=== design 1 ===
`config.mk`:
```
export PLATFORM = sky130hd
export DESIGN_NAME = fetch_pc_unit
export DESIGN_NICKNAME = d
export VERILOG_FILES = /design/src/rtl/fetch_pc_unit.sv
export SDC_FILE = /design/constraint.sdc
export NUM_CORES = 1
export LEC_CHECK = 0
export CAP_MARGIN = 0
export CORE_MARGIN = 5
export CORE_UTILIZATION = 46
export DETAILED_ROUTE_END_ITERATION = 6
export GPL_ROUTABILITY_DRIVEN = 1
export GPL_TIMING_DRIVEN = 0
export PLACE_DENSITY = 0.91
export SKIP_LAST_GASP = 1
export SYNTH_ARGS = -nofsm -noshare
export SYNTH_HDL_FRONTEND = slang
export SYNTH_SLANG_ARGS = --single-unit
export TNS_END_PERCENT = 10
```
`constraint.sdc`:
```
create_clock -name clk -period 3.07 [get_ports clk]
set_input_delay 0.307 -clock clk [delete_from_list [all_inputs] [get_ports clk]]
set_output_delay 0.307 -clock clk [all_outputs]
set_load 0.03 [all_outputs]
```
`src/rtl/fetch_pc_unit.sv`:
```
// Fetch-stage program counter and IF/ID pipeline register.
// Applies decode-stage redirects with one-delay-slot semantics; a redirect seen during a fetch miss is parked.
module fetch_pc_unit #(
  parameter logic [31:0] RESET_PC = 32'h0000_3000,
  parameter logic [31:0] EXC_VEC  = 32'h0000_4180
) (
  input  logic        clk,
  input  logic        reset,
  input  logic        stall,
  input  logic        exc_flush,
  input  logic        br_taken,
  input  logic [31:0] br_pc,
  input  logic        j_taken,
  input  logic [31:0] j_pc,
  input  logic        jr_taken,
  input  logic [31:0] jr_pc,
  output logic        if_req,
  output logic [31:0] if_addr,
  input  logic        if_rdy,
  input  logic [31:0] if_rdata,
  output logic [31:0] instr_D,
  output logic [31:0] pc8_D,
  output logic        valid_D
);

  logic [31:0] pc_q, pc_d;
  logic        pend_v_q, pend_v_d;
  logic [31:0] pend_pc_q, pend_pc_d;
  logic [31:0] instr_q, instr_d;
  logic [31:0] pc8_q, pc8_d;
  logic        valid_q, valid_d;

  logic        redir;
  logic [31:0] target;

  // Redirects only count when D holds a real instruction.
  assign redir  = valid_q & (jr_taken | j_taken | br_taken);
  assign target = jr_taken ? jr_pc : (j_taken ? j_pc : br_pc);

  always_comb begin
    pc_d      = pc_q;
    pend_v_d  = pend_v_q;
    pend_pc_d = pend_pc_q;
    instr_d   = instr_q;
    pc8_d     = pc8_q;
    valid_d   = valid_q;
    if (exc_flush) begin
      pc_d     = EXC_VEC;
      pend_v_d = 1'b0;
      instr_d  = '0;
      valid_d  = 1'b0;
    end else if (!stall) begin
      if (if_rdy) begin
        // The word fetched now is the delay slot; it always enters D.
        instr_d  = if_rdata;
        pc8_d    = pc_q + 32'd8;
        valid_d  = 1'b1;
        pend_v_d = 1'b0;
        if (redir) begin
          pc_d = target;
        end else if (pend_v_q) begin
          pc_d = pend_pc_q;
        end else begin
          pc_d = pc_q + 32'd4;
        end
      end else begin
        instr_d = '0;
        valid_d = 1'b0;
        if (redir) begin
          pend_v_d  = 1'b1;
          pend_pc_d = target;
        end
      end
    end
  end

  always_ff @(posedge clk) begin
    if (reset) begin
      pc_q      <= RESET_PC;
      pend_v_q  <= 1'b0;
      pend_pc_q <= '0;
      instr_q   <= '0;
      pc8_q     <= '0;
      valid_q   <= 1'b0;
    end else begin
      pc_q      <= pc_d;
      pend_v_q  <= pend_v_d;
      pend_pc_q <= pend_pc_d;
      instr_q   <= instr_d;
      pc8_q     <= pc8_d;
      valid_q   <= valid_d;
    end
  end

  assign if_req  = ~reset;
  assign if_addr = pc_q;
  assign instr_D = instr_q;
  assign pc8_D   = pc8_q;
  assign valid_D = valid_q;

endmodule
```
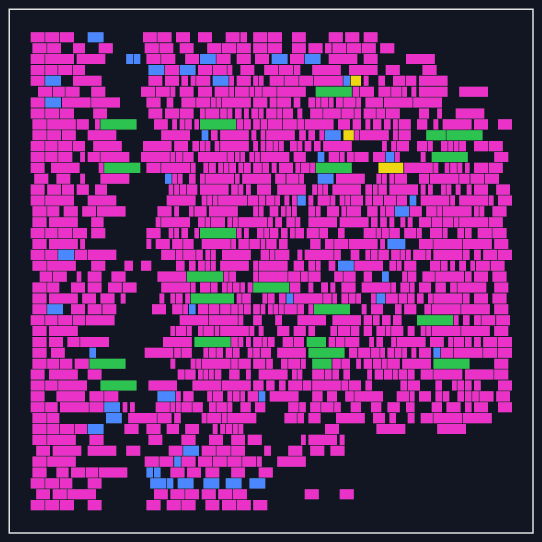
*Cells by drive strength, design 1*
(4 px per micron)
x2 -> blue  # cells 46, most used mux2_2
x6 and larger -> green  # cells 21, most used clkbuf_16
x1 and smaller -> magenta  # cells 1001, most used clkdlybuf4s50_1
x3 and x4 -> yellow  # cells 3, most used buf_4

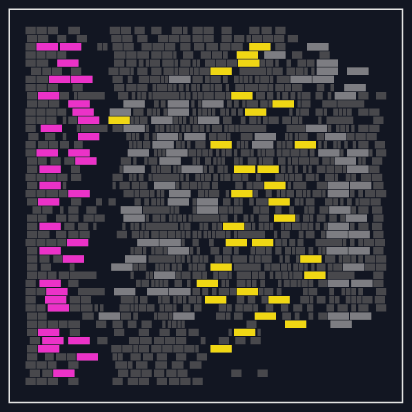
*Register map, names as in the netlist, design 1*
(3 px per micron) Other sequential cells in the stronger grey, the rest of the logic in the fainter grey.
if_addr -> yellow  # placed flops 30, where a vertical strip down the middle
instr_D -> magenta  # placed flops 32, where a vertical strip on the left

==> tab_implementation.tex <==
% Generated from flow reports
\begin{tabular}{lr}
\hline
Metric & Value \\
\hline
\multicolumn{2}{l}{\textbf{Run status}} \\
\quad Status & finished, final reports clean \\
\multicolumn{2}{l}{\textbf{Setup path}} \\
\quad First element of the critical path & if\_addr[3] \\
\quad WP data required & 3.38 ns \\
\quad Maximum single-stage delay on the critical path & 0.56 ns \\
\quad Cells traversed along the worst timing path & ha\_1, nand4\_1, or2\_2, clkbuf\_1, nor4\_1, o21ai\_0, a211o\_1 \\
\multicolumn{2}{l}{\textbf{Floorplanning}} \\
\quad I/O pin count & 234 \\
\quad Standard-cell row count & 44 \\
\quad Well-tap cell count & 184 \\
\multicolumn{2}{l}{\textbf{Timing}} \\
\quad Worst clock skew & 0.006354 ns \\
\quad Final Max Slew Viols & 0 \\
\quad Share of the cycle needed by the critical path after routing & 85.19\% \\
\quad Summed negative setup slack over all endpoints & 0 ns \\
\multicolumn{2}{l}{\textbf{Layout}} \\
\quad Layout clock buffers & 25 \\
\quad Post-route cell area & 9752 sq um \\
\quad Area grow syn2layout & 45.79\% \\
\quad Number of filler cells placed in the layout & 1124 \\
\quad Number of diodes & 0 \\
\quad Area of combinational cells with multiple inputs & 3741 sq um \\
\quad Non-clock buffer area fraction after layout & 26.58\% \\
\quad Final design utilization & 67.61\% \\
\multicolumn{2}{l}{\textbf{Logic synthesis}} \\
\quad Top-area cell share & 38.91\% \\
\quad Synth Cell Area & 6689 sq um \\
\quad Post-synthesis simple-gate area fraction & 18.59\% \\
\multicolumn{2}{l}{\textbf{Routing}} \\
\quad Routed length on met3 & 2786 microns \\
\multicolumn{2}{l}{\textbf{Global route}} \\
\quad Global-route usage over all layers & 26.81\% \\
\quad Global route total overflow & 0 \\
\multicolumn{2}{l}{\textbf{Worst hold path}} \\
\quad Endpoint with the worst hold slack & if\_addr[14] \\
\multicolumn{2}{l}{\textbf{Pwr}} \\
\quad Post-layout total power & 4273 uW \\
\quad Switching power share of the total & 24.83\% \\
\multicolumn{2}{l}{\textbf{Clocking}} \\
\quad Number of buffers inserted by post-CTS setup repair & 0 \\
\quad Max clock buf depth & 2 \\
\quad Cts-stage hold buffer count & 0 \\
\multicolumn{2}{l}{\textbf{Place}} \\
\quad Half-perimeter wire length of the detailed placement result & 18140 microns \\
\hline
\end{tabular}

=== design 2 ===
### config.mk
export PLATFORM = sky130hd
export DESIGN_NAME = histogram_stats
export DESIGN_NICKNAME = d
export VERILOG_FILES = /design/src/rtl/hist_pkg.sv /design/src/rtl/hist_peak_cmp.sv /design/src/rtl/histogram_stats.sv
export SDC_FILE = /design/constraint.sdc
export NUM_CORES = 1
export LEC_CHECK = 0
export ABC_AREA = 1
export CAP_MARGIN = 20
export CORE_MARGIN = 2
export CORE_UTILIZATION = 35
export CTS_CLUSTER_DIAMETER = 50
export CTS_CLUSTER_SIZE = 30
export DETAILED_ROUTE_END_ITERATION = 10
export SLEW_MARGIN = 20
export SYNTH_ARGS = -nofsm -noshare
export SYNTH_HDL_FRONTEND = slang
export SYNTH_SLANG_ARGS = --single-unit
### constraint.sdc
create_clock -name clk -period 3 [get_ports clk]
set_input_delay 0.45 -clock clk [delete_from_list [all_inputs] [get_ports clk]]
set_output_delay 0.45 -clock clk [all_outputs]
set_load 0.005 [all_outputs]
### src/rtl/hist_pkg.sv
// Shared histogram constants, frame-reducer state encoding and result payload.
package hist_pkg;

  localparam int unsigned NUM_BINS = 64;
  localparam int unsigned DATA_W   = 8;
  localparam int unsigned IDX_W    = 6;
  localparam int unsigned TOTAL_W  = 14;
  localparam int unsigned OCC_W    = IDX_W + 1;
  localparam int unsigned BEAT_W   = IDX_W + 1;
  localparam int unsigned FCNT_W   = 8;

  typedef enum logic [1:0] {
    IDLE  = 2'd0,
    ACCUM = 2'd1,
    DRAIN = 2'd2
  } state_e;

  typedef struct packed {
    logic [IDX_W-1:0]   peak_bin;
    logic [DATA_W-1:0]  peak_count;
    logic [TOTAL_W-1:0] total_count;
    logic [OCC_W-1:0]   occupied_bins;
  } hist_stats_t;

endpackage

### src/rtl/hist_peak_cmp.sv
// Running-peak select: a new beat replaces the peak only when strictly greater,
// so ties keep the lowest bin index.
module hist_peak_cmp
  import hist_pkg::*;
(
  input  logic [DATA_W-1:0] run_peak_i,
  input  logic [IDX_W-1:0]  run_bin_i,
  input  logic [DATA_W-1:0] data_i,
  input  logic [IDX_W-1:0]  idx_i,
  output logic [DATA_W-1:0] nxt_peak_c_o,
  output logic [IDX_W-1:0]  nxt_bin_c_o
);

  always_comb begin
    nxt_peak_c_o = run_peak_i;
    nxt_bin_c_o  = run_bin_i;
    if (data_i > run_peak_i) begin
      nxt_peak_c_o = data_i;
      nxt_bin_c_o  = idx_i;
    end
  end

endmodule

### src/rtl/histogram_stats.sv
// Reduces each 64-bin histogram dump to peak bin/count, total and occupancy,
// publishing with a one-cycle strobe and flagging short or overlong frames.
module histogram_stats
  import hist_pkg::*;
(
  input  logic               clk,
  input  logic               bin_reset,
  input  logic               clear,
  input  logic               valid_in,
  input  logic [DATA_W-1:0]  data_in,
  input  logic               last_in,
  output logic [IDX_W-1:0]   peak_bin,
  output logic [DATA_W-1:0]  peak_count,
  output logic [TOTAL_W-1:0] total_count,
  output logic [OCC_W-1:0]   occupied_bins,
  output logic               stats_valid,
  output logic               frame_error,
  output logic [FCNT_W-1:0]  frame_cnt
);

  localparam logic [BEAT_W-1:0] LAST_IDX = BEAT_W'(NUM_BINS - 1);
  localparam logic [BEAT_W-1:0] OVER_IDX = BEAT_W'(NUM_BINS);

  state_e              state_q;
  logic [BEAT_W-1:0]   idx_q;
  logic [DATA_W-1:0]   run_peak_q;
  logic [IDX_W-1:0]    run_bin_q;
  logic [TOTAL_W-1:0]  run_total_q;
  logic [OCC_W-1:0]    run_occ_q;
  hist_stats_t         res_q;
  logic                stats_valid_q;
  logic                frame_error_q;
  logic [FCNT_W-1:0]   frame_cnt_q;

  logic [DATA_W-1:0]   peak_d;
  logic [IDX_W-1:0]    bin_d;
  logic [TOTAL_W-1:0]  total_d;
  logic [OCC_W-1:0]    occ_d;

  hist_peak_cmp u_peak_cmp (
    .run_peak_i   (run_peak_q),
    .run_bin_i    (run_bin_q),
    .data_i       (data_in),
    .idx_i        (idx_q[IDX_W-1:0]),
    .nxt_peak_c_o (peak_d),
    .nxt_bin_c_o  (bin_d)
  );

  // Running sums including the current beat.
  always_comb begin
    total_d = run_total_q + TOTAL_W'(data_in);
    occ_d   = run_occ_q + OCC_W'(data_in != '0);
  end

  always_ff @(posedge clk or posedge bin_reset) begin
    if (bin_reset) begin
      state_q       <= IDLE;
      idx_q         <= '0;
      run_peak_q    <= '0;
      run_bin_q     <= '0;
      run_total_q   <= '0;
      run_occ_q     <= '0;
      res_q         <= '0;
      stats_valid_q <= 1'b0;
      frame_error_q <= 1'b0;
      frame_cnt_q   <= '0;
    end else if (clear) begin
      state_q       <= IDLE;
      idx_q         <= '0;
      run_peak_q    <= '0;
      run_bin_q     <= '0;
      run_total_q   <= '0;
      run_occ_q     <= '0;
      res_q         <= '0;
      stats_valid_q <= 1'b0;
      frame_error_q <= 1'b0;
      frame_cnt_q   <= '0;
    end else begin
      stats_valid_q <= 1'b0;
      unique case (state_q)
        IDLE: begin
          if (valid_in) begin
            run_peak_q  <= data_in;
            run_bin_q   <= '0;
            run_total_q <= TOTAL_W'(data_in);
            run_occ_q   <= OCC_W'(data_in != '0);
            idx_q       <= BEAT_W'(1);
            // A one-beat frame can never be complete.
            if (last_in) begin
              frame_error_q <= 1'b1;
              state_q       <= IDLE;
            end else begin
              state_q       <= ACCUM;
            end
          end
        end
        ACCUM: begin
          if (valid_in) begin
            run_peak_q  <= peak_d;
            run_bin_q   <= bin_d;
            run_total_q <= total_d;
            run_occ_q   <= occ_d;
            idx_q       <= idx_q + BEAT_W'(1);
            if (last_in) begin
              state_q <= IDLE;
              if (idx_q == LAST_IDX) begin
                res_q.peak_bin      <= bin_d;
                res_q.peak_count    <= peak_d;
                res_q.total_count   <= total_d;
                res_q.occupied_bins <= occ_d;
                stats_valid_q       <= 1'b1;
                frame_error_q       <= 1'b0;
                frame_cnt_q         <= frame_cnt_q + FCNT_W'(1);
              end else begin
                frame_error_q <= 1'b1;
              end
            end else if (idx_q == OVER_IDX) begin
              frame_error_q <= 1'b1;
              state_q       <= DRAIN;
            end
          end
        end
        DRAIN: begin
          if (valid_in && last_in) begin
            state_q <= IDLE;
          end
        end
        default: state_q <= IDLE;
      endcase
    end
  end

  assign peak_bin      = res_q.peak_bin;
  assign peak_count    = res_q.peak_count;
  assign total_count   = res_q.total_count;
  assign occupied_bins = res_q.occupied_bins;
  assign stats_valid   = stats_valid_q;
  assign frame_error   = frame_error_q;
  assign frame_cnt     = frame_cnt_q;

endmodule

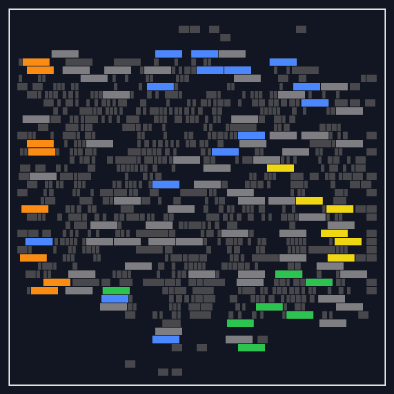
*Register map, names as in the netlist, design 2*
(3 px per micron) Other sequential cells in the stronger grey, the rest of the logic in the fainter grey.
peak_count -> orange  # placed flops 8
peak_bin -> yellow  # placed flops 6, where middle right
total_count -> blue  # placed flops 14
run_occ_q -> green  # placed flops 7
power of the sequential group: 1290 uW
sequential share of cell area: 36.14%

==> tab_implementation.tex <==
% Generated from flow reports
\begin{tabular}{lr}
\hline
Metric & Value \\
\hline
\multicolumn{2}{l}{\textbf{Place}} \\
\quad Area post-placement & 5877 sq um \\
\quad Post-Place Worst Slack & 0.3062 ns \\
\quad Number of port buffers & 57 \\
\multicolumn{2}{l}{\textbf{Global route}} \\
\quad Routing usage on met3 & 5.284\% \\
\multicolumn{2}{l}{\textbf{Routing}} \\
\quad Number of antenna-violating nets in the routed design & 0 \\
\quad Aggregate routed wire length & 13330 microns \\
\multicolumn{2}{l}{\textbf{Floorplanning}} \\
\quad Total core area & 14370 sq um \\
\multicolumn{2}{l}{\textbf{Setup path}} \\
\quad Kind of launch point of the worst setup path & input pin \\
\quad Critical path capture point type & flip-flop \\
\quad Number of stages on the worst setup path & 12 \\
\multicolumn{2}{l}{\textbf{Run status}} \\
\quad Status & finished, final reports clean \\
\multicolumn{2}{l}{\textbf{Logic synthesis}} \\
\quad Register share after synthesis & 43.61\% \\
\quad Top cells by area & sky130\_fd\_sc\_hd\_\_dfrtp\_1 (44\%), sky130\_fd\_sc\_hd\_\_nand2\_1 (17\%), sky130\_fd\_sc\_hd\_\_ha\_1 (5.1\%) \\
\quad Logic family by area & simple AND/OR/NAND/NOR gates \\
\quad Synth Cell Area & 5107 sq um \\
\quad Prevailing post-synth register cell & sky130\_fd\_sc\_hd\_\_dfrtp\_1 \\
\multicolumn{2}{l}{\textbf{Timing}} \\
\quad Final Max Slew Viols & 0 \\
\quad Transition at the pin with the smallest max-transition slack & 0.5668 ns \\
\multicolumn{2}{l}{\textbf{Pwr}} \\
\quad Internal portion of total power & 2085 uW \\
\quad Post-layout total power & 2947 uW \\
\quad Main power group & sequential cells \\
\multicolumn{2}{l}{\textbf{Layout}} \\
\quad Combinational share of cell area & 40.00\% \\
\quad Ratio of cells with drive above 1 in the final layout & 7.660\% \\
\multicolumn{2}{l}{\textbf{Clocking}} \\
\quad Clock Sink Count & 89 \\
\hline
\end{tabular}
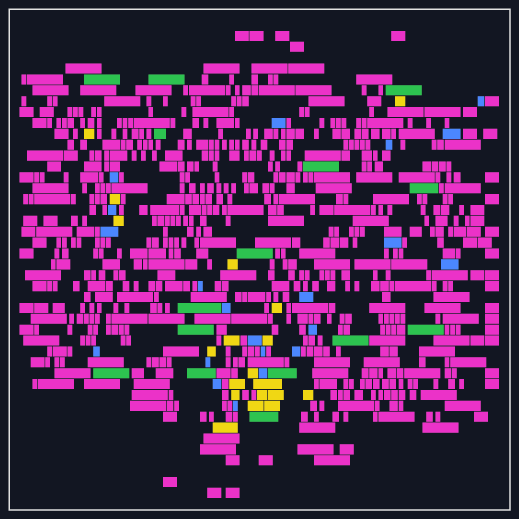
*Cells by drive strength, design 2*
(4 px per micron)
x6 and larger -> green  # cells 15, most used clkbuf_16
x3 and x4 -> yellow  # cells 19, most used buf_4
x1 and smaller -> magenta  # cells 663, most used nand2_1
x2 -> blue  # cells 21


=== design 3 ===
### Routed metal per tile, design 3

(1 px per micron) The die is cut into 32 by 32 equal tiles; black is low, pale yellow is high, scaled to the fullest tile. Values are wire area over tile area, all layers added.
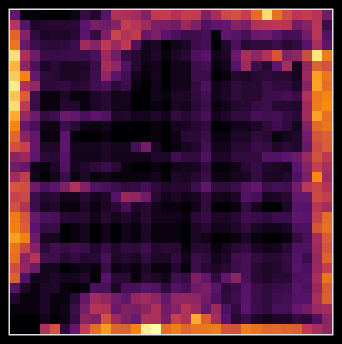
### Register map, names as in the netlist, design 3

(1 px per micron) Other sequential cells in the stronger grey, the rest of the logic in the fainter grey.
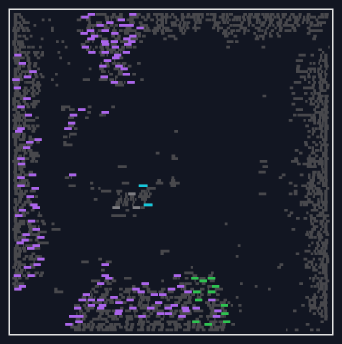
`config.mk`:
```
export PLATFORM = sky130hd
export DESIGN_NAME = l2_arbiter
export DESIGN_NICKNAME = d
export VERILOG_FILES = /design/src/rtl/l2_arbiter.sv
export SDC_FILE = /design/constraint.sdc
export NUM_CORES = 1
export LEC_CHECK = 0
export CORE_AREA = 2 2 320 322
export CTS_CLUSTER_SIZE = 16
export DETAILED_ROUTE_END_ITERATION = 6
export DIE_AREA = 0 0 322 324
export GPL_TIMING_DRIVEN = 1
export SLEW_MARGIN = 20
export SYNTH_ARGS = -nofsm -noshare
export SYNTH_HDL_FRONTEND = slang
export SYNTH_SLANG_ARGS = --single-unit
```
`constraint.sdc`:
```
create_clock -name clk -period 2.4 [get_ports clk]
set_input_delay 0.24 -clock clk [delete_from_list [all_inputs] [get_ports clk]]
set_output_delay 0.24 -clock clk [all_outputs]
set_load 0.01 [all_outputs]
```
`src/rtl/l2_arbiter.sv`:
```
// l2_arbiter: round-robin arbiter between the I-cache and D-cache line ports
// and the single L2 cache port. A request is registered into the L2 port
// registers at grant. No combinational path runs from L1 to L2. Responses
// are steered combinationally back to the granted side only.
//
// Ports:
//   clk, rst                          clock, synchronous active-high reset
//   i_pmem_* (address/read/write/wdata in, rdata/resp out)   I-cache side
//   d_pmem_* (address/read/write/wdata in, rdata/resp out)   D-cache side
//   l2_address/l2_read/l2_write/l2_wdata out (registered), l2_rdata/l2_resp in
module l2_arbiter #(
    parameter int unsigned ADDR_W = 16,
    parameter int unsigned LINE_W = 128
) (
    input  logic              clk,
    input  logic              rst,
    input  logic [ADDR_W-1:0] i_pmem_address,
    input  logic              i_pmem_read,
    input  logic              i_pmem_write,
    input  logic [LINE_W-1:0] i_pmem_wdata,
    output logic [LINE_W-1:0] i_pmem_rdata,
    output logic              i_pmem_resp,
    input  logic [ADDR_W-1:0] d_pmem_address,
    input  logic              d_pmem_read,
    input  logic              d_pmem_write,
    input  logic [LINE_W-1:0] d_pmem_wdata,
    output logic [LINE_W-1:0] d_pmem_rdata,
    output logic              d_pmem_resp,
    output logic [ADDR_W-1:0] l2_address,
    output logic              l2_read,
    output logic              l2_write,
    output logic [LINE_W-1:0] l2_wdata,
    input  logic [LINE_W-1:0] l2_rdata,
    input  logic              l2_resp
);

    typedef enum logic [1:0] {IDLE, BUSY_I, BUSY_D, DRAIN} state_t;

    state_t state, state_next;
    logic   last_grant, last_grant_next;  // 0 = I, 1 = D
    logic   i_req, d_req;
    logic   grant_i, grant_d;
    logic   busy;

    assign i_req = i_pmem_read | i_pmem_write;
    assign d_req = d_pmem_read | d_pmem_write;
    assign busy  = (state == BUSY_I) || (state == BUSY_D);

    // On a tie the side that did not win last time is granted.
    always_comb begin
        grant_i = 1'b0;
        grant_d = 1'b0;
        if (state == IDLE) begin
            if (i_req && d_req) begin
                grant_d = ~last_grant;
                grant_i = last_grant;
            end else begin
                grant_i = i_req;
                grant_d = d_req;
            end
        end
    end

    // State register
    always_ff @(posedge clk) begin
        if (rst) begin
            state      <= IDLE;
            last_grant <= 1'b0;
        end else begin
            state      <= state_next;
            last_grant <= last_grant_next;
        end
    end

    // Next-state logic
    always_comb begin
        state_next      = state;
        last_grant_next = last_grant;
        unique case (state)
            IDLE: begin
                if (grant_d) begin
                    state_next      = BUSY_D;
                    last_grant_next = 1'b1;
                end else if (grant_i) begin
                    state_next      = BUSY_I;
                    last_grant_next = 1'b0;
                end
            end
            BUSY_I, BUSY_D: begin
                if (l2_resp) state_next = DRAIN;
            end
            DRAIN:   state_next = IDLE;
            default: state_next = IDLE;
        endcase
    end

    // L2 port registers: loaded only at grant, so L1 inputs are ignored while busy.
    // A simultaneous read+write resolves to a write.
    always_ff @(posedge clk) begin
        if (rst) begin
            l2_address <= '0;
            l2_read    <= 1'b0;
            l2_write   <= 1'b0;
            l2_wdata   <= '0;
        end else if (grant_d) begin
            l2_address <= {d_pmem_address[ADDR_W-1:4], 4'b0000};
            l2_read    <= d_pmem_read & ~d_pmem_write;
            l2_write   <= d_pmem_write;
            l2_wdata   <= d_pmem_wdata;
        end else if (grant_i) begin
            l2_address <= {i_pmem_address[ADDR_W-1:4], 4'b0000};
            l2_read    <= i_pmem_read & ~i_pmem_write;
            l2_write   <= i_pmem_write;
            l2_wdata   <= i_pmem_wdata;
        end else if (busy && l2_resp) begin
            l2_read  <= 1'b0;
            l2_write <= 1'b0;
        end
    end

    // Response steering: only the granted side sees L2 data and resp.
    always_comb begin
        i_pmem_rdata = '0;
        i_pmem_resp  = 1'b0;
        d_pmem_rdata = '0;
        d_pmem_resp  = 1'b0;
        unique case (state)
            BUSY_I: begin
                i_pmem_rdata = l2_rdata;
                i_pmem_resp  = l2_resp;
            end
            BUSY_D: begin
                d_pmem_rdata = l2_rdata;
                d_pmem_resp  = l2_resp;
            end
            default: ;
        endcase
    end

    // Illegal op encoding at grant; reported as a warning so simulation continues.
    always_ff @(posedge clk) begin
        if (!rst && grant_d)
            assert (!(d_pmem_read && d_pmem_write))
            else $warning("l2_arbiter: D-cache read and write together, write taken");
        if (!rst && grant_i)
            assert (!(i_pmem_read && i_pmem_write))
            else $warning("l2_arbiter: I-cache read and write together, write taken");
    end

endmodule

```
==> tab_implementation.tex <==
% Generated from flow reports
\begin{tabular}{lr}
\hline
Metric & Value \\
\hline
\multicolumn{2}{l}{\textbf{Logic synthesis}} \\
\quad Cell count after synthesis & 957 \\
\quad Register share after synthesis & 32.40\% \\
\quad FFs w/ async S/R, synth & 0\% \\
\quad Largest area contributor in the netlist & sky130\_fd\_sc\_hd\_\_dfxtp\_1 \\
\multicolumn{2}{l}{\textbf{Floorplanning}} \\
\quad Width of the die & 322 microns \\
\multicolumn{2}{l}{\textbf{Worst hold path}} \\
\quad Tightest Hold Check Type & in2reg \\
\multicolumn{2}{l}{\textbf{Setup path}} \\
\quad Top Family by Delay on Critical Path & buffers and inverters \\
\quad Max FO, Critical Path & 12 \\
\quad CP Class & reg2out \\
\quad Startpoint of the most critical register-to-register path & state[0] \\
\multicolumn{2}{l}{\textbf{Layout}} \\
\quad Number of non-clock buffers & 907 \\
\quad Most instantiated logic cell after routing & sky130\_fd\_sc\_hd\_\_clkdlybuf4s50\_1 \\
\quad Layout clock buffers & 19 \\
\quad Final cell count without fillers & 3128 \\
\multicolumn{2}{l}{\textbf{Pwr}} \\
\quad Comb power & 13000 uW \\
\multicolumn{2}{l}{\textbf{Clocking}} \\
\quad Clock transition at the registers of the reported paths & 0.07 ns \\
\multicolumn{2}{l}{\textbf{Routing}} \\
\quad Pre-Repair DR Iteration Count & 4 \\
\multicolumn{2}{l}{\textbf{Run status}} \\
\quad Status & finished, final reports clean \\
\hline
\end{tabular}
About 'Routed metal per tile' of design 3:
emptiest ninth of the die = centre
tiles over half the peak = 11%
densest ninth of the die = upper right
mean over tiles = 0.11
nearly empty tiles = 6.5%
fullest tile = 0.51
overall via count from detail_route: 10200
global-route usage over all layers: 12.47%
detail-routed net length per standard cell: 21.94 microns
aggregate routed wire length: 68640 microns

About 'Register map, names as in the netlist' of design 3:
state -> cyan  # placed flops 2
l2_wdata -> purple  # placed flops 128
l2_address -> green  # placed flops 12
not coloured = 3
sequential share of cell area: 14.66%
power of the sequential group: 4170 uW
register area: 2910 sq um


=== design 4 ===
===== src/rtl/iter_mul_div_unit_pkg.sv =====
// Shared opcodes, FSM encoding and counter width for the iterative mul/div/mod unit.
package iter_mul_div_unit_pkg;
  localparam logic [1:0] OP_MUL = 2'b00;
  localparam logic [1:0] OP_DIV = 2'b01;
  localparam logic [1:0] OP_MOD = 2'b10;
  localparam int ITER_CNT_W = 5;

  typedef enum logic [2:0] {
    ST_IDLE = 3'd0,
    ST_PREP = 3'd1,
    ST_ITER = 3'd2,
    ST_FIX  = 3'd3,
    ST_DONE = 3'd4
  } state_t;

  // Reserved opcode 2'b11 falls through to the multiply path.
  function automatic logic is_divmod(input logic [1:0] op);
    return (op == OP_DIV) || (op == OP_MOD);
  endfunction
endpackage


===== src/rtl/iter_mul_div_unit_adder.sv =====
// Ripple-carry adder/subtracter: Sum = A + B (s=0) or A - B (s=1); Cout=1 means no borrow.
module Adder_Subtracter #(
  parameter int WIDTH = 32
) (
  input  logic [WIDTH-1:0] A,
  input  logic [WIDTH-1:0] B,
  input  logic             s,
  output logic [WIDTH-1:0] Sum,
  output logic             Cout
);
  logic [WIDTH:0]   c;
  logic [WIDTH-1:0] bx;

  assign bx   = B ^ {WIDTH{s}};
  assign c[0] = s;

  for (genvar i = 0; i < WIDTH; i++) begin : g_fa
    assign Sum[i]   = A[i] ^ bx[i] ^ c[i];
    assign c[i+1]   = (A[i] & bx[i]) | (c[i] & (A[i] ^ bx[i]));
  end

  assign Cout = c[WIDTH];
endmodule


===== src/rtl/iter_mul_div_unit.sv =====
// Multi-cycle mul/div/mod execute unit: shift-add multiply and restoring divide
// sharing one adder/subtracter whose inputs are steered by FSM state.
module iter_mul_div_unit
  import iter_mul_div_unit_pkg::*;
#(
  parameter int WIDTH = 32,
  parameter int ITERS = 32
) (
  input  logic             clk,
  input  logic             reset,
  input  logic             start,
  input  logic [1:0]       op,
  input  logic [WIDTH-1:0] A,
  input  logic [WIDTH-1:0] B,
  output logic             busy,
  output logic             done,
  output logic [WIDTH-1:0] Result,
  output logic             div_by_zero
);
  state_t                state_q, state_d;
  logic [ITER_CNT_W-1:0] cnt_q, cnt_d;
  logic [1:0]            op_q, op_d;
  logic                  q_neg_q, q_neg_d, a_neg_q, a_neg_d;
  logic [WIDTH-1:0]      p_q, p_d, m_q, m_d, d_q, d_d, r_q, r_d, q_q, q_d;
  logic [WIDTH-1:0]      result_q, result_d;
  logic                  dbz_q, dbz_d;

  logic [WIDTH-1:0] add_a, add_b, add_sum;
  logic             add_s, add_cout;
  logic [WIDTH-1:0] r_shift, fix_val;
  logic             fix_neg, acc_div;

  Adder_Subtracter #(.WIDTH(WIDTH)) u_addsub (
    .A(add_a), .B(add_b), .s(add_s), .Sum(add_sum), .Cout(add_cout)
  );

  assign r_shift = {r_q[WIDTH-2:0], q_q[WIDTH-1]};
  assign fix_val = (op_q == OP_MOD) ? r_q : q_q;
  assign fix_neg = (op_q == OP_MOD) ? a_neg_q : q_neg_q;
  assign acc_div = is_divmod(op);

  always_comb begin
    state_d  = state_q;
    cnt_d    = cnt_q;
    op_d     = op_q;
    q_neg_d  = q_neg_q;
    a_neg_d  = a_neg_q;
    p_d      = p_q;
    m_d      = m_q;
    d_d      = d_q;
    r_d      = r_q;
    q_d      = q_q;
    result_d = result_q;
    dbz_d    = dbz_q;
    // Idle default negates the incoming A so |A| is ready at the accepting edge.
    add_a    = '0;
    add_b    = A;
    add_s    = 1'b1;

    case (state_q)
      ST_IDLE, ST_DONE: begin
        if (start) begin
          state_d = ST_PREP;
          op_d    = op;
          q_neg_d = acc_div & (A[WIDTH-1] ^ B[WIDTH-1]);
          a_neg_d = acc_div & A[WIDTH-1];
          m_d     = A;           // multiplicand, or raw dividend for mod-by-zero
          d_d     = B;           // multiplier, or raw divisor until PREP
          p_d     = '0;
          r_d     = '0;
          q_d     = (acc_div && A[WIDTH-1]) ? add_sum : A;
          dbz_d   = 1'b0;
        end else if (state_q == ST_DONE) begin
          state_d = ST_IDLE;
        end
      end
      ST_PREP: begin
        add_b   = d_q;
        cnt_d   = '0;
        state_d = ST_ITER;
        if (is_divmod(op_q)) begin
          d_d = d_q[WIDTH-1] ? add_sum : d_q;
          if (d_q == '0) begin
            state_d  = ST_DONE;
            dbz_d    = 1'b1;
            result_d = (op_q == OP_MOD) ? m_q : '1;
          end
        end
      end
      ST_ITER: begin
        if (is_divmod(op_q)) begin
          add_a = r_shift;
          add_b = d_q;
          r_d   = add_cout ? add_sum : r_shift;
          q_d   = {q_q[WIDTH-2:0], add_cout};
        end else begin
          add_a = p_q;
          add_b = m_q;
          add_s = 1'b0;
          p_d   = d_q[0] ? add_sum : p_q;
          m_d   = m_q << 1;
          d_d   = d_q >> 1;
        end
        cnt_d = cnt_q + 1'b1;
        if (cnt_q == ITER_CNT_W'(ITERS - 1)) state_d = ST_FIX;
      end
      ST_FIX: begin
        add_b    = fix_val;
        result_d = is_divmod(op_q) ? (fix_neg ? add_sum : fix_val) : p_q;
        state_d  = ST_DONE;
      end
      default: state_d = ST_IDLE;
    endcase
  end

  always_ff @(posedge clk) begin
    if (reset) begin
      state_q  <= ST_IDLE;
      cnt_q    <= '0;
      op_q     <= '0;
      q_neg_q  <= 1'b0;
      a_neg_q  <= 1'b0;
      p_q      <= '0;
      m_q      <= '0;
      d_q      <= '0;
      r_q      <= '0;
      q_q      <= '0;
      result_q <= '0;
      dbz_q    <= 1'b0;
    end else begin
      state_q  <= state_d;
      cnt_q    <= cnt_d;
      op_q     <= op_d;
      q_neg_q  <= q_neg_d;
      a_neg_q  <= a_neg_d;
      p_q      <= p_d;
      m_q      <= m_d;
      d_q      <= d_d;
      r_q      <= r_d;
      q_q      <= q_d;
      result_q <= result_d;
      dbz_q    <= dbz_d;
    end
  end

  assign busy        = (state_q == ST_PREP) || (state_q == ST_ITER) || (state_q == ST_FIX);
  assign done        = (state_q == ST_DONE);
  assign Result      = result_q;
  assign div_by_zero = dbz_q;
endmodule


===== config.mk =====
export PLATFORM = sky130hd
export DESIGN_NAME = iter_mul_div_unit
export DESIGN_NICKNAME = d
export VERILOG_FILES = /design/src/rtl/iter_mul_div_unit_pkg.sv /design/src/rtl/iter_mul_div_unit_adder.sv /design/src/rtl/iter_mul_div_unit.sv
export SDC_FILE = /design/constraint.sdc
export NUM_CORES = 1
export LEC_CHECK = 0
export ABC_AREA = 1
export CORE_AREA = 2 2 206 208
export CTS_CLUSTER_DIAMETER = 30
export DETAILED_ROUTE_END_ITERATION = 6
export DIE_AREA = 0 0 208 210
export DONT_BUFFER_PORTS = 1
export PLACE_DENSITY = 0.48
export SYNTH_ARGS = -nofsm -noshare
export SYNTH_HDL_FRONTEND = slang
export SYNTH_SLANG_ARGS = --single-unit

===== constraint.sdc =====
create_clock -name clk -period 22.3 [get_ports clk]
set_input_delay 4.46 -clock clk [delete_from_list [all_inputs] [get_ports clk]]
set_output_delay 4.46 -clock clk [all_outputs]
set_load 0.02 [all_outputs]

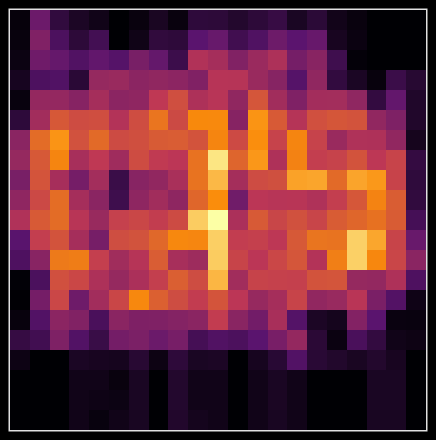
*Routed metal per tile, design 4*
(2 px per micron) The die is cut into 21 by 21 equal tiles; black is low, pale yellow is high, scaled to the fullest tile. Values are wire area over tile area, all layers added.
tiles over half the peak = 29%
nearly empty tiles = 10%
fullest tile = 0.59

==> tab_implementation.tex <==
% Generated from flow reports
\begin{tabular}{lr}
\hline
Metric & Value \\
\hline
\multicolumn{2}{l}{\textbf{Run status}} \\
\quad Status & finished, final reports clean \\
\multicolumn{2}{l}{\textbf{Setup path}} \\
\quad Maximum single-stage delay on the critical path & 0.62 ns \\
\quad Kind of launch point of the worst setup path & input pin \\
\multicolumn{2}{l}{\textbf{Timing}} \\
\quad Setup slack of the critical path after layout & 3.705 ns \\
\quad Hold Fails Final Rpt & 0 \\
\quad Fin crit period & 18.60 ns \\
\multicolumn{2}{l}{\textbf{Layout}} \\
\quad Largest contributor to cell area by class & multi-input combinational cells \\
\multicolumn{2}{l}{\textbf{Worst hold path}} \\
\quad Hold depth & 2 \\
\quad Endpoint with the worst hold slack & r\_q[30] \\
\multicolumn{2}{l}{\textbf{Logic synthesis}} \\
\quad Syn Nets & 1917 \\
\quad Number of synthesized register bits & 205 \\
\quad Ranking of synthesized cells by instance count & sky130\_fd\_sc\_hd\_\_nand2\_1 (345), sky130\_fd\_sc\_hd\_\_o21ai\_0 (236), sky130\_fd\_sc\_hd\_\_a21oi\_1 (220) \\
\multicolumn{2}{l}{\textbf{Pwr}} \\
\quad Static leakage & 0.005350 uW \\
\quad Comb power & 402 uW \\
\quad Pwr Density & 119.5 nW/um\^{}2 \\
\multicolumn{2}{l}{\textbf{Global route}} \\
\quad Via count of the first global-routing pass & 12620 \\
\multicolumn{2}{l}{\textbf{Routing}} \\
\quad Routed length on met3 & 2827 microns \\
\hline
\end{tabular}

=== design 5 ===
==> src/rtl/fir_pkg.sv <==
// Shared definitions for the FIR input feeder slice.
// Default widths, FIFO geometry and the feeder FSM states.
package fir_pkg;

    localparam int FIR_DATA_W = 32;
    localparam int FIFO_DEPTH = 4;
    localparam int FIFO_PTR_W = $clog2(FIFO_DEPTH);
    localparam int HOLD_TAPS  = 8;

    typedef enum logic [1:0] {
        ST_IDLE  = 2'd0,
        ST_SHIFT = 2'd1,
        ST_HOLD  = 2'd2
    } state_t;

endpackage

==> src/rtl/fir_sample_fifo.sv <==
// Ring FIFO holding samples waiting to enter the buffer chain.
// Read data is combinational from the head entry.
module fir_sample_fifo
    import fir_pkg::*;
#(
    parameter int DATA_W = FIR_DATA_W,
    parameter int DEPTH  = FIFO_DEPTH,
    localparam int PTR_W = $clog2(DEPTH),
    localparam int LVL_W = $clog2(DEPTH + 1)
) (
    input  logic              clk,
    input  logic              reset,
    input  logic              push,
    input  logic [DATA_W-1:0] push_data,
    input  logic              pop,
    output logic [DATA_W-1:0] rd_data,
    output logic [LVL_W-1:0]  level,
    output logic              full,
    output logic              empty
);

    logic [DATA_W-1:0] mem [DEPTH];
    logic [PTR_W-1:0]  wr_ptr;
    logic [PTR_W-1:0]  rd_ptr;

    always_ff @(posedge clk) begin
        if (push) begin
            mem[wr_ptr] <= push_data;
        end
    end

    // DEPTH is a power of two, so pointers wrap by natural overflow
    always_ff @(posedge clk) begin
        if (reset) begin
            wr_ptr <= '0;
            rd_ptr <= '0;
            level  <= '0;
        end else begin
            if (push) begin
                wr_ptr <= wr_ptr + 1'b1;
            end
            if (pop) begin
                rd_ptr <= rd_ptr + 1'b1;
            end
            case ({push, pop})
                2'b10:   level <= level + 1'b1;
                2'b01:   level <= level - 1'b1;
                default: level <= level;
            endcase
        end
    end

    assign rd_data = mem[rd_ptr];
    assign full    = (level == LVL_W'(DEPTH));
    assign empty   = (level == '0);

endmodule

==> src/rtl/fir_input_feeder.sv <==
// Feeds one sample at a time into the FIR buffer chain, then
// freezes the chain for TAPS cycles while the MAC consumes it.
module fir_input_feeder
    import fir_pkg::*;
#(
    parameter int DATA_W = FIR_DATA_W,
    parameter int DEPTH  = FIFO_DEPTH,
    parameter int TAPS   = HOLD_TAPS,
    localparam int LVL_W = $clog2(DEPTH + 1),
    localparam int CNT_W = (TAPS > 1) ? $clog2(TAPS) : 1
) (
    input  logic              clk,
    input  logic              reset,
    input  logic              in_valid,
    input  logic [DATA_W-1:0] in_data,
    output logic              in_ready,
    output logic [DATA_W-1:0] buf_data,
    output logic              buf_enable,
    output logic              buf_flags,
    output logic              mac_start,
    output logic [LVL_W-1:0]  fifo_level
);

    state_t             state;
    logic [CNT_W-1:0]   cnt;
    logic               push;
    logic               pop;
    logic               full;
    logic               empty;
    logic [DATA_W-1:0]  head_data;

    // Full is judged on the registered level, so a same-cycle pop never frees a slot
    assign in_ready = !full && !reset;
    assign push     = in_valid && in_ready;
    assign pop      = (state == ST_SHIFT);

    fir_sample_fifo #(
        .DATA_W (DATA_W),
        .DEPTH  (DEPTH)
    ) u_fifo (
        .clk       (clk),
        .reset     (reset),
        .push      (push),
        .push_data (in_data),
        .pop       (pop),
        .rd_data   (head_data),
        .level     (fifo_level),
        .full      (full),
        .empty     (empty)
    );

    always_ff @(posedge clk) begin
        if (reset) begin
            state      <= ST_IDLE;
            cnt        <= '0;
            buf_data   <= '0;
            buf_enable <= 1'b0;
            buf_flags  <= 1'b0;
            mac_start  <= 1'b0;
        end else begin
            mac_start <= 1'b0;
            unique case (state)
                ST_IDLE: begin
                    buf_flags <= 1'b0;
                    if (!empty) begin
                        state      <= ST_SHIFT;
                        buf_data   <= head_data;
                        buf_enable <= 1'b1;
                    end else begin
                        buf_enable <= 1'b0;
                    end
                end
                ST_SHIFT: begin
                    state      <= ST_HOLD;
                    cnt        <= CNT_W'(TAPS - 1);
                    buf_enable <= 1'b1;
                    buf_flags  <= 1'b1;
                    mac_start  <= 1'b1;
                end
                ST_HOLD: begin
                    if (cnt != '0) begin
                        cnt <= cnt - 1'b1;
                    end else if (!empty) begin
                        state      <= ST_SHIFT;
                        buf_data   <= head_data;
                        buf_enable <= 1'b1;
                        buf_flags  <= 1'b0;
                    end else begin
                        state      <= ST_IDLE;
                        buf_enable <= 1'b0;
                        buf_flags  <= 1'b0;
                    end
                end
                default: begin
                    state      <= ST_IDLE;
                    buf_enable <= 1'b0;
                    buf_flags  <= 1'b0;
                end
            endcase
        end
    end

endmodule

==> config.mk <==
export PLATFORM = sky130hd
export DESIGN_NAME = fir_input_feeder
export DESIGN_NICKNAME = d
export VERILOG_FILES = /design/src/rtl/fir_pkg.sv /design/src/rtl/fir_sample_fifo.sv /design/src/rtl/fir_input_feeder.sv
export SDC_FILE = /design/constraint.sdc
export NUM_CORES = 1
export LEC_CHECK = 0
export CORE_MARGIN = 8
export CORE_UTILIZATION = 45
export CTS_BUF_LIST = sky130_fd_sc_hd__clkbuf_16
export CTS_CLUSTER_DIAMETER = 60
export DETAILED_ROUTE_END_ITERATION = 8
export PLACE_DENSITY = 0.66
export SLEW_MARGIN = 20
export SYNTH_ARGS = -nofsm -noshare
export SYNTH_HDL_FRONTEND = slang
export SYNTH_HIERARCHICAL = 1
export SYNTH_SLANG_ARGS = --single-unit
==> constraint.sdc <==
create_clock -name clk -period 3.25 [get_ports clk]
set_clock_uncertainty 0.1 [all_clocks]
set_input_delay 0.4875 -clock clk [delete_from_list [all_inputs] [get_ports clk]]
set_output_delay 0.4875 -clock clk [all_outputs]
set_load 0.02 [all_outputs]
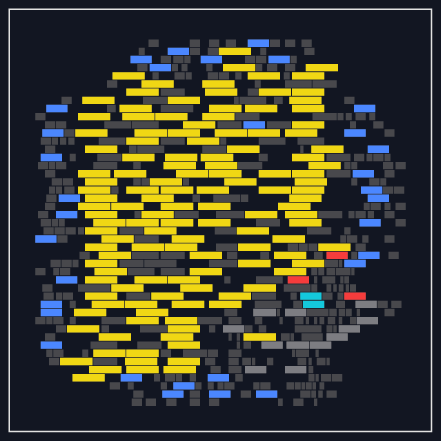
*Register map, names as in the netlist, design 5*
(3 px per micron) Other sequential cells in the stronger grey, the rest of the logic in the fainter grey.
buf_data -> blue  # placed flops 32, where spread over the die
cnt -> red  # placed flops 3
state -> cyan  # placed flops 2
u_fifo/mem -> yellow  # placed flops 128
register area: 4827 sq um
final design utilization: 55.68%
power of the sequential group: 2980 uW
sequential share of cell area: 57.24%

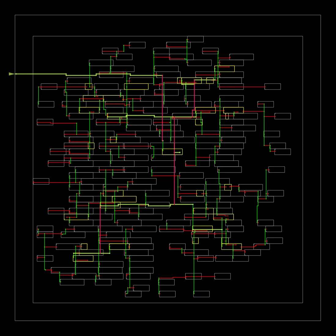
*The clock network, design 5*
flip-flops: 177
insertion delay of the later-clocked pin in the worst-skew pair: 0.41 ns
clock buffer count from CTS: 17
Layout clock buffers: 17

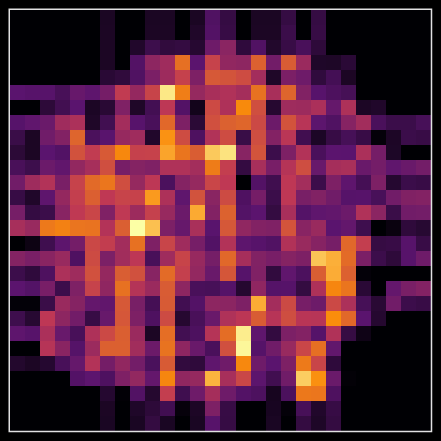
*Routed metal per tile, design 5*
(3 px per micron) The die is cut into 28 by 28 equal tiles; black is low, pale yellow is high, scaled to the fullest tile. Values are wire area over tile area, all layers added.
mean over tiles = 0.099
emptiest ninth of the die = upper right
tiles over half the peak = 17%
nearly empty tiles = 22%
fullest tile = 0.37

==> tab_implementation.tex <==
% Generated from flow reports
\begin{tabular}{lr}
\hline
Metric & Value \\
\hline
\multicolumn{2}{l}{\textbf{Clocking}} \\
\quad Max clock buf depth & 2 \\
\quad Root buffer cell & sky130\_fd\_sc\_hd\_\_clkbuf\_16 \\
\multicolumn{2}{l}{\textbf{Run status}} \\
\quad Status & finished, final reports clean \\
\multicolumn{2}{l}{\textbf{Routing}} \\
\quad Routed metal-1 wirelength & 5749 microns \\
\quad Routed length on met3 & 620 microns \\
\quad Via density per instance & 5.119 \\
\multicolumn{2}{l}{\textbf{Timing}} \\
\quad Setup repair after global routing missed its margin & false \\
\multicolumn{2}{l}{\textbf{Place}} \\
\quad Number of placed instances with taps included & 648 \\
\multicolumn{2}{l}{\textbf{Layout}} \\
\quad Post-route cell area & 8433 sq um \\
\quad Final cell count without fillers & 680 \\
\quad Registers with the highest flip-flop counts & u\_fifo/mem: 128 flops, buf\_data: 32 flops \\
\multicolumn{2}{l}{\textbf{Pwr}} \\
\quad Switching power share of the total & 29.41\% \\
\multicolumn{2}{l}{\textbf{Setup path}} \\
\quad CP Capture Point & u\_fifo/level[2] \\
\quad Top Family by Delay on Critical Path & simple AND/OR/NAND/NOR gates \\
\multicolumn{2}{l}{\textbf{Floorplanning}} \\
\quad I/O pin count & 74 \\
\multicolumn{2}{l}{\textbf{Logic synthesis}} \\
\quad Top-area cell share & 55.31\% \\
\hline
\end{tabular}

=== design 6 ===
[config.mk]
export PLATFORM = sky130hd
export DESIGN_NAME = lsu_byte_port_flat
export DESIGN_NICKNAME = d
export VERILOG_FILES = /design/src/rtl/lsu_byte_port_if.sv /design/src/rtl/lsu_byte_port.sv /design/src/flat_wrapper.sv
export SDC_FILE = /design/constraint.sdc
export NUM_CORES = 1
export LEC_CHECK = 0
export CAP_MARGIN = 15
export CORE_MARGIN = 4
export CORE_UTILIZATION = 45
export DETAILED_ROUTE_END_ITERATION = 10
export PLACE_DENSITY = 0.77
export SLEW_MARGIN = 20
export SYNTH_ARGS = -nofsm -noshare
export SYNTH_HDL_FRONTEND = slang
export SYNTH_SLANG_ARGS = --single-unit
[constraint.sdc]
create_clock -name clk -period 2.3 [get_ports clk]
set_clock_uncertainty 0.15 [all_clocks]
set_input_delay 0.46 -clock clk [delete_from_list [all_inputs] [get_ports clk]]
set_output_delay 0.46 -clock clk [all_outputs]
set_load 0.005 [all_outputs]
[src/rtl/lsu_byte_port_if.sv]
// Bundle for the LSU byte port: pipeline request/response and byte-wide data-memory signals.
// The master side is the pipeline plus memory; the slave side is the LSU.
interface lsu_byte_port_if #(
   parameter int ADDR_W = 9
);
   logic              req_valid;
   logic              req_we;
   logic [2:0]        req_type;
   logic [ADDR_W-1:0] req_addr;
   logic [31:0]       req_wdata;
   logic              busy;
   logic              done;
   logic [31:0]       rdata;
   logic              err;
   logic              mem_we;
   logic [ADDR_W-1:0] mem_addr;
   logic [7:0]        mem_wdata;
   logic [7:0]        mem_rdata;

   modport master (
      output req_valid, req_we, req_type, req_addr, req_wdata, mem_rdata,
      input  busy, done, rdata, err, mem_we, mem_addr, mem_wdata
   );

   modport slave (
      input  req_valid, req_we, req_type, req_addr, req_wdata, mem_rdata,
      output busy, done, rdata, err, mem_we, mem_addr, mem_wdata
   );
endinterface

[src/rtl/lsu_byte_port.sv]
// Load/store unit that serialises word, halfword and byte accesses into single-byte
// beats on a byte-wide data memory, with sign/zero extension of load results.
module lsu_byte_port #(
   parameter int ADDR_W = 9
) (
   input  logic            clk,
   input  logic            rstn,
   lsu_byte_port_if.slave  bus
);

   localparam logic [2:0] T_WORD  = 3'b000;
   localparam logic [2:0] T_HALF  = 3'b001;
   localparam logic [2:0] T_HALFU = 3'b010;
   localparam logic [2:0] T_BYTE  = 3'b011;
   localparam logic [2:0] T_BYTEU = 3'b100;

   typedef enum logic [1:0] {IDLE, ACCESS, DONE} state_t;

   state_t            state;
   logic              we_q;
   logic [2:0]        type_q;
   logic [ADDR_W-1:0] addr_q;
   logic [31:0]       wdata_q;
   logic [1:0]        beat_q;
   logic [1:0]        last_q;
   logic              illegal_q;
   logic [31:0]       rdata_q;

   function automatic logic [1:0] last_beat(input logic [2:0] typ);
      case (typ)
         T_WORD:          return 2'd3;
         T_HALF, T_HALFU: return 2'd1;
         default:         return 2'd0;
      endcase
   endfunction

   // Extension is reapplied every beat; only the value after the final beat is architectural.
   function automatic logic [31:0] merge_load(input logic [31:0] cur, input logic [2:0] typ,
                                              input logic [1:0] beat, input logic [7:0] b);
      logic [31:0] r;
      r = cur;
      r[{beat, 3'b000} +: 8] = b;
      case (typ)
         T_HALF:  r = {{16{r[15]}}, r[15:0]};
         T_HALFU: r = {16'h0000, r[15:0]};
         T_BYTE:  r = {{24{b[7]}}, b};
         T_BYTEU: r = {24'h000000, b};
         default: r = r;
      endcase
      return r;
   endfunction

   // NOTE: sequential state uses non-blocking assignments so every register samples pre-edge values.
   always_ff @(posedge clk or negedge rstn) begin
      if (!rstn) begin
         state     <= IDLE;
         we_q      <= 1'b0;
         type_q    <= 3'b000;
         addr_q    <= '0;
         wdata_q   <= 32'h0;
         beat_q    <= 2'd0;
         last_q    <= 2'd0;
         illegal_q <= 1'b0;
         rdata_q   <= 32'h0;
      end else begin
         case (state)
            IDLE: begin
               if (bus.req_valid) begin
                  we_q      <= bus.req_we;
                  type_q    <= bus.req_type;
                  addr_q    <= bus.req_addr;
                  wdata_q   <= bus.req_wdata;
                  beat_q    <= 2'd0;
                  last_q    <= last_beat(bus.req_type);
                  illegal_q <= (bus.req_type > T_BYTEU);
                  rdata_q   <= 32'h0;
                  state     <= (bus.req_type > T_BYTEU) ? DONE : ACCESS;
               end
            end
            ACCESS: begin
               if (!we_q) rdata_q <= merge_load(rdata_q, type_q, beat_q, bus.mem_rdata);
               if (beat_q == last_q) state <= DONE;
               else                  beat_q <= beat_q + 2'd1;
            end
            DONE:    state <= IDLE;
            default: state <= IDLE;
         endcase
      end
   end

   // NOTE: every output gets a default first so no latch is inferred on the non-ACCESS paths.
   always_comb begin
      bus.busy      = (state != IDLE);
      bus.done      = (state == DONE);
      bus.err       = (state == DONE) && illegal_q;
      bus.rdata     = rdata_q;
      bus.mem_we    = 1'b0;
      bus.mem_addr  = '0;
      bus.mem_wdata = 8'h00;
      if (state == ACCESS) begin
         bus.mem_we    = we_q;
         bus.mem_addr  = addr_q + ADDR_W'(beat_q);
         bus.mem_wdata = we_q ? wdata_q[{beat_q, 3'b000} +: 8] : 8'h00;
      end
   end

endmodule

[src/flat_wrapper.sv]
// flat-port wrapper written by rule: the top's interface ports become plain ports
module lsu_byte_port_flat 
#(
   parameter int ADDR_W = 9
)
  (clk, rstn, bus_req_valid, bus_req_we, bus_req_type, bus_req_addr, bus_req_wdata, bus_mem_rdata, bus_busy, bus_done, bus_rdata, bus_err, bus_mem_we, bus_mem_addr, bus_mem_wdata);
  lsu_byte_port_if #(.ADDR_W(ADDR_W)) bus_i ();
  input  logic clk;
  input  logic rstn;
  input wire logic [$bits(bus_i.req_valid)-1:0] bus_req_valid;
  input wire logic [$bits(bus_i.req_we)-1:0] bus_req_we;
  input wire logic [$bits(bus_i.req_type)-1:0] bus_req_type;
  input wire logic [$bits(bus_i.req_addr)-1:0] bus_req_addr;
  input wire logic [$bits(bus_i.req_wdata)-1:0] bus_req_wdata;
  input wire logic [$bits(bus_i.mem_rdata)-1:0] bus_mem_rdata;
  output wire logic [$bits(bus_i.busy)-1:0] bus_busy;
  output wire logic [$bits(bus_i.done)-1:0] bus_done;
  output wire logic [$bits(bus_i.rdata)-1:0] bus_rdata;
  output wire logic [$bits(bus_i.err)-1:0] bus_err;
  output wire logic [$bits(bus_i.mem_we)-1:0] bus_mem_we;
  output wire logic [$bits(bus_i.mem_addr)-1:0] bus_mem_addr;
  output wire logic [$bits(bus_i.mem_wdata)-1:0] bus_mem_wdata;
  assign bus_i.req_valid = bus_req_valid;
  assign bus_i.req_we = bus_req_we;
  assign bus_i.req_type = bus_req_type;
  assign bus_i.req_addr = bus_req_addr;
  assign bus_i.req_wdata = bus_req_wdata;
  assign bus_i.mem_rdata = bus_mem_rdata;
  assign bus_busy = bus_i.busy;
  assign bus_done = bus_i.done;
  assign bus_rdata = bus_i.rdata;
  assign bus_err = bus_i.err;
  assign bus_mem_we = bus_i.mem_we;
  assign bus_mem_addr = bus_i.mem_addr;
  assign bus_mem_wdata = bus_i.mem_wdata;
  lsu_byte_port #(.ADDR_W(ADDR_W)) u_core (.clk(clk), .rstn(rstn), .bus(bus_i));
endmodule
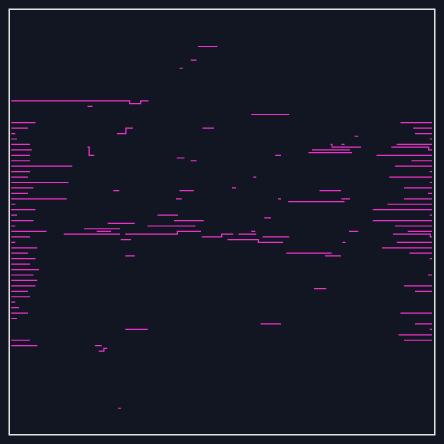
*Met3 routing, design 6*
(4 px per micron)
nets with wire on the layer = 103
longest straight run = 29.4 microns
share of all routed wire = 5.7%
wire length on this layer = 674 microns

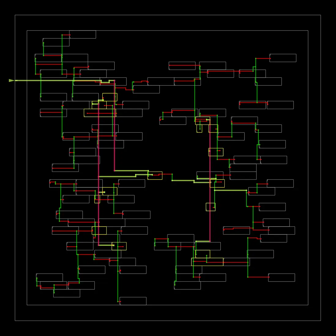
*The clock network, design 6*
Clock Sink Count: 84
insertion delay of the later-clocked pin in the worst-skew pair: 0.35 ns
Layout clock buffers: 10
clock buffer count from CTS: 9
Clock net power: 1180 uW

==> tab_implementation.tex <==
% Generated from flow reports
\begin{tabular}{lr}
\hline
Metric & Value \\
\hline
\multicolumn{2}{l}{\textbf{Run status}} \\
\quad Status & finished, violations left \\
\quad Violations in the final reports & setup timing \\
\multicolumn{2}{l}{\textbf{Timing}} \\
\quad \# setup viols final & 16 \\
\quad Hold Fails Final Rpt & 0 \\
\quad WHS & 0.3272 ns \\
\quad Highest Clock Rate & 0.3702 GHz \\
\quad Setup slack of the critical path after layout & -0.4009 ns \\
\quad Summed negative setup slack over all endpoints & -3.659 ns \\
\quad Share of the cycle needed by the critical path after routing & 117.4\% \\
\multicolumn{2}{l}{\textbf{Place}} \\
\quad Number of port buffers & 108 \\
\quad Last weighted congestion value of the routability-driven placer & 0.8085 \\
\quad Half-perimeter wire length of the detailed placement result & 8055 microns \\
\quad Post-Place Worst Slack & -0.3983 ns \\
\multicolumn{2}{l}{\textbf{Floorplanning}} \\
\quad Width of the die & 106.0 microns \\
\quad Total core area & 9284 sq um \\
\quad Floorplan utilization & 46.58\% \\
\multicolumn{2}{l}{\textbf{Logic synthesis}} \\
\quad Register share after synthesis & 48.61\% \\
\quad Area share of and-or/or-and cells after synthesis & 13.31\% \\
\quad Syn Nets & 527 \\
\quad Post-synthesis simple-gate area fraction & 22.28\% \\
\quad Ranking of synthesized cells by instance count & sky130\_fd\_sc\_hd\_\_nand2\_1 (155), sky130\_fd\_sc\_hd\_\_dfrtp\_1 (84), sky130\_fd\_sc\_hd\_\_inv\_1 (25) \\
\quad Number of synthesized register bits & 84 \\
\quad Number of standard cells reported by yosys & 463 \\
\quad Chip area line of the yosys report & 4324 sq um \\
\multicolumn{2}{l}{\textbf{Run}} \\
\quad Number of warnings in the stage logs & 32 \\
\multicolumn{2}{l}{\textbf{Setup path}} \\
\quad Cells traversed along the worst timing path & ha\_4, inv\_4, fa\_2, nor2b\_4, buf\_4, buf\_4, nand2\_2, xor2\_1, nor2\_1, buf\_2 \\
\quad CP Class & reg2out \\
\quad Library cell contributing the largest single delay on the critical path & sky130\_fd\_sc\_hd\_\_dfrtp\_1 \\
\quad Max FO, Critical Path & 3 \\
\multicolumn{2}{l}{\textbf{Routing}} \\
\quad Via density per instance & 5.279 \\
\quad Drt first-iter violations & 166 \\
\quad Number of antenna-violating nets in the routed design & 0 \\
\quad Detail-routed net length per standard cell & 16.24 microns \\
\quad Routed metal-1 wirelength & 4985 microns \\
\multicolumn{2}{l}{\textbf{Layout}} \\
\quad Inverters & 25 \\
\quad Top Layout Cells & sky130\_fd\_sc\_hd\_\_nand2\_1 (154), sky130\_fd\_sc\_hd\_\_clkdlybuf4s50\_1 (88), sky130\_fd\_sc\_hd\_\_dfrtp\_1 (83) \\
\quad Ratio of cells with drive above 1 in the final layout & 19.34\% \\
\quad Combinational gate count & 328 \\
\quad Number of nets in the finished design & 664 \\
\multicolumn{2}{l}{\textbf{Pwr}} \\
\quad Switch Pwr & 3033 uW \\
\quad Comb power & 4150 uW \\
\quad Sequential group share of total power & 33.1\% \\
\multicolumn{2}{l}{\textbf{Global route}} \\
\quad Global-route track usage on met1 & 25.83\% \\
\quad Wire length of the first global-routing pass & 18420 microns \\
\hline
\end{tabular}

=== design 7 ===
### Routed metal per tile, design 7

(3 px per micron) The die is cut into 26 by 26 equal tiles; black is low, pale yellow is high, scaled to the fullest tile. Values are wire area over tile area, all layers added.
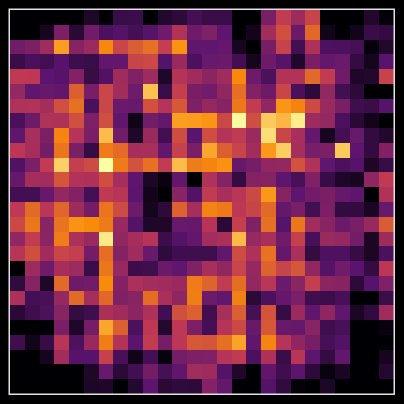
### config.mk
export PLATFORM = sky130hd
export DESIGN_NAME = mmio_device_port
export DESIGN_NICKNAME = d
export VERILOG_FILES = /design/src/rtl/mmio_device_port.sv
export SDC_FILE = /design/constraint.sdc
export NUM_CORES = 1
export LEC_CHECK = 0
export CORE_UTILIZATION = 38
export CTS_CLUSTER_DIAMETER = 40
export DETAILED_ROUTE_END_ITERATION = 8
export GPL_ROUTABILITY_DRIVEN = 0
export GPL_TIMING_DRIVEN = 1
export PLACE_DENSITY_LB_ADDON = 0.1
export SLEW_MARGIN = 20
export SYNTH_ARGS = -nofsm -noshare
export SYNTH_HDL_FRONTEND = slang
export SYNTH_SLANG_ARGS = --single-unit
export TNS_END_PERCENT = 50
### constraint.sdc
create_clock -name clock -period 2.7 [get_ports clock]
set_clock_uncertainty 0.15 [all_clocks]
set_input_delay 0.54 -clock clock [delete_from_list [all_inputs] [get_ports clock]]
set_output_delay 0.54 -clock clock [all_outputs]
set_load 0.02 [all_outputs]
### src/rtl/mmio_device_port.sv
// Bus-facing write FIFO and status register for a memory-mapped peripheral.
// Define MMIO_DEVICE_PORT_IRQ_EN to build the drain/overflow interrupt; otherwise irq is tied low.
module mmio_device_port #(
  parameter int          DEPTH       = 4,
  parameter logic [15:0] DATA_ADDR   = 16'hFFFE,
  parameter logic [15:0] STATUS_ADDR = 16'hFFFF
) (
  input  logic        clock,
  input  logic        reset_n,
  input  logic        bus_valid,
  input  logic        rw,
  input  logic [31:0] address_in,
  input  logic [31:0] data_in,
  output logic [31:0] data_out,
  output logic        read_valid,
  output logic [31:0] dev_data,
  output logic        dev_valid,
  input  logic        dev_ready,
  output logic        irq
);

  localparam int AW = $clog2(DEPTH);
  localparam int CW = AW + 1;

  localparam logic [1:0] ST_EMPTY    = 2'd0;
  localparam logic [1:0] ST_NONEMPTY = 2'd1;
  localparam logic [1:0] ST_FULL     = 2'd2;

  logic [1:0]    state, state_nxt;
  logic [31:0]   mem [DEPTH];
  logic [AW-1:0] wr_ptr, rd_ptr;
  logic [CW-1:0] count;
  logic          overflow;

  logic hit_data, hit_stat, full, not_empty, push, pop, ovf_set;
  logic [31:0] status_word;
  logic unused_addr;

  assign hit_data  = bus_valid &  rw & (address_in[15:0] == DATA_ADDR);
  assign hit_stat  = bus_valid & ~rw & (address_in[15:0] == STATUS_ADDR);
  assign unused_addr = ^address_in[31:16];

  assign full      = (state == ST_FULL);
  assign not_empty = (state != ST_EMPTY);
  assign dev_valid = not_empty;

  // A pop in the same cycle frees the slot, so a write into a full FIFO still lands.
  assign pop     = dev_valid & dev_ready;
  assign push    = hit_data & (~full | pop);
  assign ovf_set = hit_data & full & ~pop;

  assign dev_data = not_empty ? mem[rd_ptr] : '0;

  assign status_word = {19'b0, 5'(count), 5'b0, overflow, full, not_empty};

  // NOTE: combinational blocks assign every output a default first so no latch is inferred.
  always_comb begin
    state_nxt = state;
    case (state)
      ST_EMPTY:    if (push) state_nxt = ST_NONEMPTY;
      ST_NONEMPTY: begin
        if (push && !pop && count == CW'(DEPTH - 1)) state_nxt = ST_FULL;
        else if (pop && !push && count == CW'(1))    state_nxt = ST_EMPTY;
      end
      ST_FULL:     if (pop && !push) state_nxt = ST_NONEMPTY;
      default:     state_nxt = ST_EMPTY;
    endcase
  end

  // NOTE: registers use non-blocking assignments so every flop samples pre-edge values.
  always_ff @(posedge clock or negedge reset_n) begin
    if (!reset_n) begin
      state      <= ST_EMPTY;
      wr_ptr     <= '0;
      rd_ptr     <= '0;
      count      <= '0;
      overflow   <= 1'b0;
      data_out   <= '0;
      read_valid <= 1'b0;
    end else begin
      state <= state_nxt;
      if (push) wr_ptr <= wr_ptr + AW'(1);
      if (pop)  rd_ptr <= rd_ptr + AW'(1);
      case ({push, pop})
        2'b10:   count <= count + CW'(1);
        2'b01:   count <= count - CW'(1);
        default: ;
      endcase
      if (ovf_set)       overflow <= 1'b1;
      else if (hit_stat) overflow <= 1'b0;
      read_valid <= hit_stat;
      if (hit_stat) data_out <= status_word;
    end
  end

  // NOTE: storage has no reset; stale words are never visible because dev_data is gated by state.
  always_ff @(posedge clock) begin
    if (push) mem[wr_ptr] <= data_in;
  end

`ifdef MMIO_DEVICE_PORT_IRQ_EN
  logic drained;
  logic irq_q;

  assign drained = pop & ~push & (state == ST_NONEMPTY) & (count == CW'(1));
  assign irq     = irq_q;

  always_ff @(posedge clock or negedge reset_n) begin
    if (!reset_n)                irq_q <= 1'b0;
    else if (drained || ovf_set) irq_q <= 1'b1;
    else if (hit_stat)           irq_q <= 1'b0;
  end
`else
  assign irq = 1'b0;
`endif

endmodule
==> tab_implementation.tex <==
% Generated from flow reports
\begin{tabular}{lr}
\hline
Metric & Value \\
\hline
\multicolumn{2}{l}{\textbf{Routing}} \\
\quad Pre-Repair DR Iteration Count & 4 \\
\quad Drt first-iter violations & 213 \\
\quad Routed length on met3 & 495 microns \\
\quad Number of antenna-violating nets in the routed design & 0 \\
\quad Via density per instance & 4.663 \\
\multicolumn{2}{l}{\textbf{Logic synthesis}} \\
\quad Top cells by area & sky130\_fd\_sc\_hd\_\_edfxtp\_1 (64\%), sky130\_fd\_sc\_hd\_\_mux4\_2 (12\%), sky130\_fd\_sc\_hd\_\_dfrtp\_1 (7.1\%) \\
\quad Xor/xnor cell area share of the yosys netlist & 0.5819\% \\
\quad Most instantiated library cell after synthesis & sky130\_fd\_sc\_hd\_\_edfxtp\_1 \\
\quad Synth Cell Area & 6021 sq um \\
\quad Register share after synthesis & 70.91\% \\
\quad Chip area line of the yosys report & 6021 sq um \\
\quad Number of standard cells reported by yosys & 330 \\
\quad Cell count after synthesis & 330 \\
\multicolumn{2}{l}{\textbf{Pwr}} \\
\quad Switch Pwr & 1416 uW \\
\quad Pwr Density & 783.5 nW/um\^{}2 \\
\quad Clock power frac & 38.7\% \\
\multicolumn{2}{l}{\textbf{Clocking}} \\
\quad Number of buffers inserted by post-CTS setup repair & 4 \\
\quad Maximum level of the CTS H-tree & 4 \\
\multicolumn{2}{l}{\textbf{Timing}} \\
\quad WHS & 0.3139 ns \\
\quad Highest Clock Rate & 0.3748 GHz \\
\quad Final Max Slew Viols & 0 \\
\quad Hold Fails Final Rpt & 0 \\
\multicolumn{2}{l}{\textbf{Layout}} \\
\quad Inverters & 7 \\
\quad Combinational share of cell area & 19.72\% \\
\quad Final design utilization & 51.76\% \\
\quad Combinational gate count & 163 \\
\quad Final cell count without fillers & 683 \\
\quad Number of filler cells placed in the layout & 1318 \\
\quad Number of diodes & 0 \\
\quad Ratio of cells with drive above 1 in the final layout & 29.45\% \\
\multicolumn{2}{l}{\textbf{Place}} \\
\quad Number of placed instances with taps included & 645 \\
\multicolumn{2}{l}{\textbf{Setup path}} \\
\quad Cells traversed along the worst timing path & buf\_4, buf\_12, buf\_12, mux4\_2, and2\_1, buf\_2 \\
\quad Top Family by Delay on Critical Path & buffers and inverters \\
\quad Worst reg-to-reg setup slack & 0.74 ns \\
\quad WP data required & 2.01 ns \\
\multicolumn{2}{l}{\textbf{Floorplanning}} \\
\quad Well-tap cell count & 211 \\
\multicolumn{2}{l}{\textbf{Global route}} \\
\quad Global-route usage over all layers & 15.38\% \\
\quad M2 GR Usage & 25.51\% \\
\quad Pin count of the biggest net entering global routing & 23 \\
\multicolumn{2}{l}{\textbf{Run}} \\
\quad Number of warnings in the stage logs & 50 \\
\multicolumn{2}{l}{\textbf{Run status}} \\
\quad Status & finished, final reports clean \\
\hline
\end{tabular}
About 'Routed metal per tile' of design 7:
nearly empty tiles = 9.2%
mean over tiles = 0.11
tiles over half the peak = 23%
densest ninth of the die = middle left
emptiest ninth of the die = lower right
detail-routed net length per standard cell: 17.05 microns
overall via count from detail_route: 3185


=== design 8 ===
<file path="config.mk">
export PLATFORM = sky130hd
export DESIGN_NAME = ritc_phase_scanner_interface_v3
export DESIGN_NICKNAME = d
export VERILOG_FILES = /design/src/rtl/ritc_scan_pkg.sv /design/src/rtl/ritc_scan_result_fifo.sv /design/src/rtl/ritc_phase_scanner_interface_v3.sv
export SDC_FILE = /design/constraint.sdc
export NUM_CORES = 1
export LEC_CHECK = 0
export CELL_PAD_IN_SITES_DETAIL_PLACEMENT = 1
export CELL_PAD_IN_SITES_GLOBAL_PLACEMENT = 1
export CORE_MARGIN = 2
export CORE_UTILIZATION = 40
export CTS_BUF_LIST = sky130_fd_sc_hd__clkbuf_16
export CTS_CLUSTER_DIAMETER = 80
export DETAILED_ROUTE_END_ITERATION = 16
export PLACE_DENSITY_LB_ADDON = 0.15
export SLEW_MARGIN = 0
export SYNTH_ARGS = -nofsm -noshare
export SYNTH_HDL_FRONTEND = slang
export SYNTH_SLANG_ARGS = --single-unit
export TNS_END_PERCENT = 5
</file>
<file path="constraint.sdc">
create_clock -name CLK -period 3.8 [get_ports CLK]
set_clock_uncertainty 0.15 [all_clocks]
set_input_delay 0.95 -clock CLK [delete_from_list [all_inputs] [get_ports CLK]]
set_output_delay 0.95 -clock CLK [all_outputs]
set_load 0.02 [all_outputs]
</file>
<file path="src/rtl/ritc_scan_pkg.sv">
// Shared constants for the RITC phase scanner interface: register map,
// STATUS bit positions and command FSM state encoding.
package ritc_scan_pkg;

  localparam logic [3:0] A_CMD        = 4'd0;
  localparam logic [3:0] A_SEL_LO     = 4'd1;
  localparam logic [3:0] A_SEL_HI     = 4'd2;
  localparam logic [3:0] A_ARG_LO     = 4'd3;
  localparam logic [3:0] A_ARG_HI     = 4'd4;
  localparam logic [3:0] A_STATUS     = 4'd5;
  localparam logic [3:0] A_RES_LO     = 4'd6;
  localparam logic [3:0] A_RES_HI     = 4'd7;
  localparam logic [3:0] A_SERVO_LO   = 4'd8;
  localparam logic [3:0] A_SERVO_HI   = 4'd9;
  localparam logic [3:0] A_FIFO_COUNT = 4'd10;

  localparam int ST_BUSY  = 0;
  localparam int ST_DONE  = 1;
  localparam int ST_TMO   = 2;
  localparam int ST_REJ   = 3;
  localparam int ST_OVF   = 4;
  localparam int ST_SNEW  = 5;
  localparam int ST_EMPTY = 6;

  typedef enum logic [1:0] {
    S_IDLE  = 2'd0,
    S_ISSUE = 2'd1,
    S_WAIT  = 2'd2
  } scan_state_e;

endpackage

</file>
<file path="src/rtl/ritc_scan_result_fifo.sv">
// Result FIFO: a push while full is dropped unless a pop happens in the
// same cycle, in which case both proceed.
module ritc_scan_result_fifo #(
  parameter int W     = 16,
  parameter int DEPTH = 8,
  parameter int AW    = $clog2(DEPTH)
) (
  input  logic          clk_i,
  input  logic          rst_i,
  input  logic          push_i,
  input  logic          pop_i,
  input  logic [W-1:0]  din_i,
  output logic [W-1:0]  dout_o,
  output logic [AW:0]   count_o,
  output logic          full_o,
  output logic          empty_o,
  output logic          overflow_o
);

  logic [W-1:0]  mem_q [DEPTH];
  logic [AW-1:0] wr_ptr_q, rd_ptr_q;
  logic [AW:0]   count_q;
  logic          do_push, do_pop;

  assign full_o     = (count_q == (AW+1)'(DEPTH));
  assign empty_o    = (count_q == '0);
  assign do_pop     = pop_i && !empty_o;
  assign do_push    = push_i && (!full_o || do_pop);
  assign overflow_o = push_i && full_o && !do_pop;
  assign dout_o     = mem_q[rd_ptr_q];
  assign count_o    = count_q;

  always_ff @(posedge clk_i) begin
    if (do_push) mem_q[wr_ptr_q] <= din_i;
  end

  always_ff @(posedge clk_i or posedge rst_i) begin
    if (rst_i) begin
      wr_ptr_q <= '0;
      rd_ptr_q <= '0;
      count_q  <= '0;
    end else begin
      if (do_push) wr_ptr_q <= wr_ptr_q + 1'b1;
      if (do_pop)  rd_ptr_q <= rd_ptr_q + 1'b1;
      if (do_push && !do_pop)      count_q <= count_q + 1'b1;
      else if (do_pop && !do_push) count_q <= count_q - 1'b1;
    end
  end

endmodule

</file>
<file path="src/rtl/ritc_phase_scanner_interface_v3.sv">
// Byte-register front end for the RITC phase scanner: command FSM, result
// FIFO, servo capture. Define RITC_SCAN_TIMEOUT_EN to enable the WAIT timeout.
module ritc_phase_scanner_interface_v3
  import ritc_scan_pkg::*;
#(
  parameter int NUM_CH         = 8,
  parameter int RES_DEPTH      = 8,
  parameter int TIMEOUT_CYCLES = 65535
) (
  input  logic              CLK,
  input  logic              RST,
  input  logic              user_sel_i,
  input  logic [3:0]        user_addr_i,
  input  logic [7:0]        user_dat_i,
  output logic [7:0]        user_dat_o,
  input  logic              user_wr_i,
  input  logic              user_rd_i,
  output logic [NUM_CH-1:0] select_o,
  output logic [7:0]        cmd_o,
  output logic              cmd_wr_o,
  output logic [15:0]       argument_o,
  output logic              argument_wr_o,
  input  logic [15:0]       result_i,
  input  logic              result_valid_i,
  input  logic [15:0]       servo_i,
  input  logic              servo_update_i,
  output logic              busy_o,
  output logic [2:0]        debug_o
);

  localparam int AW = $clog2(RES_DEPTH);

  scan_state_e       state_q, state_d;
  logic [7:0]        cmd_q, cmd_d;
  logic [NUM_CH-1:0] sel_q, sel_d;
  logic [15:0]       arg_q, arg_d;
  logic              arg_wr_q;
  logic [15:0]       servo_q;
  logic [7:0]        shadow_q;
  logic [5:1]        stky_q, stky_d;
  logic [15:0]       sel_full, sel_wr;
  logic              wr_stb, rd_stb, cmd_wr, pop;
  logic              done_set, tmo_set, rej_set;
  logic [15:0]       fifo_head;
  logic [AW:0]       fifo_count;
  logic              fifo_full, fifo_empty, fifo_ovf;
  logic [7:0]        status;

  assign wr_stb = user_sel_i && user_wr_i;
  assign rd_stb = user_sel_i && user_rd_i;
  assign cmd_wr = wr_stb && (user_addr_i == A_CMD);
  assign pop    = rd_stb && (user_addr_i == A_RES_HI);

  ritc_scan_result_fifo #(.W(16), .DEPTH(RES_DEPTH)) u_fifo (
    .clk_i(CLK), .rst_i(RST), .push_i(result_valid_i), .pop_i(pop),
    .din_i(result_i), .dout_o(fifo_head), .count_o(fifo_count),
    .full_o(fifo_full), .empty_o(fifo_empty), .overflow_o(fifo_ovf)
  );

  // Select held as NUM_CH bits; widened to 16 so byte lanes above NUM_CH read 0.
  always_comb begin
    sel_full = '0;
    sel_full[NUM_CH-1:0] = sel_q;
    sel_wr = sel_full;
    if (wr_stb && user_addr_i == A_SEL_LO) sel_wr[7:0]  = user_dat_i;
    if (wr_stb && user_addr_i == A_SEL_HI) sel_wr[15:8] = user_dat_i;
    sel_d = sel_wr[NUM_CH-1:0];
  end

  always_comb begin
    arg_d = arg_q;
    if (wr_stb && user_addr_i == A_ARG_LO) arg_d[7:0]  = user_dat_i;
    if (wr_stb && user_addr_i == A_ARG_HI) arg_d[15:8] = user_dat_i;
  end

`ifdef RITC_SCAN_TIMEOUT_EN
  localparam int TW = $clog2(TIMEOUT_CYCLES + 1);
  logic [TW-1:0] tmo_cnt_q;
  logic          tmo_hit;
  assign tmo_hit = (tmo_cnt_q == TW'(TIMEOUT_CYCLES - 1));

  always_ff @(posedge CLK or posedge RST) begin
    if (RST)                    tmo_cnt_q <= '0;
    else if (state_q == S_ISSUE) tmo_cnt_q <= '0;
    else if (state_q == S_WAIT)  tmo_cnt_q <= tmo_cnt_q + 1'b1;
  end
`else
  logic tmo_hit;
  assign tmo_hit = 1'b0;
`endif

  always_comb begin
    state_d  = state_q;
    cmd_d    = cmd_q;
    done_set = 1'b0;
    tmo_set  = 1'b0;
    rej_set  = cmd_wr && (state_q != S_IDLE);
    case (state_q)
      S_IDLE:  if (cmd_wr) begin state_d = S_ISSUE; cmd_d = user_dat_i; end
      S_ISSUE: state_d = S_WAIT;
      S_WAIT: begin
        // A result landing on the expiry cycle counts as completion.
        if (result_valid_i) begin state_d = S_IDLE; done_set = 1'b1; end
        else if (tmo_hit)   begin state_d = S_IDLE; tmo_set  = 1'b1; end
      end
      default: state_d = S_IDLE;
    endcase
  end

  // Set events are OR-ed after the read clear so they survive a coincident read.
  always_comb begin
    stky_d = (rd_stb && user_addr_i == A_STATUS) ? '0 : stky_q;
    if (done_set)       stky_d[ST_DONE] = 1'b1;
    if (tmo_set)        stky_d[ST_TMO]  = 1'b1;
    if (rej_set)        stky_d[ST_REJ]  = 1'b1;
    if (fifo_ovf)       stky_d[ST_OVF]  = 1'b1;
    if (servo_update_i) stky_d[ST_SNEW] = 1'b1;
  end

  always_ff @(posedge CLK or posedge RST) begin
    if (RST) begin
      state_q  <= S_IDLE;
      cmd_q    <= '0;
      sel_q    <= '0;
      arg_q    <= '0;
      arg_wr_q <= 1'b0;
      servo_q  <= '0;
      shadow_q <= '0;
      stky_q   <= '0;
    end else begin
      state_q  <= state_d;
      cmd_q    <= cmd_d;
      sel_q    <= sel_d;
      arg_q    <= arg_d;
      arg_wr_q <= wr_stb && (user_addr_i == A_ARG_HI);
      stky_q   <= stky_d;
      if (servo_update_i) servo_q <= servo_i;
      if (rd_stb && user_addr_i == A_SERVO_LO) shadow_q <= servo_q[15:8];
    end
  end

  assign status = {1'b0, fifo_empty, stky_q, busy_o};

  always_comb begin
    user_dat_o = 8'h00;
    case (user_addr_i)
      A_CMD:        user_dat_o = cmd_q;
      A_SEL_LO:     user_dat_o = sel_full[7:0];
      A_SEL_HI:     user_dat_o = sel_full[15:8];
      A_ARG_LO:     user_dat_o = arg_q[7:0];
      A_ARG_HI:     user_dat_o = arg_q[15:8];
      A_STATUS:     user_dat_o = status;
      A_RES_LO:     user_dat_o = fifo_empty ? 8'h00 : fifo_head[7:0];
      A_RES_HI:     user_dat_o = fifo_empty ? 8'h00 : fifo_head[15:8];
      A_SERVO_LO:   user_dat_o = servo_q[7:0];
      A_SERVO_HI:   user_dat_o = shadow_q;
      A_FIFO_COUNT: user_dat_o = 8'(fifo_count);
      default:      user_dat_o = 8'h00;
    endcase
  end

  assign select_o      = sel_q;
  assign cmd_o         = cmd_q;
  assign cmd_wr_o      = (state_q == S_ISSUE);
  assign argument_o    = arg_q;
  assign argument_wr_o = arg_wr_q;
  assign busy_o        = (state_q != S_IDLE);
  assign debug_o       = {fifo_empty, state_q};

endmodule

</file>
==> tab_implementation.tex <==
% Generated from flow reports
\begin{tabular}{lr}
\hline
Metric & Value \\
\hline
\multicolumn{2}{l}{\textbf{Run status}} \\
\quad Status & finished, final reports clean \\
\multicolumn{2}{l}{\textbf{Logic synthesis}} \\
\quad FFs w/ async S/R, synth & 36.32\% \\
\quad Syn Nets & 563 \\
\quad Distinct lib cells & 55 \\
\quad Post-synthesis simple-gate area fraction & 7.170\% \\
\quad Ranking of synthesized cells by instance count & sky130\_fd\_sc\_hd\_\_edfxtp\_1 (128), sky130\_fd\_sc\_hd\_\_dfrtp\_1 (73), sky130\_fd\_sc\_hd\_\_mux2\_2 (68) \\
\quad Area share of and-or/or-and cells after synthesis & 3.944\% \\
\multicolumn{2}{l}{\textbf{Place}} \\
\quad Number of placed instances with taps included & 913 \\
\quad Number of port buffers & 96 \\
\multicolumn{2}{l}{\textbf{Layout}} \\
\quad Post-route cell area & 11300 sq um \\
\quad Area grow syn2layout & 32.37\% \\
\quad Max FFs per register & 128 \\
\quad Number of nets in the finished design & 723 \\
\multicolumn{2}{l}{\textbf{Setup path}} \\
\quad Top Family by Delay on Critical Path & buffers and inverters \\
\quad Worst endpoint data arrival time & 2.69 ns \\
\multicolumn{2}{l}{\textbf{Global route}} \\
\quad Via count of the first global-routing pass & 5653 \\
\quad Routing usage on met3 & 3.079\% \\
\multicolumn{2}{l}{\textbf{Timing}} \\
\quad Hold Fails Final Rpt & 0 \\
\quad Setup repair after global routing missed its margin & true \\
\quad Transition at the pin with the smallest max-transition slack & 0.9292 ns \\
\quad Share of the cycle needed by the critical path after routing & 99.64\% \\
\multicolumn{2}{l}{\textbf{Run}} \\
\quad Max-Cap Viols & 0 \\
\multicolumn{2}{l}{\textbf{Pwr}} \\
\quad Switching power share of the total & 28.51\% \\
\multicolumn{2}{l}{\textbf{Routing}} \\
\quad Drt first-iter violations & 265 \\
\multicolumn{2}{l}{\textbf{Clocking}} \\
\quad Insertion delay of the later-clocked pin in the worst-skew pair & 0.51 ns \\
\hline
\end{tabular}
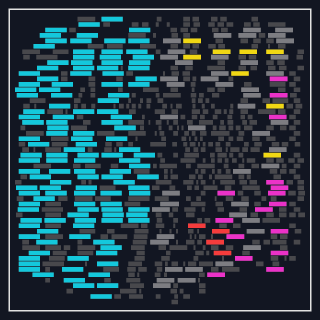
*Register map, names as in the netlist, design 8*
(2 px per micron) Other sequential cells in the stronger grey, the rest of the logic in the fainter grey.
select_o -> yellow  # placed flops 8, where upper right
u_fifo.count_o -> red  # placed flops 4
u_fifo.mem_q -> cyan  # placed flops 128
servo_q -> magenta  # placed flops 16
not coloured = 45
final design utilization: 53.90%
power of the sequential group: 2970 uW

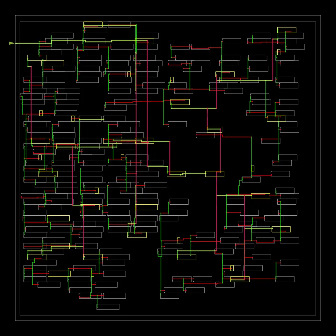
*The clock network, design 8*
Layout clock buffers: 23
clock buffer count from CTS: 23
flip-flops: 201
Clock Sink Count: 201
Clock net power: 2230 uW


=== design 9 ===
File: src/rtl/mem_stage_pkg.sv
// Shared encodings, widths and the MEM/WB payload type for the memory stage.
package mem_stage_pkg;

    localparam int unsigned DW   = 32;  // data word width
    localparam int unsigned AW   = 30;  // word address width
    localparam int unsigned RW   = 5;   // register address width
    localparam int unsigned OPW  = 2;   // memory / control op width
    localparam int unsigned EXPW = 3;   // exception code width

    // Memory operation encoding; the reserved code behaves like NOP.
    typedef enum logic [OPW-1:0] {
        MEMOP_NOP   = 2'b00,
        MEMOP_LOAD  = 2'b01,
        MEMOP_STORE = 2'b10,
        MEMOP_RSVD  = 2'b11
    } mem_op_e;

    localparam logic [EXPW-1:0] NO_EXP     = 3'h0;
    localparam logic [EXPW-1:0] MISS_ALIGN = 3'h4;

    localparam logic BUS_READ  = 1'b1;
    localparam logic BUS_WRITE = 1'b0;

    typedef enum logic {
        ST_IDLE = 1'b0,
        ST_WAIT = 1'b1
    } mem_state_e;

    // MEM/WB pipeline register payload.
    typedef struct packed {
        logic [AW-1:0]   pc;
        logic            en;
        logic            br_flag;
        logic [OPW-1:0]  ctrl_op;
        logic [RW-1:0]   dst_addr;
        logic            gpr_we_;
        logic [EXPW-1:0] exp_code;
        logic [DW-1:0]   out;
    } mem_wb_t;

    // Bubble contents used by both reset (pc=0) and flush (pc kept).
    function automatic mem_wb_t wb_cleared(input logic [AW-1:0] pc);
        mem_wb_t w;
        w          = '0;
        w.pc       = pc;
        w.gpr_we_  = 1'b1;
        w.exp_code = NO_EXP;
        return w;
    endfunction

endpackage

File: src/rtl/mem_ctrl.sv
// Memory-stage control: alignment check, bus FSM, bus drive and result mux.
module mem_ctrl
    import mem_stage_pkg::*;
(
    input  logic            clk,
    input  logic            reset,
    input  logic [AW-1:0]   ex_pc,
    input  logic            ex_en,
    input  logic            ex_br_flag,
    input  logic [OPW-1:0]  ex_mem_op,
    input  logic [DW-1:0]   ex_mem_wr_data,
    input  logic [OPW-1:0]  ex_ctrl_op,
    input  logic [RW-1:0]   ex_dst_addr,
    input  logic            ex_gpr_we_,
    input  logic [EXPW-1:0] ex_exp_code,
    input  logic [DW-1:0]   ex_out,
    input  logic [DW-1:0]   bus_rd_data,
    input  logic            bus_rdy,
    output logic            busy_c,
    output logic            bus_req_c,
    output logic            bus_rw_c,
    output logic [AW-1:0]   bus_addr_c,
    output logic [DW-1:0]   bus_wr_data_c,
    output mem_wb_t         wb_next_c
);

    mem_state_e state_q;
    mem_state_e state_d;
    mem_op_e    op;
    logic       is_load;
    logic       is_store;
    logic       misalign;
    logic       access;

    // Decode the op and qualify the bus access.
    always_comb begin
        op       = mem_op_e'(ex_mem_op);
        is_load  = (op == MEMOP_LOAD);
        is_store = (op == MEMOP_STORE);
        misalign = ex_en & (is_load | is_store) & (ex_out[1:0] != 2'b00);
        access   = ex_en & (is_load | is_store) & (ex_exp_code == NO_EXP)
                   & (ex_out[1:0] == 2'b00);
    end

    // FSM state register.
    always_ff @(posedge clk or negedge reset) begin
        if (!reset) begin
            state_q <= ST_IDLE;
        end else begin
            state_q <= state_d;
        end
    end

    // Next state, request and busy; a started request is held until rdy,
    // and reset drops request/busy without waiting for a clock edge.
    always_comb begin
        state_d   = state_q;
        bus_req_c = 1'b0;
        busy_c    = 1'b0;
        case (state_q)
            ST_IDLE: begin
                if (access) begin
                    bus_req_c = 1'b1;
                    if (!bus_rdy) begin
                        busy_c  = 1'b1;
                        state_d = ST_WAIT;
                    end
                end
            end
            ST_WAIT: begin
                bus_req_c = 1'b1;
                if (bus_rdy) begin
                    state_d = ST_IDLE;
                end else begin
                    busy_c = 1'b1;
                end
            end
            default: state_d = ST_IDLE;
        endcase
        if (!reset) begin
            bus_req_c = 1'b0;
            busy_c    = 1'b0;
        end
    end

    // Bus address/data come straight from EX, which the stall keeps stable.
    always_comb begin
        bus_rw_c      = is_load ? BUS_READ : BUS_WRITE;
        bus_addr_c    = ex_out[DW-1:2];
        bus_wr_data_c = ex_mem_wr_data;
    end

    // Value the MEM/WB register would capture this cycle (before flush).
    always_comb begin
        wb_next_c          = '0;
        wb_next_c.pc       = ex_pc;
        wb_next_c.en       = ex_en;
        wb_next_c.br_flag  = ex_br_flag;
        wb_next_c.ctrl_op  = ex_ctrl_op;
        wb_next_c.dst_addr = ex_dst_addr;
        wb_next_c.gpr_we_  = ex_gpr_we_ | ~ex_en | is_store | misalign;
        wb_next_c.exp_code = misalign ? MISS_ALIGN : ex_exp_code;
        wb_next_c.out      = is_load ? bus_rd_data : ex_out;
    end

endmodule

File: src/rtl/mem_stage.sv
// Memory pipeline stage: bus control plus the MEM/WB pipeline register.
module mem_stage
    import mem_stage_pkg::*;
(
    input  logic            clk,
    input  logic            reset,
    input  logic            stall,
    input  logic            flush,
    output logic            busy,
    output logic [DW-1:0]   fwd_data,
    input  logic [AW-1:0]   ex_pc,
    input  logic            ex_en,
    input  logic            ex_br_flag,
    input  logic [OPW-1:0]  ex_mem_op,
    input  logic [DW-1:0]   ex_mem_wr_data,
    input  logic [OPW-1:0]  ex_ctrl_op,
    input  logic [RW-1:0]   ex_dst_addr,
    input  logic            ex_gpr_we_,
    input  logic [EXPW-1:0] ex_exp_code,
    input  logic [DW-1:0]   ex_out,
    output logic            bus_req,
    output logic            bus_rw,
    output logic [AW-1:0]   bus_addr,
    output logic [DW-1:0]   bus_wr_data,
    input  logic [DW-1:0]   bus_rd_data,
    input  logic            bus_rdy,
    output logic [AW-1:0]   mem_pc,
    output logic            mem_en,
    output logic            mem_br_flag,
    output logic [OPW-1:0]  mem_ctrl_op,
    output logic [RW-1:0]   mem_dst_addr,
    output logic            mem_gpr_we_,
    output logic [EXPW-1:0] mem_exp_code,
    output logic [DW-1:0]   mem_out
);

    mem_wb_t wb_next_c;
    mem_wb_t wb_q;
    logic    busy_c;
    logic    hold;
    logic    flush_pend_q;

    mem_ctrl u_ctrl (
        .clk            (clk),
        .reset          (reset),
        .ex_pc          (ex_pc),
        .ex_en          (ex_en),
        .ex_br_flag     (ex_br_flag),
        .ex_mem_op      (ex_mem_op),
        .ex_mem_wr_data (ex_mem_wr_data),
        .ex_ctrl_op     (ex_ctrl_op),
        .ex_dst_addr    (ex_dst_addr),
        .ex_gpr_we_     (ex_gpr_we_),
        .ex_exp_code    (ex_exp_code),
        .ex_out         (ex_out),
        .bus_rd_data    (bus_rd_data),
        .bus_rdy        (bus_rdy),
        .busy_c         (busy_c),
        .bus_req_c      (bus_req),
        .bus_rw_c       (bus_rw),
        .bus_addr_c     (bus_addr),
        .bus_wr_data_c  (bus_wr_data),
        .wb_next_c      (wb_next_c)
    );

    assign busy     = busy_c;
    assign hold     = busy_c | stall;
    assign fwd_data = wb_next_c.out;

    // MEM/WB register; a flush seen while holding is remembered so the
    // in-flight result is discarded once the register next updates.
    always_ff @(posedge clk or negedge reset) begin
        if (!reset) begin
            wb_q         <= wb_cleared(AW'(0));
            flush_pend_q <= 1'b0;
        end else if (hold) begin
            flush_pend_q <= flush_pend_q | flush;
        end else begin
            flush_pend_q <= 1'b0;
            if (flush | flush_pend_q) begin
                wb_q <= wb_cleared(ex_pc);
            end else begin
                wb_q <= wb_next_c;
            end
        end
    end

    // Break the register out onto the named pipeline outputs.
    always_comb begin
        mem_pc       = wb_q.pc;
        mem_en       = wb_q.en;
        mem_br_flag  = wb_q.br_flag;
        mem_ctrl_op  = wb_q.ctrl_op;
        mem_dst_addr = wb_q.dst_addr;
        mem_gpr_we_  = wb_q.gpr_we_;
        mem_exp_code = wb_q.exp_code;
        mem_out      = wb_q.out;
    end

endmodule

File: config.mk
export PLATFORM = sky130hd
export DESIGN_NAME = mem_stage
export DESIGN_NICKNAME = d
export VERILOG_FILES = /design/src/rtl/mem_stage_pkg.sv /design/src/rtl/mem_ctrl.sv /design/src/rtl/mem_stage.sv
export SDC_FILE = /design/constraint.sdc
export NUM_CORES = 1
export LEC_CHECK = 0
export ABC_AREA = 0
export CORE_MARGIN = 2
export CORE_UTILIZATION = 28
export DETAILED_ROUTE_END_ITERATION = 8
export PLACE_DENSITY = 0.72
export SYNTH_ARGS = -nofsm -noshare
export SYNTH_HDL_FRONTEND = slang
export SYNTH_SLANG_ARGS = --single-unit
File: constraint.sdc
create_clock -name clk -period 2.4 [get_ports clk]
set_input_delay 0.6 -clock clk [delete_from_list [all_inputs] [get_ports clk]]
set_output_delay 0.6 -clock clk [all_outputs]
set_load 0.005 [all_outputs]
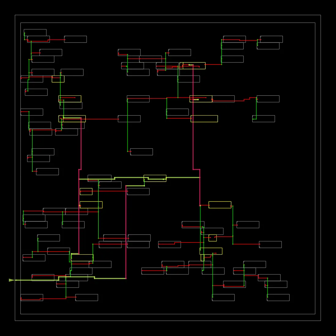
*The clock network, design 9*
Layout clock buffers: 13
worst clock skew: 0.005984 ns
clock buffer count from CTS: 9
Clock net power: 1390 uW
insertion delay of the later-clocked pin in the worst-skew pair: 0.33 ns

==> tab_implementation.tex <==
% Generated from flow reports
\begin{tabular}{lr}
\hline
Metric & Value \\
\hline
\multicolumn{2}{l}{\textbf{Place}} \\
\quad Half-perimeter wire length of the detailed placement result & 10330 microns \\
\quad Number of placed instances with taps included & 764 \\
\multicolumn{2}{l}{\textbf{Logic synthesis}} \\
\quad Adder-cell share of the synthesized area & 0.6048\% \\
\quad Syn Nets & 519 \\
\multicolumn{2}{l}{\textbf{Pwr}} \\
\quad Clock power frac & 35.5\% \\
\quad Pwr Density & 542.7 nW/um\^{}2 \\
\multicolumn{2}{l}{\textbf{Run status}} \\
\quad Status & finished, final reports clean \\
\multicolumn{2}{l}{\textbf{Run}} \\
\quad Number of warnings in the stage logs & 29 \\
\multicolumn{2}{l}{\textbf{Timing}} \\
\quad Relative slew margins & 33.00\% \\
\multicolumn{2}{l}{\textbf{Routing}} \\
\quad Pre-Repair DR Iteration Count & 4 \\
\quad Drt drc & 0 \\
\quad Number of antenna-violating nets in the routed design & 0 \\
\multicolumn{2}{l}{\textbf{Floorplanning}} \\
\quad Floorplan utilization & 28.58\% \\
\multicolumn{2}{l}{\textbf{Setup path}} \\
\quad Maximum single-stage delay on the critical path & 0.42 ns \\
\quad First element of the critical path & ex\_en \\
\quad Worst reg-to-reg setup slack & 0.82 ns \\
\quad Register-to-Register Path Depth & 6 \\
\quad Number of stages on the worst setup path & 5 \\
\multicolumn{2}{l}{\textbf{Clocking}} \\
\quad Number of buffers inserted by post-CTS setup repair & 9 \\
\quad Clock Sink Count & 77 \\
\multicolumn{2}{l}{\textbf{Global route}} \\
\quad Global-route usage over all layers & 17.25\% \\
\hline
\end{tabular}

=== design 10 ===
### Register map, names as in the netlist, design 10

(1 px per micron) Other sequential cells in the stronger grey, the rest of the logic in the fainter grey.
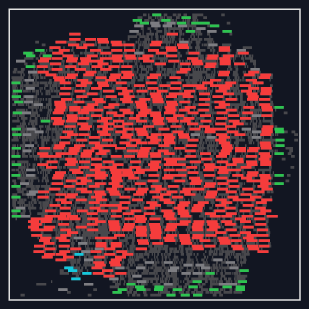
### Met3 routing, design 10

(1.5 px per micron)
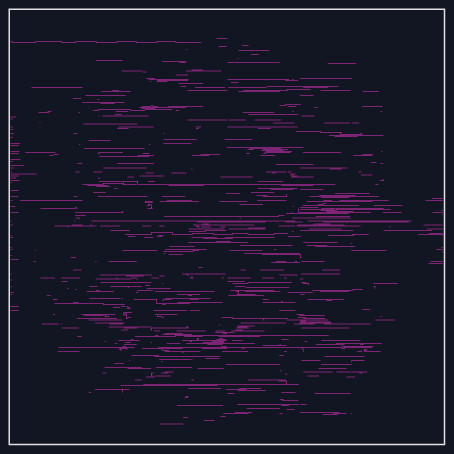
[config.mk]
export PLATFORM = sky130hd
export DESIGN_NAME = cnn_maxpool_2x2
export DESIGN_NICKNAME = d
export VERILOG_FILES = /design/src/rtl/cnn_maxpool_2x2.sv
export SDC_FILE = /design/constraint.sdc
export NUM_CORES = 1
export LEC_CHECK = 0
export ABC_AREA = 1
export CAP_MARGIN = 20
export CORE_UTILIZATION = 47
export CTS_BUF_LIST = sky130_fd_sc_hd__clkbuf_16
export CTS_CLUSTER_DIAMETER = 100
export DETAILED_ROUTE_END_ITERATION = 10
export GPL_TIMING_DRIVEN = 0
export HOLD_SLACK_MARGIN = 0.05
export PLACE_DENSITY = 0.68
export SYNTH_ARGS = -nofsm -noshare
export SYNTH_HDL_FRONTEND = slang
export SYNTH_SLANG_ARGS = --single-unit
export TNS_END_PERCENT = 30
[constraint.sdc]
create_clock -name clk -period 14.8 [get_ports clk]
set_clock_uncertainty 0.05 [all_clocks]
set_input_delay 3.7 -clock clk [delete_from_list [all_inputs] [get_ports clk]]
set_output_delay 3.7 -clock clk [all_outputs]
set_load 0.01 [all_outputs]
[src/rtl/cnn_maxpool_2x2.sv]
// 2x2 stride-2 max pooling over a raster-ordered multi-channel feature map stream.
// One half-width row of horizontal pair maxima is buffered so the input never stalls.
module cnn_maxpool_2x2 #(
    parameter int CO     = 3,
    parameter int I_F_BW = 20,
    parameter int IX     = 24,
    parameter int IY     = 24
) (
    input  logic                 clk,
    input  logic                 reset_n,
    input  logic                 i_in_valid,
    input  logic [CO*I_F_BW-1:0] i_in_fmap,
    output logic                 o_ot_valid,
    output logic [CO*I_F_BW-1:0] o_ot_fmap,
    output logic                 o_ot_last
);
    localparam int W  = CO * I_F_BW;
    localparam int CW = (IX > 1) ? $clog2(IX) : 1;
    localparam int RW = (IY > 1) ? $clog2(IY) : 1;
    localparam int HD = IX / 2;
    localparam int AW = (HD > 1) ? $clog2(HD) : 1;
    localparam logic [CW-1:0] COL_LAST = CW'(IX - 1);
    localparam logic [RW-1:0] ROW_LAST = RW'(IY - 1);

    logic [CW-1:0] col_cnt_q, col_cnt_d;
    logic [RW-1:0] row_cnt_q, row_cnt_d;
    logic [W-1:0]  hold_q, hold_d;
    logic [W-1:0]  ot_fmap_q, ot_fmap_d;
    logic          ot_valid_q, ot_valid_d;
    logic          ot_last_q, ot_last_d;

    logic [W-1:0]  halfbuf [0:HD-1];
    logic [AW-1:0] hb_addr;
    logic [W-1:0]  hb_rd;
    logic          hb_we;
    logic [W-1:0]  pair_max;
    logic [W-1:0]  pool_max;

    logic col_odd, row_odd, col_end, row_end;

    assign col_odd = col_cnt_q[0];
    assign row_odd = row_cnt_q[0];
    assign col_end = (col_cnt_q == COL_LAST);
    assign row_end = (row_cnt_q == ROW_LAST);
    assign hb_addr = AW'(col_cnt_q >> 1);
    assign hb_rd   = halfbuf[hb_addr];
    assign hb_we   = i_in_valid && col_odd && !row_odd;

    // Per-channel unsigned compares: horizontal pair first, then against the buffered row above.
    genvar gi;
    generate
        for (gi = 0; gi < CO; gi++) begin : g_ch
            logic [I_F_BW-1:0] pix;
            logic [I_F_BW-1:0] hold;
            logic [I_F_BW-1:0] above;
            logic [I_F_BW-1:0] pmax;

            assign pix   = i_in_fmap[gi*I_F_BW +: I_F_BW];
            assign hold  = hold_q[gi*I_F_BW +: I_F_BW];
            assign above = hb_rd[gi*I_F_BW +: I_F_BW];
            assign pmax  = (pix > hold) ? pix : hold;

            assign pair_max[gi*I_F_BW +: I_F_BW] = pmax;
            assign pool_max[gi*I_F_BW +: I_F_BW] = (above > pmax) ? above : pmax;
        end
    endgenerate

    always_comb begin
        col_cnt_d  = col_cnt_q;
        row_cnt_d  = row_cnt_q;
        hold_d     = hold_q;
        ot_fmap_d  = ot_fmap_q;
        ot_valid_d = 1'b0;
        ot_last_d  = 1'b0;

        if (i_in_valid) begin
            if (col_end) begin
                col_cnt_d = '0;
                row_cnt_d = row_end ? '0 : row_cnt_q + 1'b1;
            end else begin
                col_cnt_d = col_cnt_q + 1'b1;
            end

            if (!col_odd) begin
                hold_d = i_in_fmap;
            end

            if (col_odd && row_odd) begin
                ot_valid_d = 1'b1;
                ot_fmap_d  = pool_max;
                ot_last_d  = col_end && row_end;
            end
        end
    end

    always_ff @(posedge clk or negedge reset_n) begin
        if (!reset_n) begin
            col_cnt_q  <= '0;
            row_cnt_q  <= '0;
            hold_q     <= '0;
            ot_fmap_q  <= '0;
            ot_valid_q <= 1'b0;
            ot_last_q  <= 1'b0;
        end else begin
            col_cnt_q  <= col_cnt_d;
            row_cnt_q  <= row_cnt_d;
            hold_q     <= hold_d;
            ot_fmap_q  <= ot_fmap_d;
            ot_valid_q <= ot_valid_d;
            ot_last_q  <= ot_last_d;
        end
    end

    // Contents are always rewritten on an even row before the odd row reads them.
    always_ff @(posedge clk) begin
        if (hb_we) begin
            halfbuf[hb_addr] <= pair_max;
        end
    end

    assign o_ot_valid = ot_valid_q;
    assign o_ot_fmap  = ot_fmap_q;
    assign o_ot_last  = ot_last_q;

endmodule

==> tab_implementation.tex <==
% Generated from flow reports
\begin{tabular}{lr}
\hline
Metric & Value \\
\hline
\multicolumn{2}{l}{\textbf{Floorplanning}} \\
\quad I/O pin count & 125 \\
\quad Width of the die & 289.2 microns \\
\quad Well-tap cell count & 1060 \\
\multicolumn{2}{l}{\textbf{Logic synthesis}} \\
\quad Prevailing post-synth register cell & sky130\_fd\_sc\_hd\_\_edfxtp\_1 \\
\quad Distinct lib cells & 29 \\
\quad Logic family by area & simple AND/OR/NAND/NOR gates \\
\quad Xor/xnor cell area share of the yosys netlist & 0.04518\% \\
\quad Top-area cell share & 55.76\% \\
\quad Share of cell area taken by muxes after synthesis & 0\% \\
\multicolumn{2}{l}{\textbf{Layout}} \\
\quad Final design utilization & 55.66\% \\
\quad Top Layout Cells & sky130\_fd\_sc\_hd\_\_nand2\_1 (1733), sky130\_fd\_sc\_hd\_\_edfxtp\_1 (720), sky130\_fd\_sc\_hd\_\_nand3\_1 (374) \\
\quad Number of nets in the finished design & 4480 \\
\multicolumn{2}{l}{\textbf{Run}} \\
\quad Number of warnings in the stage logs & 26 \\
\multicolumn{2}{l}{\textbf{Timing}} \\
\quad \# setup viols final & 0 \\
\quad Transition at the pin with the smallest max-transition slack & 1.157 ns \\
\multicolumn{2}{l}{\textbf{Pwr}} \\
\quad Power of the sequential group & 3130 uW \\
\quad Static leakage & 0.02004 uW \\
\multicolumn{2}{l}{\textbf{Setup path}} \\
\quad Top Family by Delay on Critical Path & simple AND/OR/NAND/NOR gates \\
\quad Buffering stage count on the worst path with inverters included & 4 \\
\quad Number of stages on the worst setup path & 22 \\
\quad Reg2Reg Capture Point & o\_ot\_fmap[20] \\
\multicolumn{2}{l}{\textbf{Routing}} \\
\quad Drt first-iter violations & 2664 \\
\multicolumn{2}{l}{\textbf{Global route}} \\
\quad Global route total overflow & 0 \\
\multicolumn{2}{l}{\textbf{Run status}} \\
\quad Status & finished, final reports clean \\
\hline
\end{tabular}
## Picture notes: 'Register map, names as in the netlist' of design 10
o_ot_fmap -> green  # placed flops 60, where spread over the die
halfbuf -> red  # placed flops 720
row_cnt_q -> cyan  # placed flops 5, where lower left

## Picture notes: 'Met3 routing' of design 10
wire length on this layer = 8430 microns
longest straight run = 136 microns
nets with wire on the layer = 336
main direction = horizontal
share of all routed wire = 7.9%


=== design 11 ===
File: config.mk
export PLATFORM = sky130hd
export DESIGN_NAME = hicore_commit_ctrl
export DESIGN_NICKNAME = d
export VERILOG_FILES = /design/src/rtl/hicore_commit_ctrl_pkg.sv /design/src/rtl/hicore_instret_cnt.sv /design/src/rtl/hicore_commit_ctrl.sv
export SDC_FILE = /design/constraint.sdc
export NUM_CORES = 1
export LEC_CHECK = 0
export ABC_AREA = 1
export CORE_AREA = 2 2 173 175
export CTS_CLUSTER_SIZE = 16
export DETAILED_ROUTE_END_ITERATION = 6
export DIE_AREA = 0 0 175 177
export PLACE_DENSITY = 0.66
export SKIP_LAST_GASP = 1
export SLEW_MARGIN = 15
export SYNTH_ARGS = -nofsm -noshare
export SYNTH_HDL_FRONTEND = slang
export SYNTH_SLANG_ARGS = --single-unit
File: constraint.sdc
create_clock -name clk -period 5.1 [get_ports clk]
set_input_delay 1.02 -clock clk [delete_from_list [all_inputs] [get_ports clk]]
set_output_delay 1.02 -clock clk [all_outputs]
set_load 0.02 [all_outputs]
File: src/rtl/hicore_commit_ctrl_pkg.sv
// Shared definitions for the commit controller: state codes, writeback-info
// bit positions, the retired-instruction counter width and redirect classes.
package hicore_commit_ctrl_pkg;

  // One-hot sequencer states
  localparam logic [2:0] ST_RUN        = 3'b001;
  localparam logic [2:0] ST_FLUSH      = 3'b010;
  localparam logic [2:0] ST_FENCE_WAIT = 3'b100;

  // Writeback info layout
  localparam int INFO_EXC_BIT   = 0;
  localparam int INFO_MISP_BIT  = 1;
  localparam int INFO_CAUSE_LSB = 2;

  localparam int INSTRET_W = 64;

  // Why a retiring instruction redirects the front end
  typedef enum logic [2:0] {
    REDIR_NONE  = 3'd0,
    REDIR_TRAP  = 3'd1,
    REDIR_MRET  = 3'd2,
    REDIR_FENCE = 3'd3,
    REDIR_MISP  = 3'd4
  } redir_kind_e;

  // Priority: exception > mret > fence.i > mispredict
  function automatic redir_kind_e classify(input logic exc, input logic mret,
                                           input logic fence, input logic misp);
    if (exc)        return REDIR_TRAP;
    else if (mret)  return REDIR_MRET;
    else if (fence) return REDIR_FENCE;
    else if (misp)  return REDIR_MISP;
    else            return REDIR_NONE;
  endfunction

endpackage

File: src/rtl/hicore_instret_cnt.sv
// Retired-instruction counter: increments when en is high, wraps naturally.
module hicore_instret_cnt
  import hicore_commit_ctrl_pkg::*;
#(
  parameter int W = INSTRET_W
) (
  input  logic         clk,
  input  logic         rst_n,
  input  logic         en,
  output logic [W-1:0] count
);

  logic [W-1:0] count_q;
  logic [W-1:0] count_d;

  // Next count
  always_comb begin
    count_d = count_q;
    if (en) count_d = count_q + {{(W-1){1'b0}}, 1'b1};
  end

  // Count register
  always_ff @(posedge clk or negedge rst_n) begin
    if (!rst_n) count_q <= '0;
    else        count_q <= count_d;
  end

  assign count = count_q;

endmodule

File: src/rtl/hicore_commit_ctrl.sv
// In-order retirement sequencer: handshakes the ROB head, issues RF/CSR
// writes one cycle later and sequences flush/redirect for traps, mret,
// fence.i and mispredicts.
module hicore_commit_ctrl
  import hicore_commit_ctrl_pkg::*;
#(
  parameter int PC_SIZE      = 32,
  parameter int REG_SIZE     = 32,
  parameter int RFIDX_WIDTH  = 5,
  parameter int CSRIDX_WIDTH = 12,
  parameter int WB_SIZE      = 8
) (
  input  logic                    clk,
  input  logic                    rst_n,
  output logic                    rob_commit_valid,
  input  logic                    rob_commit_ready,
  input  logic                    rob_rd_need,
  input  logic [RFIDX_WIDTH-1:0]  rob_rd_idx,
  input  logic [REG_SIZE-1:0]     rob_rd_data,
  input  logic                    rob_csr_need,
  input  logic [CSRIDX_WIDTH-1:0] rob_csr_idx,
  input  logic [REG_SIZE-1:0]     rob_csr_data,
  input  logic                    rob_fence_i_op,
  input  logic                    rob_mret_op,
  input  logic [PC_SIZE-1:0]      rob_next_pc,
  input  logic [WB_SIZE-1:0]      rob_info,
  input  logic [PC_SIZE-1:0]      csr_mepc,
  input  logic [PC_SIZE-1:0]      csr_mtvec,
  output logic                    rf_wen,
  output logic [RFIDX_WIDTH-1:0]  rf_widx,
  output logic [REG_SIZE-1:0]     rf_wdata,
  output logic                    csr_wen,
  output logic [CSRIDX_WIDTH-1:0] csr_widx,
  output logic [REG_SIZE-1:0]     csr_wdata,
  output logic                    flush,
  output logic                    redirect_valid,
  output logic [PC_SIZE-1:0]      redirect_pc,
  output logic                    trap_valid,
  output logic [PC_SIZE-1:0]      trap_epc,
  output logic [REG_SIZE-1:0]     trap_cause,
  output logic                    mret_done,
  output logic                    fence_i_req,
  input  logic                    fence_i_ack,
  output logic [INSTRET_W-1:0]    instret
);

  localparam int CAUSE_W = WB_SIZE - INFO_CAUSE_LSB;

  logic [2:0]              state_q, state_d;
  logic                    fence_flag_q, fence_flag_d;
  logic [PC_SIZE-1:0]      target_q, target_d;
  logic                    rf_wen_q, rf_wen_d;
  logic [RFIDX_WIDTH-1:0]  rf_widx_q, rf_widx_d;
  logic [REG_SIZE-1:0]     rf_wdata_q, rf_wdata_d;
  logic                    csr_wen_q, csr_wen_d;
  logic [CSRIDX_WIDTH-1:0] csr_widx_q, csr_widx_d;
  logic [REG_SIZE-1:0]     csr_wdata_q, csr_wdata_d;
  logic                    redirect_valid_q, redirect_valid_d;
  logic                    trap_valid_q, trap_valid_d;
  logic [PC_SIZE-1:0]      trap_epc_q, trap_epc_d;
  logic [REG_SIZE-1:0]     trap_cause_q, trap_cause_d;
  logic                    mret_done_q, mret_done_d;
  logic                    fence_i_req_q, fence_i_req_d;

  logic        hs;
  logic        head_exc;
  redir_kind_e head_kind;

  assign rob_commit_valid = (state_q == ST_RUN);
  assign hs        = rob_commit_valid & rob_commit_ready;
  assign head_exc  = rob_info[INFO_EXC_BIT];
  assign head_kind = classify(head_exc, rob_mret_op, rob_fence_i_op,
                              rob_info[INFO_MISP_BIT]);

  // Sequencer next-state and registered-output logic
  always_comb begin
    state_d          = state_q;
    fence_flag_d     = fence_flag_q;
    target_d         = target_q;
    rf_wen_d         = 1'b0;
    rf_widx_d        = rf_widx_q;
    rf_wdata_d       = rf_wdata_q;
    csr_wen_d        = 1'b0;
    csr_widx_d       = csr_widx_q;
    csr_wdata_d      = csr_wdata_q;
    redirect_valid_d = 1'b0;
    trap_valid_d     = 1'b0;
    trap_epc_d       = trap_epc_q;
    trap_cause_d     = trap_cause_q;
    mret_done_d      = 1'b0;
    fence_i_req_d    = fence_i_req_q;

    case (state_q)
      ST_RUN: begin
        if (hs) begin
          // Writes land one cycle after the handshake; faulting entries never write
          rf_wen_d    = rob_rd_need & (rob_rd_idx != '0) & ~head_exc;
          rf_widx_d   = rob_rd_idx;
          rf_wdata_d  = rob_rd_data;
          csr_wen_d   = rob_csr_need & ~head_exc;
          csr_widx_d  = rob_csr_idx;
          csr_wdata_d = rob_csr_data;
          if (head_kind != REDIR_NONE) begin
            state_d      = ST_FLUSH;
            fence_flag_d = (head_kind == REDIR_FENCE);
            // fence.i defers its redirect until the I-cache acknowledges
            redirect_valid_d = (head_kind != REDIR_FENCE);
            mret_done_d      = (head_kind == REDIR_MRET);
            case (head_kind)
              REDIR_TRAP: target_d = csr_mtvec;
              REDIR_MRET: target_d = csr_mepc;
              default:    target_d = rob_next_pc;
            endcase
            if (head_kind == REDIR_TRAP) begin
              trap_valid_d = 1'b1;
              // The ROB reuses rd_data to carry the faulting PC
              trap_epc_d   = rob_rd_data[PC_SIZE-1:0];
              trap_cause_d = {{(REG_SIZE-CAUSE_W){1'b0}},
                              rob_info[WB_SIZE-1:INFO_CAUSE_LSB]};
            end
          end
        end
      end
      ST_FLUSH: begin
        fence_flag_d = 1'b0;
        if (fence_flag_q) begin
          state_d       = ST_FENCE_WAIT;
          fence_i_req_d = 1'b1;
        end else begin
          state_d = ST_RUN;
        end
      end
      ST_FENCE_WAIT: begin
        if (fence_i_ack) begin
          state_d          = ST_RUN;
          fence_i_req_d    = 1'b0;
          redirect_valid_d = 1'b1;
        end
      end
      default: begin
        state_d       = ST_RUN;
        fence_flag_d  = 1'b0;
        fence_i_req_d = 1'b0;
      end
    endcase
  end

  // State and output registers
  always_ff @(posedge clk or negedge rst_n) begin
    if (!rst_n) begin
      state_q          <= ST_RUN;
      fence_flag_q     <= 1'b0;
      target_q         <= '0;
      rf_wen_q         <= 1'b0;
      rf_widx_q        <= '0;
      rf_wdata_q       <= '0;
      csr_wen_q        <= 1'b0;
      csr_widx_q       <= '0;
      csr_wdata_q      <= '0;
      redirect_valid_q <= 1'b0;
      trap_valid_q     <= 1'b0;
      trap_epc_q       <= '0;
      trap_cause_q     <= '0;
      mret_done_q      <= 1'b0;
      fence_i_req_q    <= 1'b0;
    end else begin
      state_q          <= state_d;
      fence_flag_q     <= fence_flag_d;
      target_q         <= target_d;
      rf_wen_q         <= rf_wen_d;
      rf_widx_q        <= rf_widx_d;
      rf_wdata_q       <= rf_wdata_d;
      csr_wen_q        <= csr_wen_d;
      csr_widx_q       <= csr_widx_d;
      csr_wdata_q      <= csr_wdata_d;
      redirect_valid_q <= redirect_valid_d;
      trap_valid_q     <= trap_valid_d;
      trap_epc_q       <= trap_epc_d;
      trap_cause_q     <= trap_cause_d;
      mret_done_q      <= mret_done_d;
      fence_i_req_q    <= fence_i_req_d;
    end
  end

  hicore_instret_cnt #(.W(INSTRET_W)) u_instret (
    .clk   (clk),
    .rst_n (rst_n),
    .en    (hs & ~head_exc),
    .count (instret)
  );

  assign flush          = (state_q == ST_FLUSH);
  assign rf_wen         = rf_wen_q;
  assign rf_widx        = rf_widx_q;
  assign rf_wdata       = rf_wdata_q;
  assign csr_wen        = csr_wen_q;
  assign csr_widx       = csr_widx_q;
  assign csr_wdata      = csr_wdata_q;
  assign redirect_valid = redirect_valid_q;
  assign redirect_pc    = target_q;
  assign trap_valid     = trap_valid_q;
  assign trap_epc       = trap_epc_q;
  assign trap_cause     = trap_cause_q;
  assign mret_done      = mret_done_q;
  assign fence_i_req    = fence_i_req_q;

endmodule

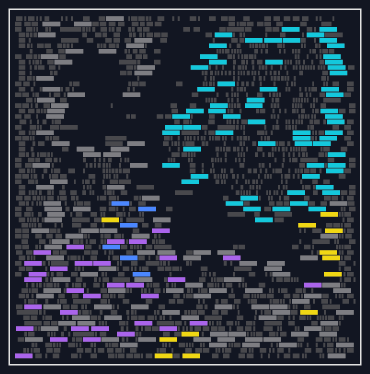
*Register map, names as in the netlist, design 11*
(2 px per micron) Other sequential cells in the stronger grey, the rest of the logic in the fainter grey.
trap_cause -> blue  # placed flops 6
csr_widx -> yellow  # placed flops 12
rf_wdata -> purple  # placed flops 32
u_instret.count -> cyan  # placed flops 64
not coloured = 111
sequential share of cell area: 35.65%
power of the sequential group: 2740 uW
final design utilization: 54.01%
register area: 5632 sq um

==> tab_implementation.tex <==
% Generated from flow reports
\begin{tabular}{lr}
\hline
Metric & Value \\
\hline
\multicolumn{2}{l}{\textbf{Timing}} \\
\quad Transition at the pin with the smallest max-transition slack & 1.120 ns \\
\quad Summed negative setup slack over all endpoints & 0 ns \\
\quad Highest Clock Rate & 0.3142 GHz \\
\multicolumn{2}{l}{\textbf{Layout}} \\
\quad Number of filler cells placed in the layout & 2711 \\
\quad Number of non-clock buffers & 422 \\
\quad Fraction of area in clock buffers and inverters & 5.965\% \\
\quad Ratio of cells with drive above 1 in the final layout & 4.264\% \\
\multicolumn{2}{l}{\textbf{Run status}} \\
\quad Status & finished, final reports clean \\
\multicolumn{2}{l}{\textbf{Worst hold path}} \\
\quad Worst Hold Launch & trap\_cause[4] \\
\multicolumn{2}{l}{\textbf{Logic synthesis}} \\
\quad Per-instance average area after synthesis & 8.112 sq um \\
\quad Register share after synthesis & 54.03\% \\
\quad Logic family by area & simple AND/OR/NAND/NOR gates \\
\quad Total of warnings raised by yosys & 0 \\
\quad Number of synthesized register bits & 225 \\
\multicolumn{2}{l}{\textbf{Clocking}} \\
\quad Number of instances resized during post-cts repair & 0 \\
\multicolumn{2}{l}{\textbf{Setup path}} \\
\quad Most Frequent Cell on Critical Path & sky130\_fd\_sc\_hd\_\_inv\_1 \\
\hline
\end{tabular}
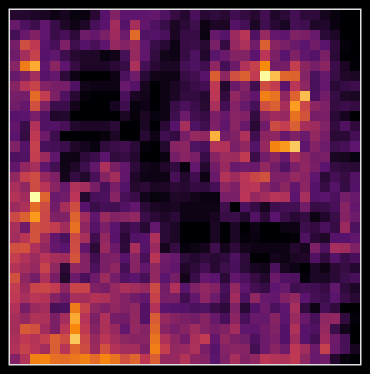
*Routed metal per tile, design 11*
(2 px per micron) The die is cut into 35 by 35 equal tiles; black is low, pale yellow is high, scaled to the fullest tile. Values are wire area over tile area, all layers added.
tiles over half the peak = 9.9%
emptiest ninth of the die = centre
fullest tile = 0.73
densest ninth of the die = lower left
mean over tiles = 0.20


=== design 12 ===
[src/rtl/rgb_dosing_sequencer.sv]
// R->G->B dye motor sequencer: latches counts on start, runs each channel for N ticks.
// Optional `SEQ_ABORT_EN: an enter edge while running aborts back to IDLE.
module rgb_dosing_sequencer #(
    parameter int CNT_W = 5
) (
    input  logic             clk,
    input  logic             reset,
    input  logic             tick,
    input  logic             enter,
    input  logic             rgb_full,
    input  logic [CNT_W-1:0] ciclos_r,
    input  logic [CNT_W-1:0] ciclos_g,
    input  logic [CNT_W-1:0] ciclos_b,
    output logic [2:0]       motores,
    output logic [2:0]       flags,
    output logic             busy,
    output logic             done
);

    typedef enum logic [2:0] {
        S_IDLE,
        S_RUN_R,
        S_RUN_G,
        S_RUN_B,
        S_DONE
    } state_t;

    state_t           r_state;
    state_t           w_next;
    state_t           w_first;
    state_t           w_after_r;
    state_t           w_after_g;
    logic             r_enter_d;
    logic [CNT_W-1:0] r_cr;
    logic [CNT_W-1:0] r_cg;
    logic [CNT_W-1:0] r_cb;
    logic [CNT_W-1:0] r_cnt;
    logic [CNT_W-1:0] w_cur;
    logic [2:0]       r_flags;
    logic [2:0]       r_motores;
    logic             r_busy;
    logic             r_done;
    logic [2:0]       w_motores;
    logic             w_busy;
    logic             w_done;
    logic             w_rise;
    logic             w_run;
    logic             w_start;
    logic             w_abort;
    logic             w_last;

    assign w_rise  = enter & ~r_enter_d;
    assign w_run   = (r_state == S_RUN_R) || (r_state == S_RUN_G) ||
                     (r_state == S_RUN_B);
    assign w_start = (r_state == S_IDLE) & w_rise & rgb_full;

`ifdef SEQ_ABORT_EN
    assign w_abort = w_run & w_rise;
`else
    assign w_abort = 1'b0;
`endif

    always_comb begin
        w_cur = '0;
        unique case (r_state)
            S_RUN_R: w_cur = r_cr;
            S_RUN_G: w_cur = r_cg;
            S_RUN_B: w_cur = r_cb;
            default: w_cur = '0;
        endcase
    end

    assign w_last = w_run & tick & (r_cnt == w_cur - CNT_W'(1));

    // Start uses the live inputs: they are being latched on this same edge
    assign w_first   = (ciclos_r != '0) ? S_RUN_R :
                       (ciclos_g != '0) ? S_RUN_G :
                       (ciclos_b != '0) ? S_RUN_B : S_DONE;
    assign w_after_r = (r_cg != '0) ? S_RUN_G :
                       (r_cb != '0) ? S_RUN_B : S_DONE;
    assign w_after_g = (r_cb != '0) ? S_RUN_B : S_DONE;

    always_ff @(posedge clk or posedge reset) begin
        if (reset) r_state <= S_IDLE;
        else       r_state <= w_next;
    end

    always_comb begin
        w_next = r_state;
        unique case (r_state)
            S_IDLE:  if (w_start) w_next = w_first;
            S_RUN_R: if (w_abort) w_next = S_IDLE;
                     else if (w_last) w_next = w_after_r;
            S_RUN_G: if (w_abort) w_next = S_IDLE;
                     else if (w_last) w_next = w_after_g;
            S_RUN_B: if (w_abort) w_next = S_IDLE;
                     else if (w_last) w_next = S_DONE;
            S_DONE:  w_next = S_IDLE;
            default: w_next = S_IDLE;
        endcase
    end

    // Outputs are decoded from the next state and registered
    always_comb begin
        w_motores = {w_next == S_RUN_R, w_next == S_RUN_G, w_next == S_RUN_B};
        w_busy    = |w_motores;
        w_done    = (w_next == S_DONE);
    end

    always_ff @(posedge clk or posedge reset) begin
        if (reset) begin
            r_motores <= 3'b000;
            r_busy    <= 1'b0;
            r_done    <= 1'b0;
        end else begin
            r_motores <= w_motores;
            r_busy    <= w_busy;
            r_done    <= w_done;
        end
    end

    always_ff @(posedge clk or posedge reset) begin
        if (reset) begin
            r_enter_d <= 1'b0;
            r_cr      <= '0;
            r_cg      <= '0;
            r_cb      <= '0;
            r_cnt     <= '0;
            r_flags   <= 3'b000;
        end else begin
            r_enter_d <= enter;
            if (w_start) begin
                r_cr    <= ciclos_r;
                r_cg    <= ciclos_g;
                r_cb    <= ciclos_b;
                r_cnt   <= '0;
                r_flags <= {ciclos_r == '0, ciclos_g == '0, ciclos_b == '0};
            end else if (w_abort || w_last) begin
                r_cnt <= '0;
                if (!w_abort) begin
                    unique case (r_state)
                        S_RUN_R: r_flags[2] <= 1'b1;
                        S_RUN_G: r_flags[1] <= 1'b1;
                        default: r_flags[0] <= 1'b1;
                    endcase
                end
            end else if (w_run && tick) begin
                r_cnt <= r_cnt + CNT_W'(1);
            end
        end
    end

    assign motores = r_motores;
    assign busy    = r_busy;
    assign done    = r_done;
    assign flags   = r_flags;

endmodule

[config.mk]
export PLATFORM = sky130hd
export DESIGN_NAME = rgb_dosing_sequencer
export DESIGN_NICKNAME = d
export VERILOG_FILES = /design/src/rtl/rgb_dosing_sequencer.sv
export SDC_FILE = /design/constraint.sdc
export NUM_CORES = 1
export LEC_CHECK = 0
export CAP_MARGIN = 20
export CORE_MARGIN = 2
export CORE_UTILIZATION = 45
export DETAILED_ROUTE_END_ITERATION = 8
export PLACE_DENSITY = 0.68
export SYNTH_ARGS = -nofsm -noshare
export SYNTH_HDL_FRONTEND = slang
export SYNTH_SLANG_ARGS = --single-unit
[constraint.sdc]
create_clock -name clk -period 4.61 [get_ports clk]
set_input_delay 0.922 -clock clk [delete_from_list [all_inputs] [get_ports clk]]
set_output_delay 0.922 -clock clk [all_outputs]
set_load 0.05 [all_outputs]
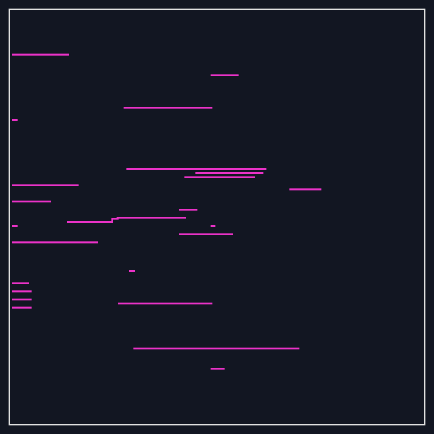
*Met3 routing, design 12*
(6 px per micron)
wire length on this layer = 200 microns
share of all routed wire = 4.6%
nets with wire on the layer = 18

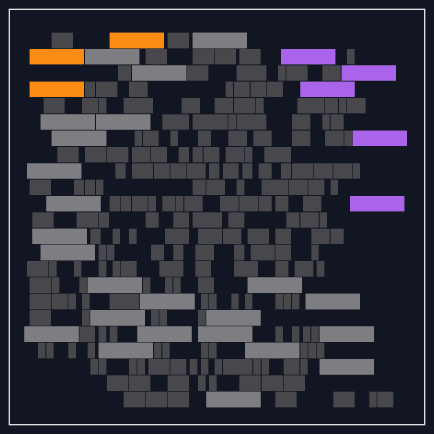
*Register map, names as in the netlist, design 12*
(6 px per micron) Other sequential cells in the stronger grey, the rest of the logic in the fainter grey.
r_cnt -> purple  # placed flops 5, where upper right
motores -> orange  # placed flops 3

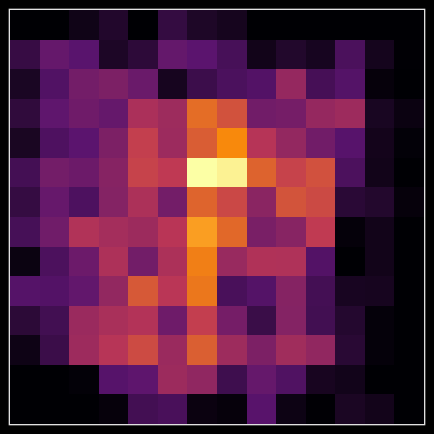
*Routed metal per tile, design 12*
(6 px per micron) The die is cut into 14 by 14 equal tiles; black is low, pale yellow is high, scaled to the fullest tile. Values are wire area over tile area, all layers added.
nearly empty tiles = 18%
emptiest ninth of the die = lower right
mean over tiles = 0.14
densest ninth of the die = centre
tiles over half the peak = 13%
fullest tile = 0.57

==> tab_implementation.tex <==
% Generated from flow reports
\begin{tabular}{lr}
\hline
Metric & Value \\
\hline
\multicolumn{2}{l}{\textbf{Layout}} \\
\quad Final design utilization & 56.80\% \\
\quad Area of combinational cells with multiple inputs & 1023 sq um \\
\quad Post-route cell area & 2288 sq um \\
\quad Area grow syn2layout & 20.41\% \\
\multicolumn{2}{l}{\textbf{Timing}} \\
\quad Share of the cycle needed by the critical path after routing & 84.01\% \\
\quad Summed negative setup slack over all endpoints & 0 ns \\
\multicolumn{2}{l}{\textbf{Setup path}} \\
\quad Startpoint of the most critical register-to-register path & r\_state[1] \\
\quad Kind of launch point of the worst setup path & flip-flop \\
\quad Number of stages on the worst setup path & 12 \\
\quad Critical path capture point type & flip-flop \\
\multicolumn{2}{l}{\textbf{Place}} \\
\quad Half-perimeter wire length of the detailed placement result & 3152 microns \\
\multicolumn{2}{l}{\textbf{Logic synthesis}} \\
\quad Post-synthesis simple-gate area fraction & 27.72\% \\
\quad Chip area line of the yosys report & 1901 sq um \\
\multicolumn{2}{l}{\textbf{Global route}} \\
\quad Via count of the first global-routing pass & 1491 \\
\quad Global-route usage over all layers & 21.16\% \\
\multicolumn{2}{l}{\textbf{Pwr}} \\
\quad Post-layout total power & 1444 uW \\
\quad Internal portion of total power & 812.4 uW \\
\multicolumn{2}{l}{\textbf{Clocking}} \\
\quad Number of instances resized during post-cts repair & 0 \\
\multicolumn{2}{l}{\textbf{Routing}} \\
\quad Routed length on met3 & 200 microns \\
\multicolumn{2}{l}{\textbf{Run status}} \\
\quad Status & finished, final reports clean \\
\hline
\end{tabular}


==> layout pictures side by side <==
Routed metal per tile.
picture 1
(4 px per micron) The die is cut into 21 by 21 equal tiles; black is low, pale yellow is high, scaled to the fullest tile. Values are wire area over tile area, all layers added.
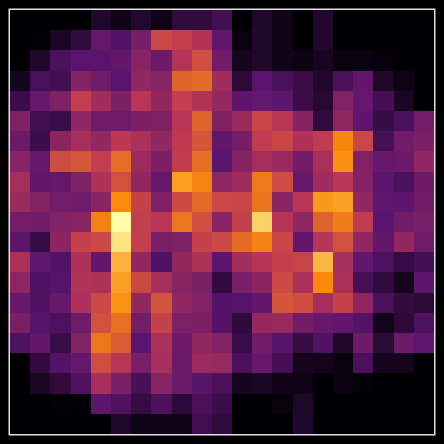
picture 2
(3 px per micron) The die is cut into 25 by 25 equal tiles; black is low, pale yellow is high, scaled to the fullest tile. Values are wire area over tile area, all layers added.
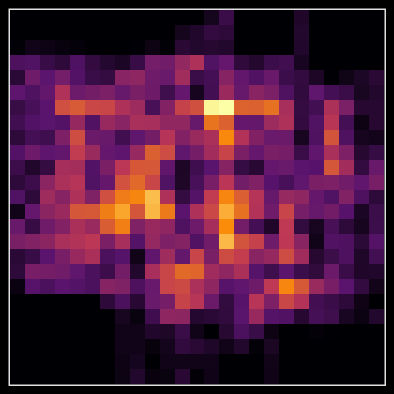
picture 3
(3 px per micron) The die is cut into 26 by 26 equal tiles; black is low, pale yellow is high, scaled to the fullest tile. Values are wire area over tile area, all layers added.
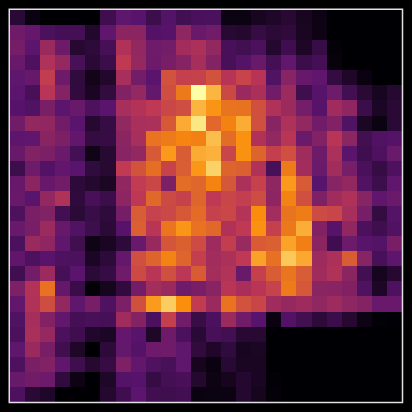
picture 4
(2 px per micron) The die is cut into 30 by 30 equal tiles; black is low, pale yellow is high, scaled to the fullest tile. Values are wire area over tile area, all layers added.
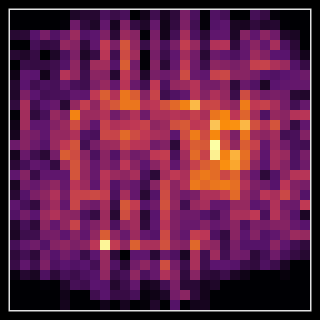
picture 5
(3 px per micron) The die is cut into 25 by 25 equal tiles; black is low, pale yellow is high, scaled to the fullest tile. Values are wire area over tile area, all layers added.
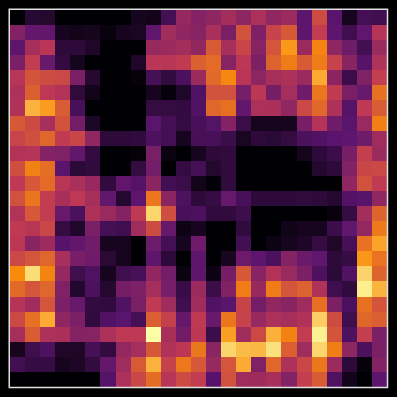
picture 6
(1 px per micron) The die is cut into 29 by 29 equal tiles; black is low, pale yellow is high, scaled to the fullest tile. Values are wire area over tile area, all layers added.
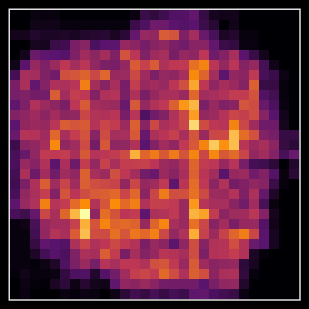
Of these, smallest die: picture 1
| picture | from |
|---|---|
| picture 4 | design 8 |
| picture 6 | design 10 |
| picture 2 | design 2 |
| picture 1 | design 6 |
| picture 3 | design 1 |
| picture 5 | design 9 |

Key to picture 5:
emptiest ninth of the die = centre
nearly empty tiles = 12%
mean over tiles = 0.14
fullest tile = 0.44
tiles over half the peak = 25%


## Gallery

Met3 routing.
shot_01.png
(4 px per micron)
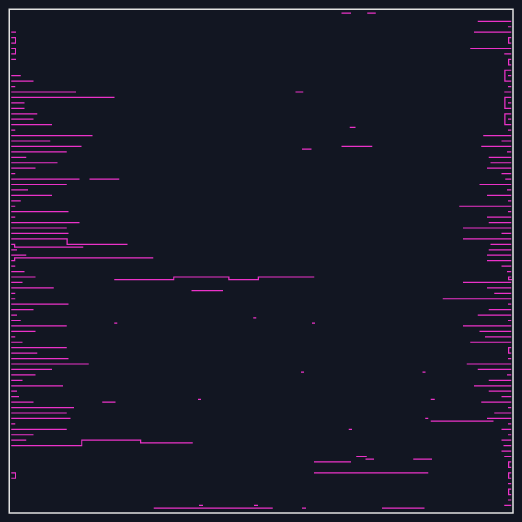
shot_02.png
(4 px per micron)
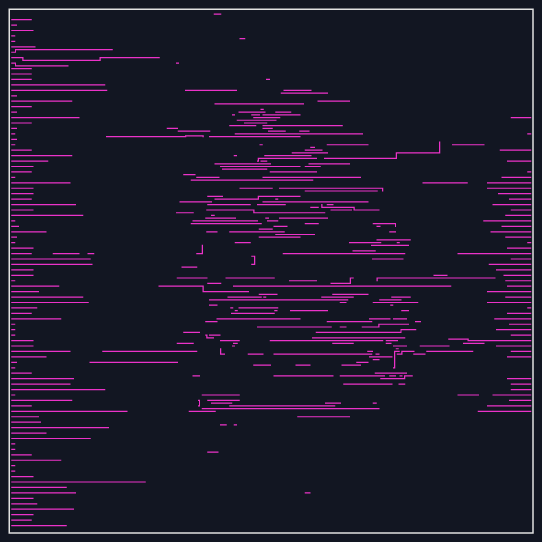
shot_03.png
(3 px per micron)
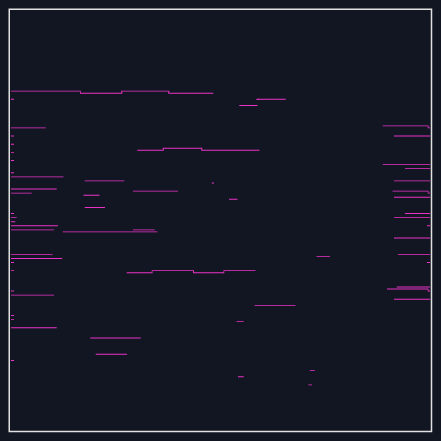
shot_04.png
(3 px per micron)
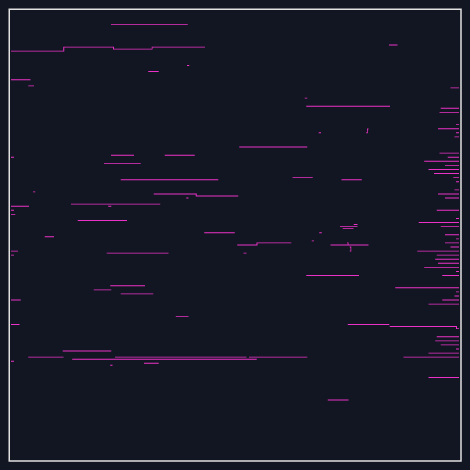
shot_05.png
(3 px per micron)
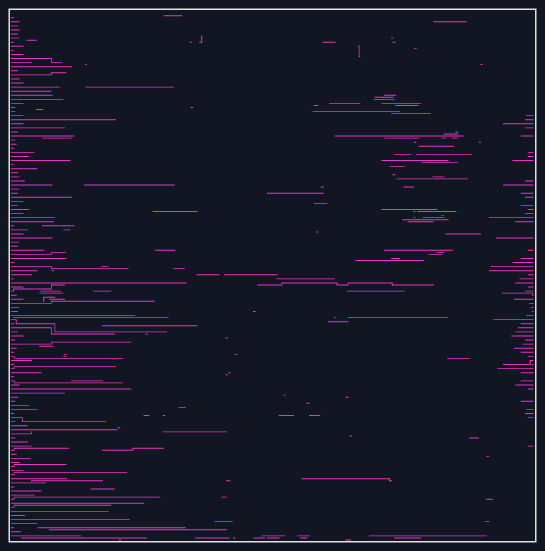
shot_06.png
(1.5 px per micron)
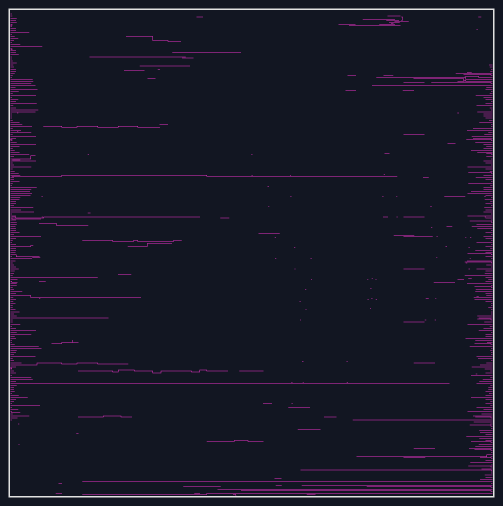
- largest die: shot_06.png
shot_05.png: design 11
shot_06.png: design 3
shot_04.png: design 8
shot_03.png: design 5
shot_02.png: design 1
shot_01.png: design 9

Key to shot_05.png:
wire length on this layer = 3010 microns
longest straight run = 59.1 microns
main direction = horizontal
share of all routed wire = 8.3%

Power and IR drop assume default switching activity.
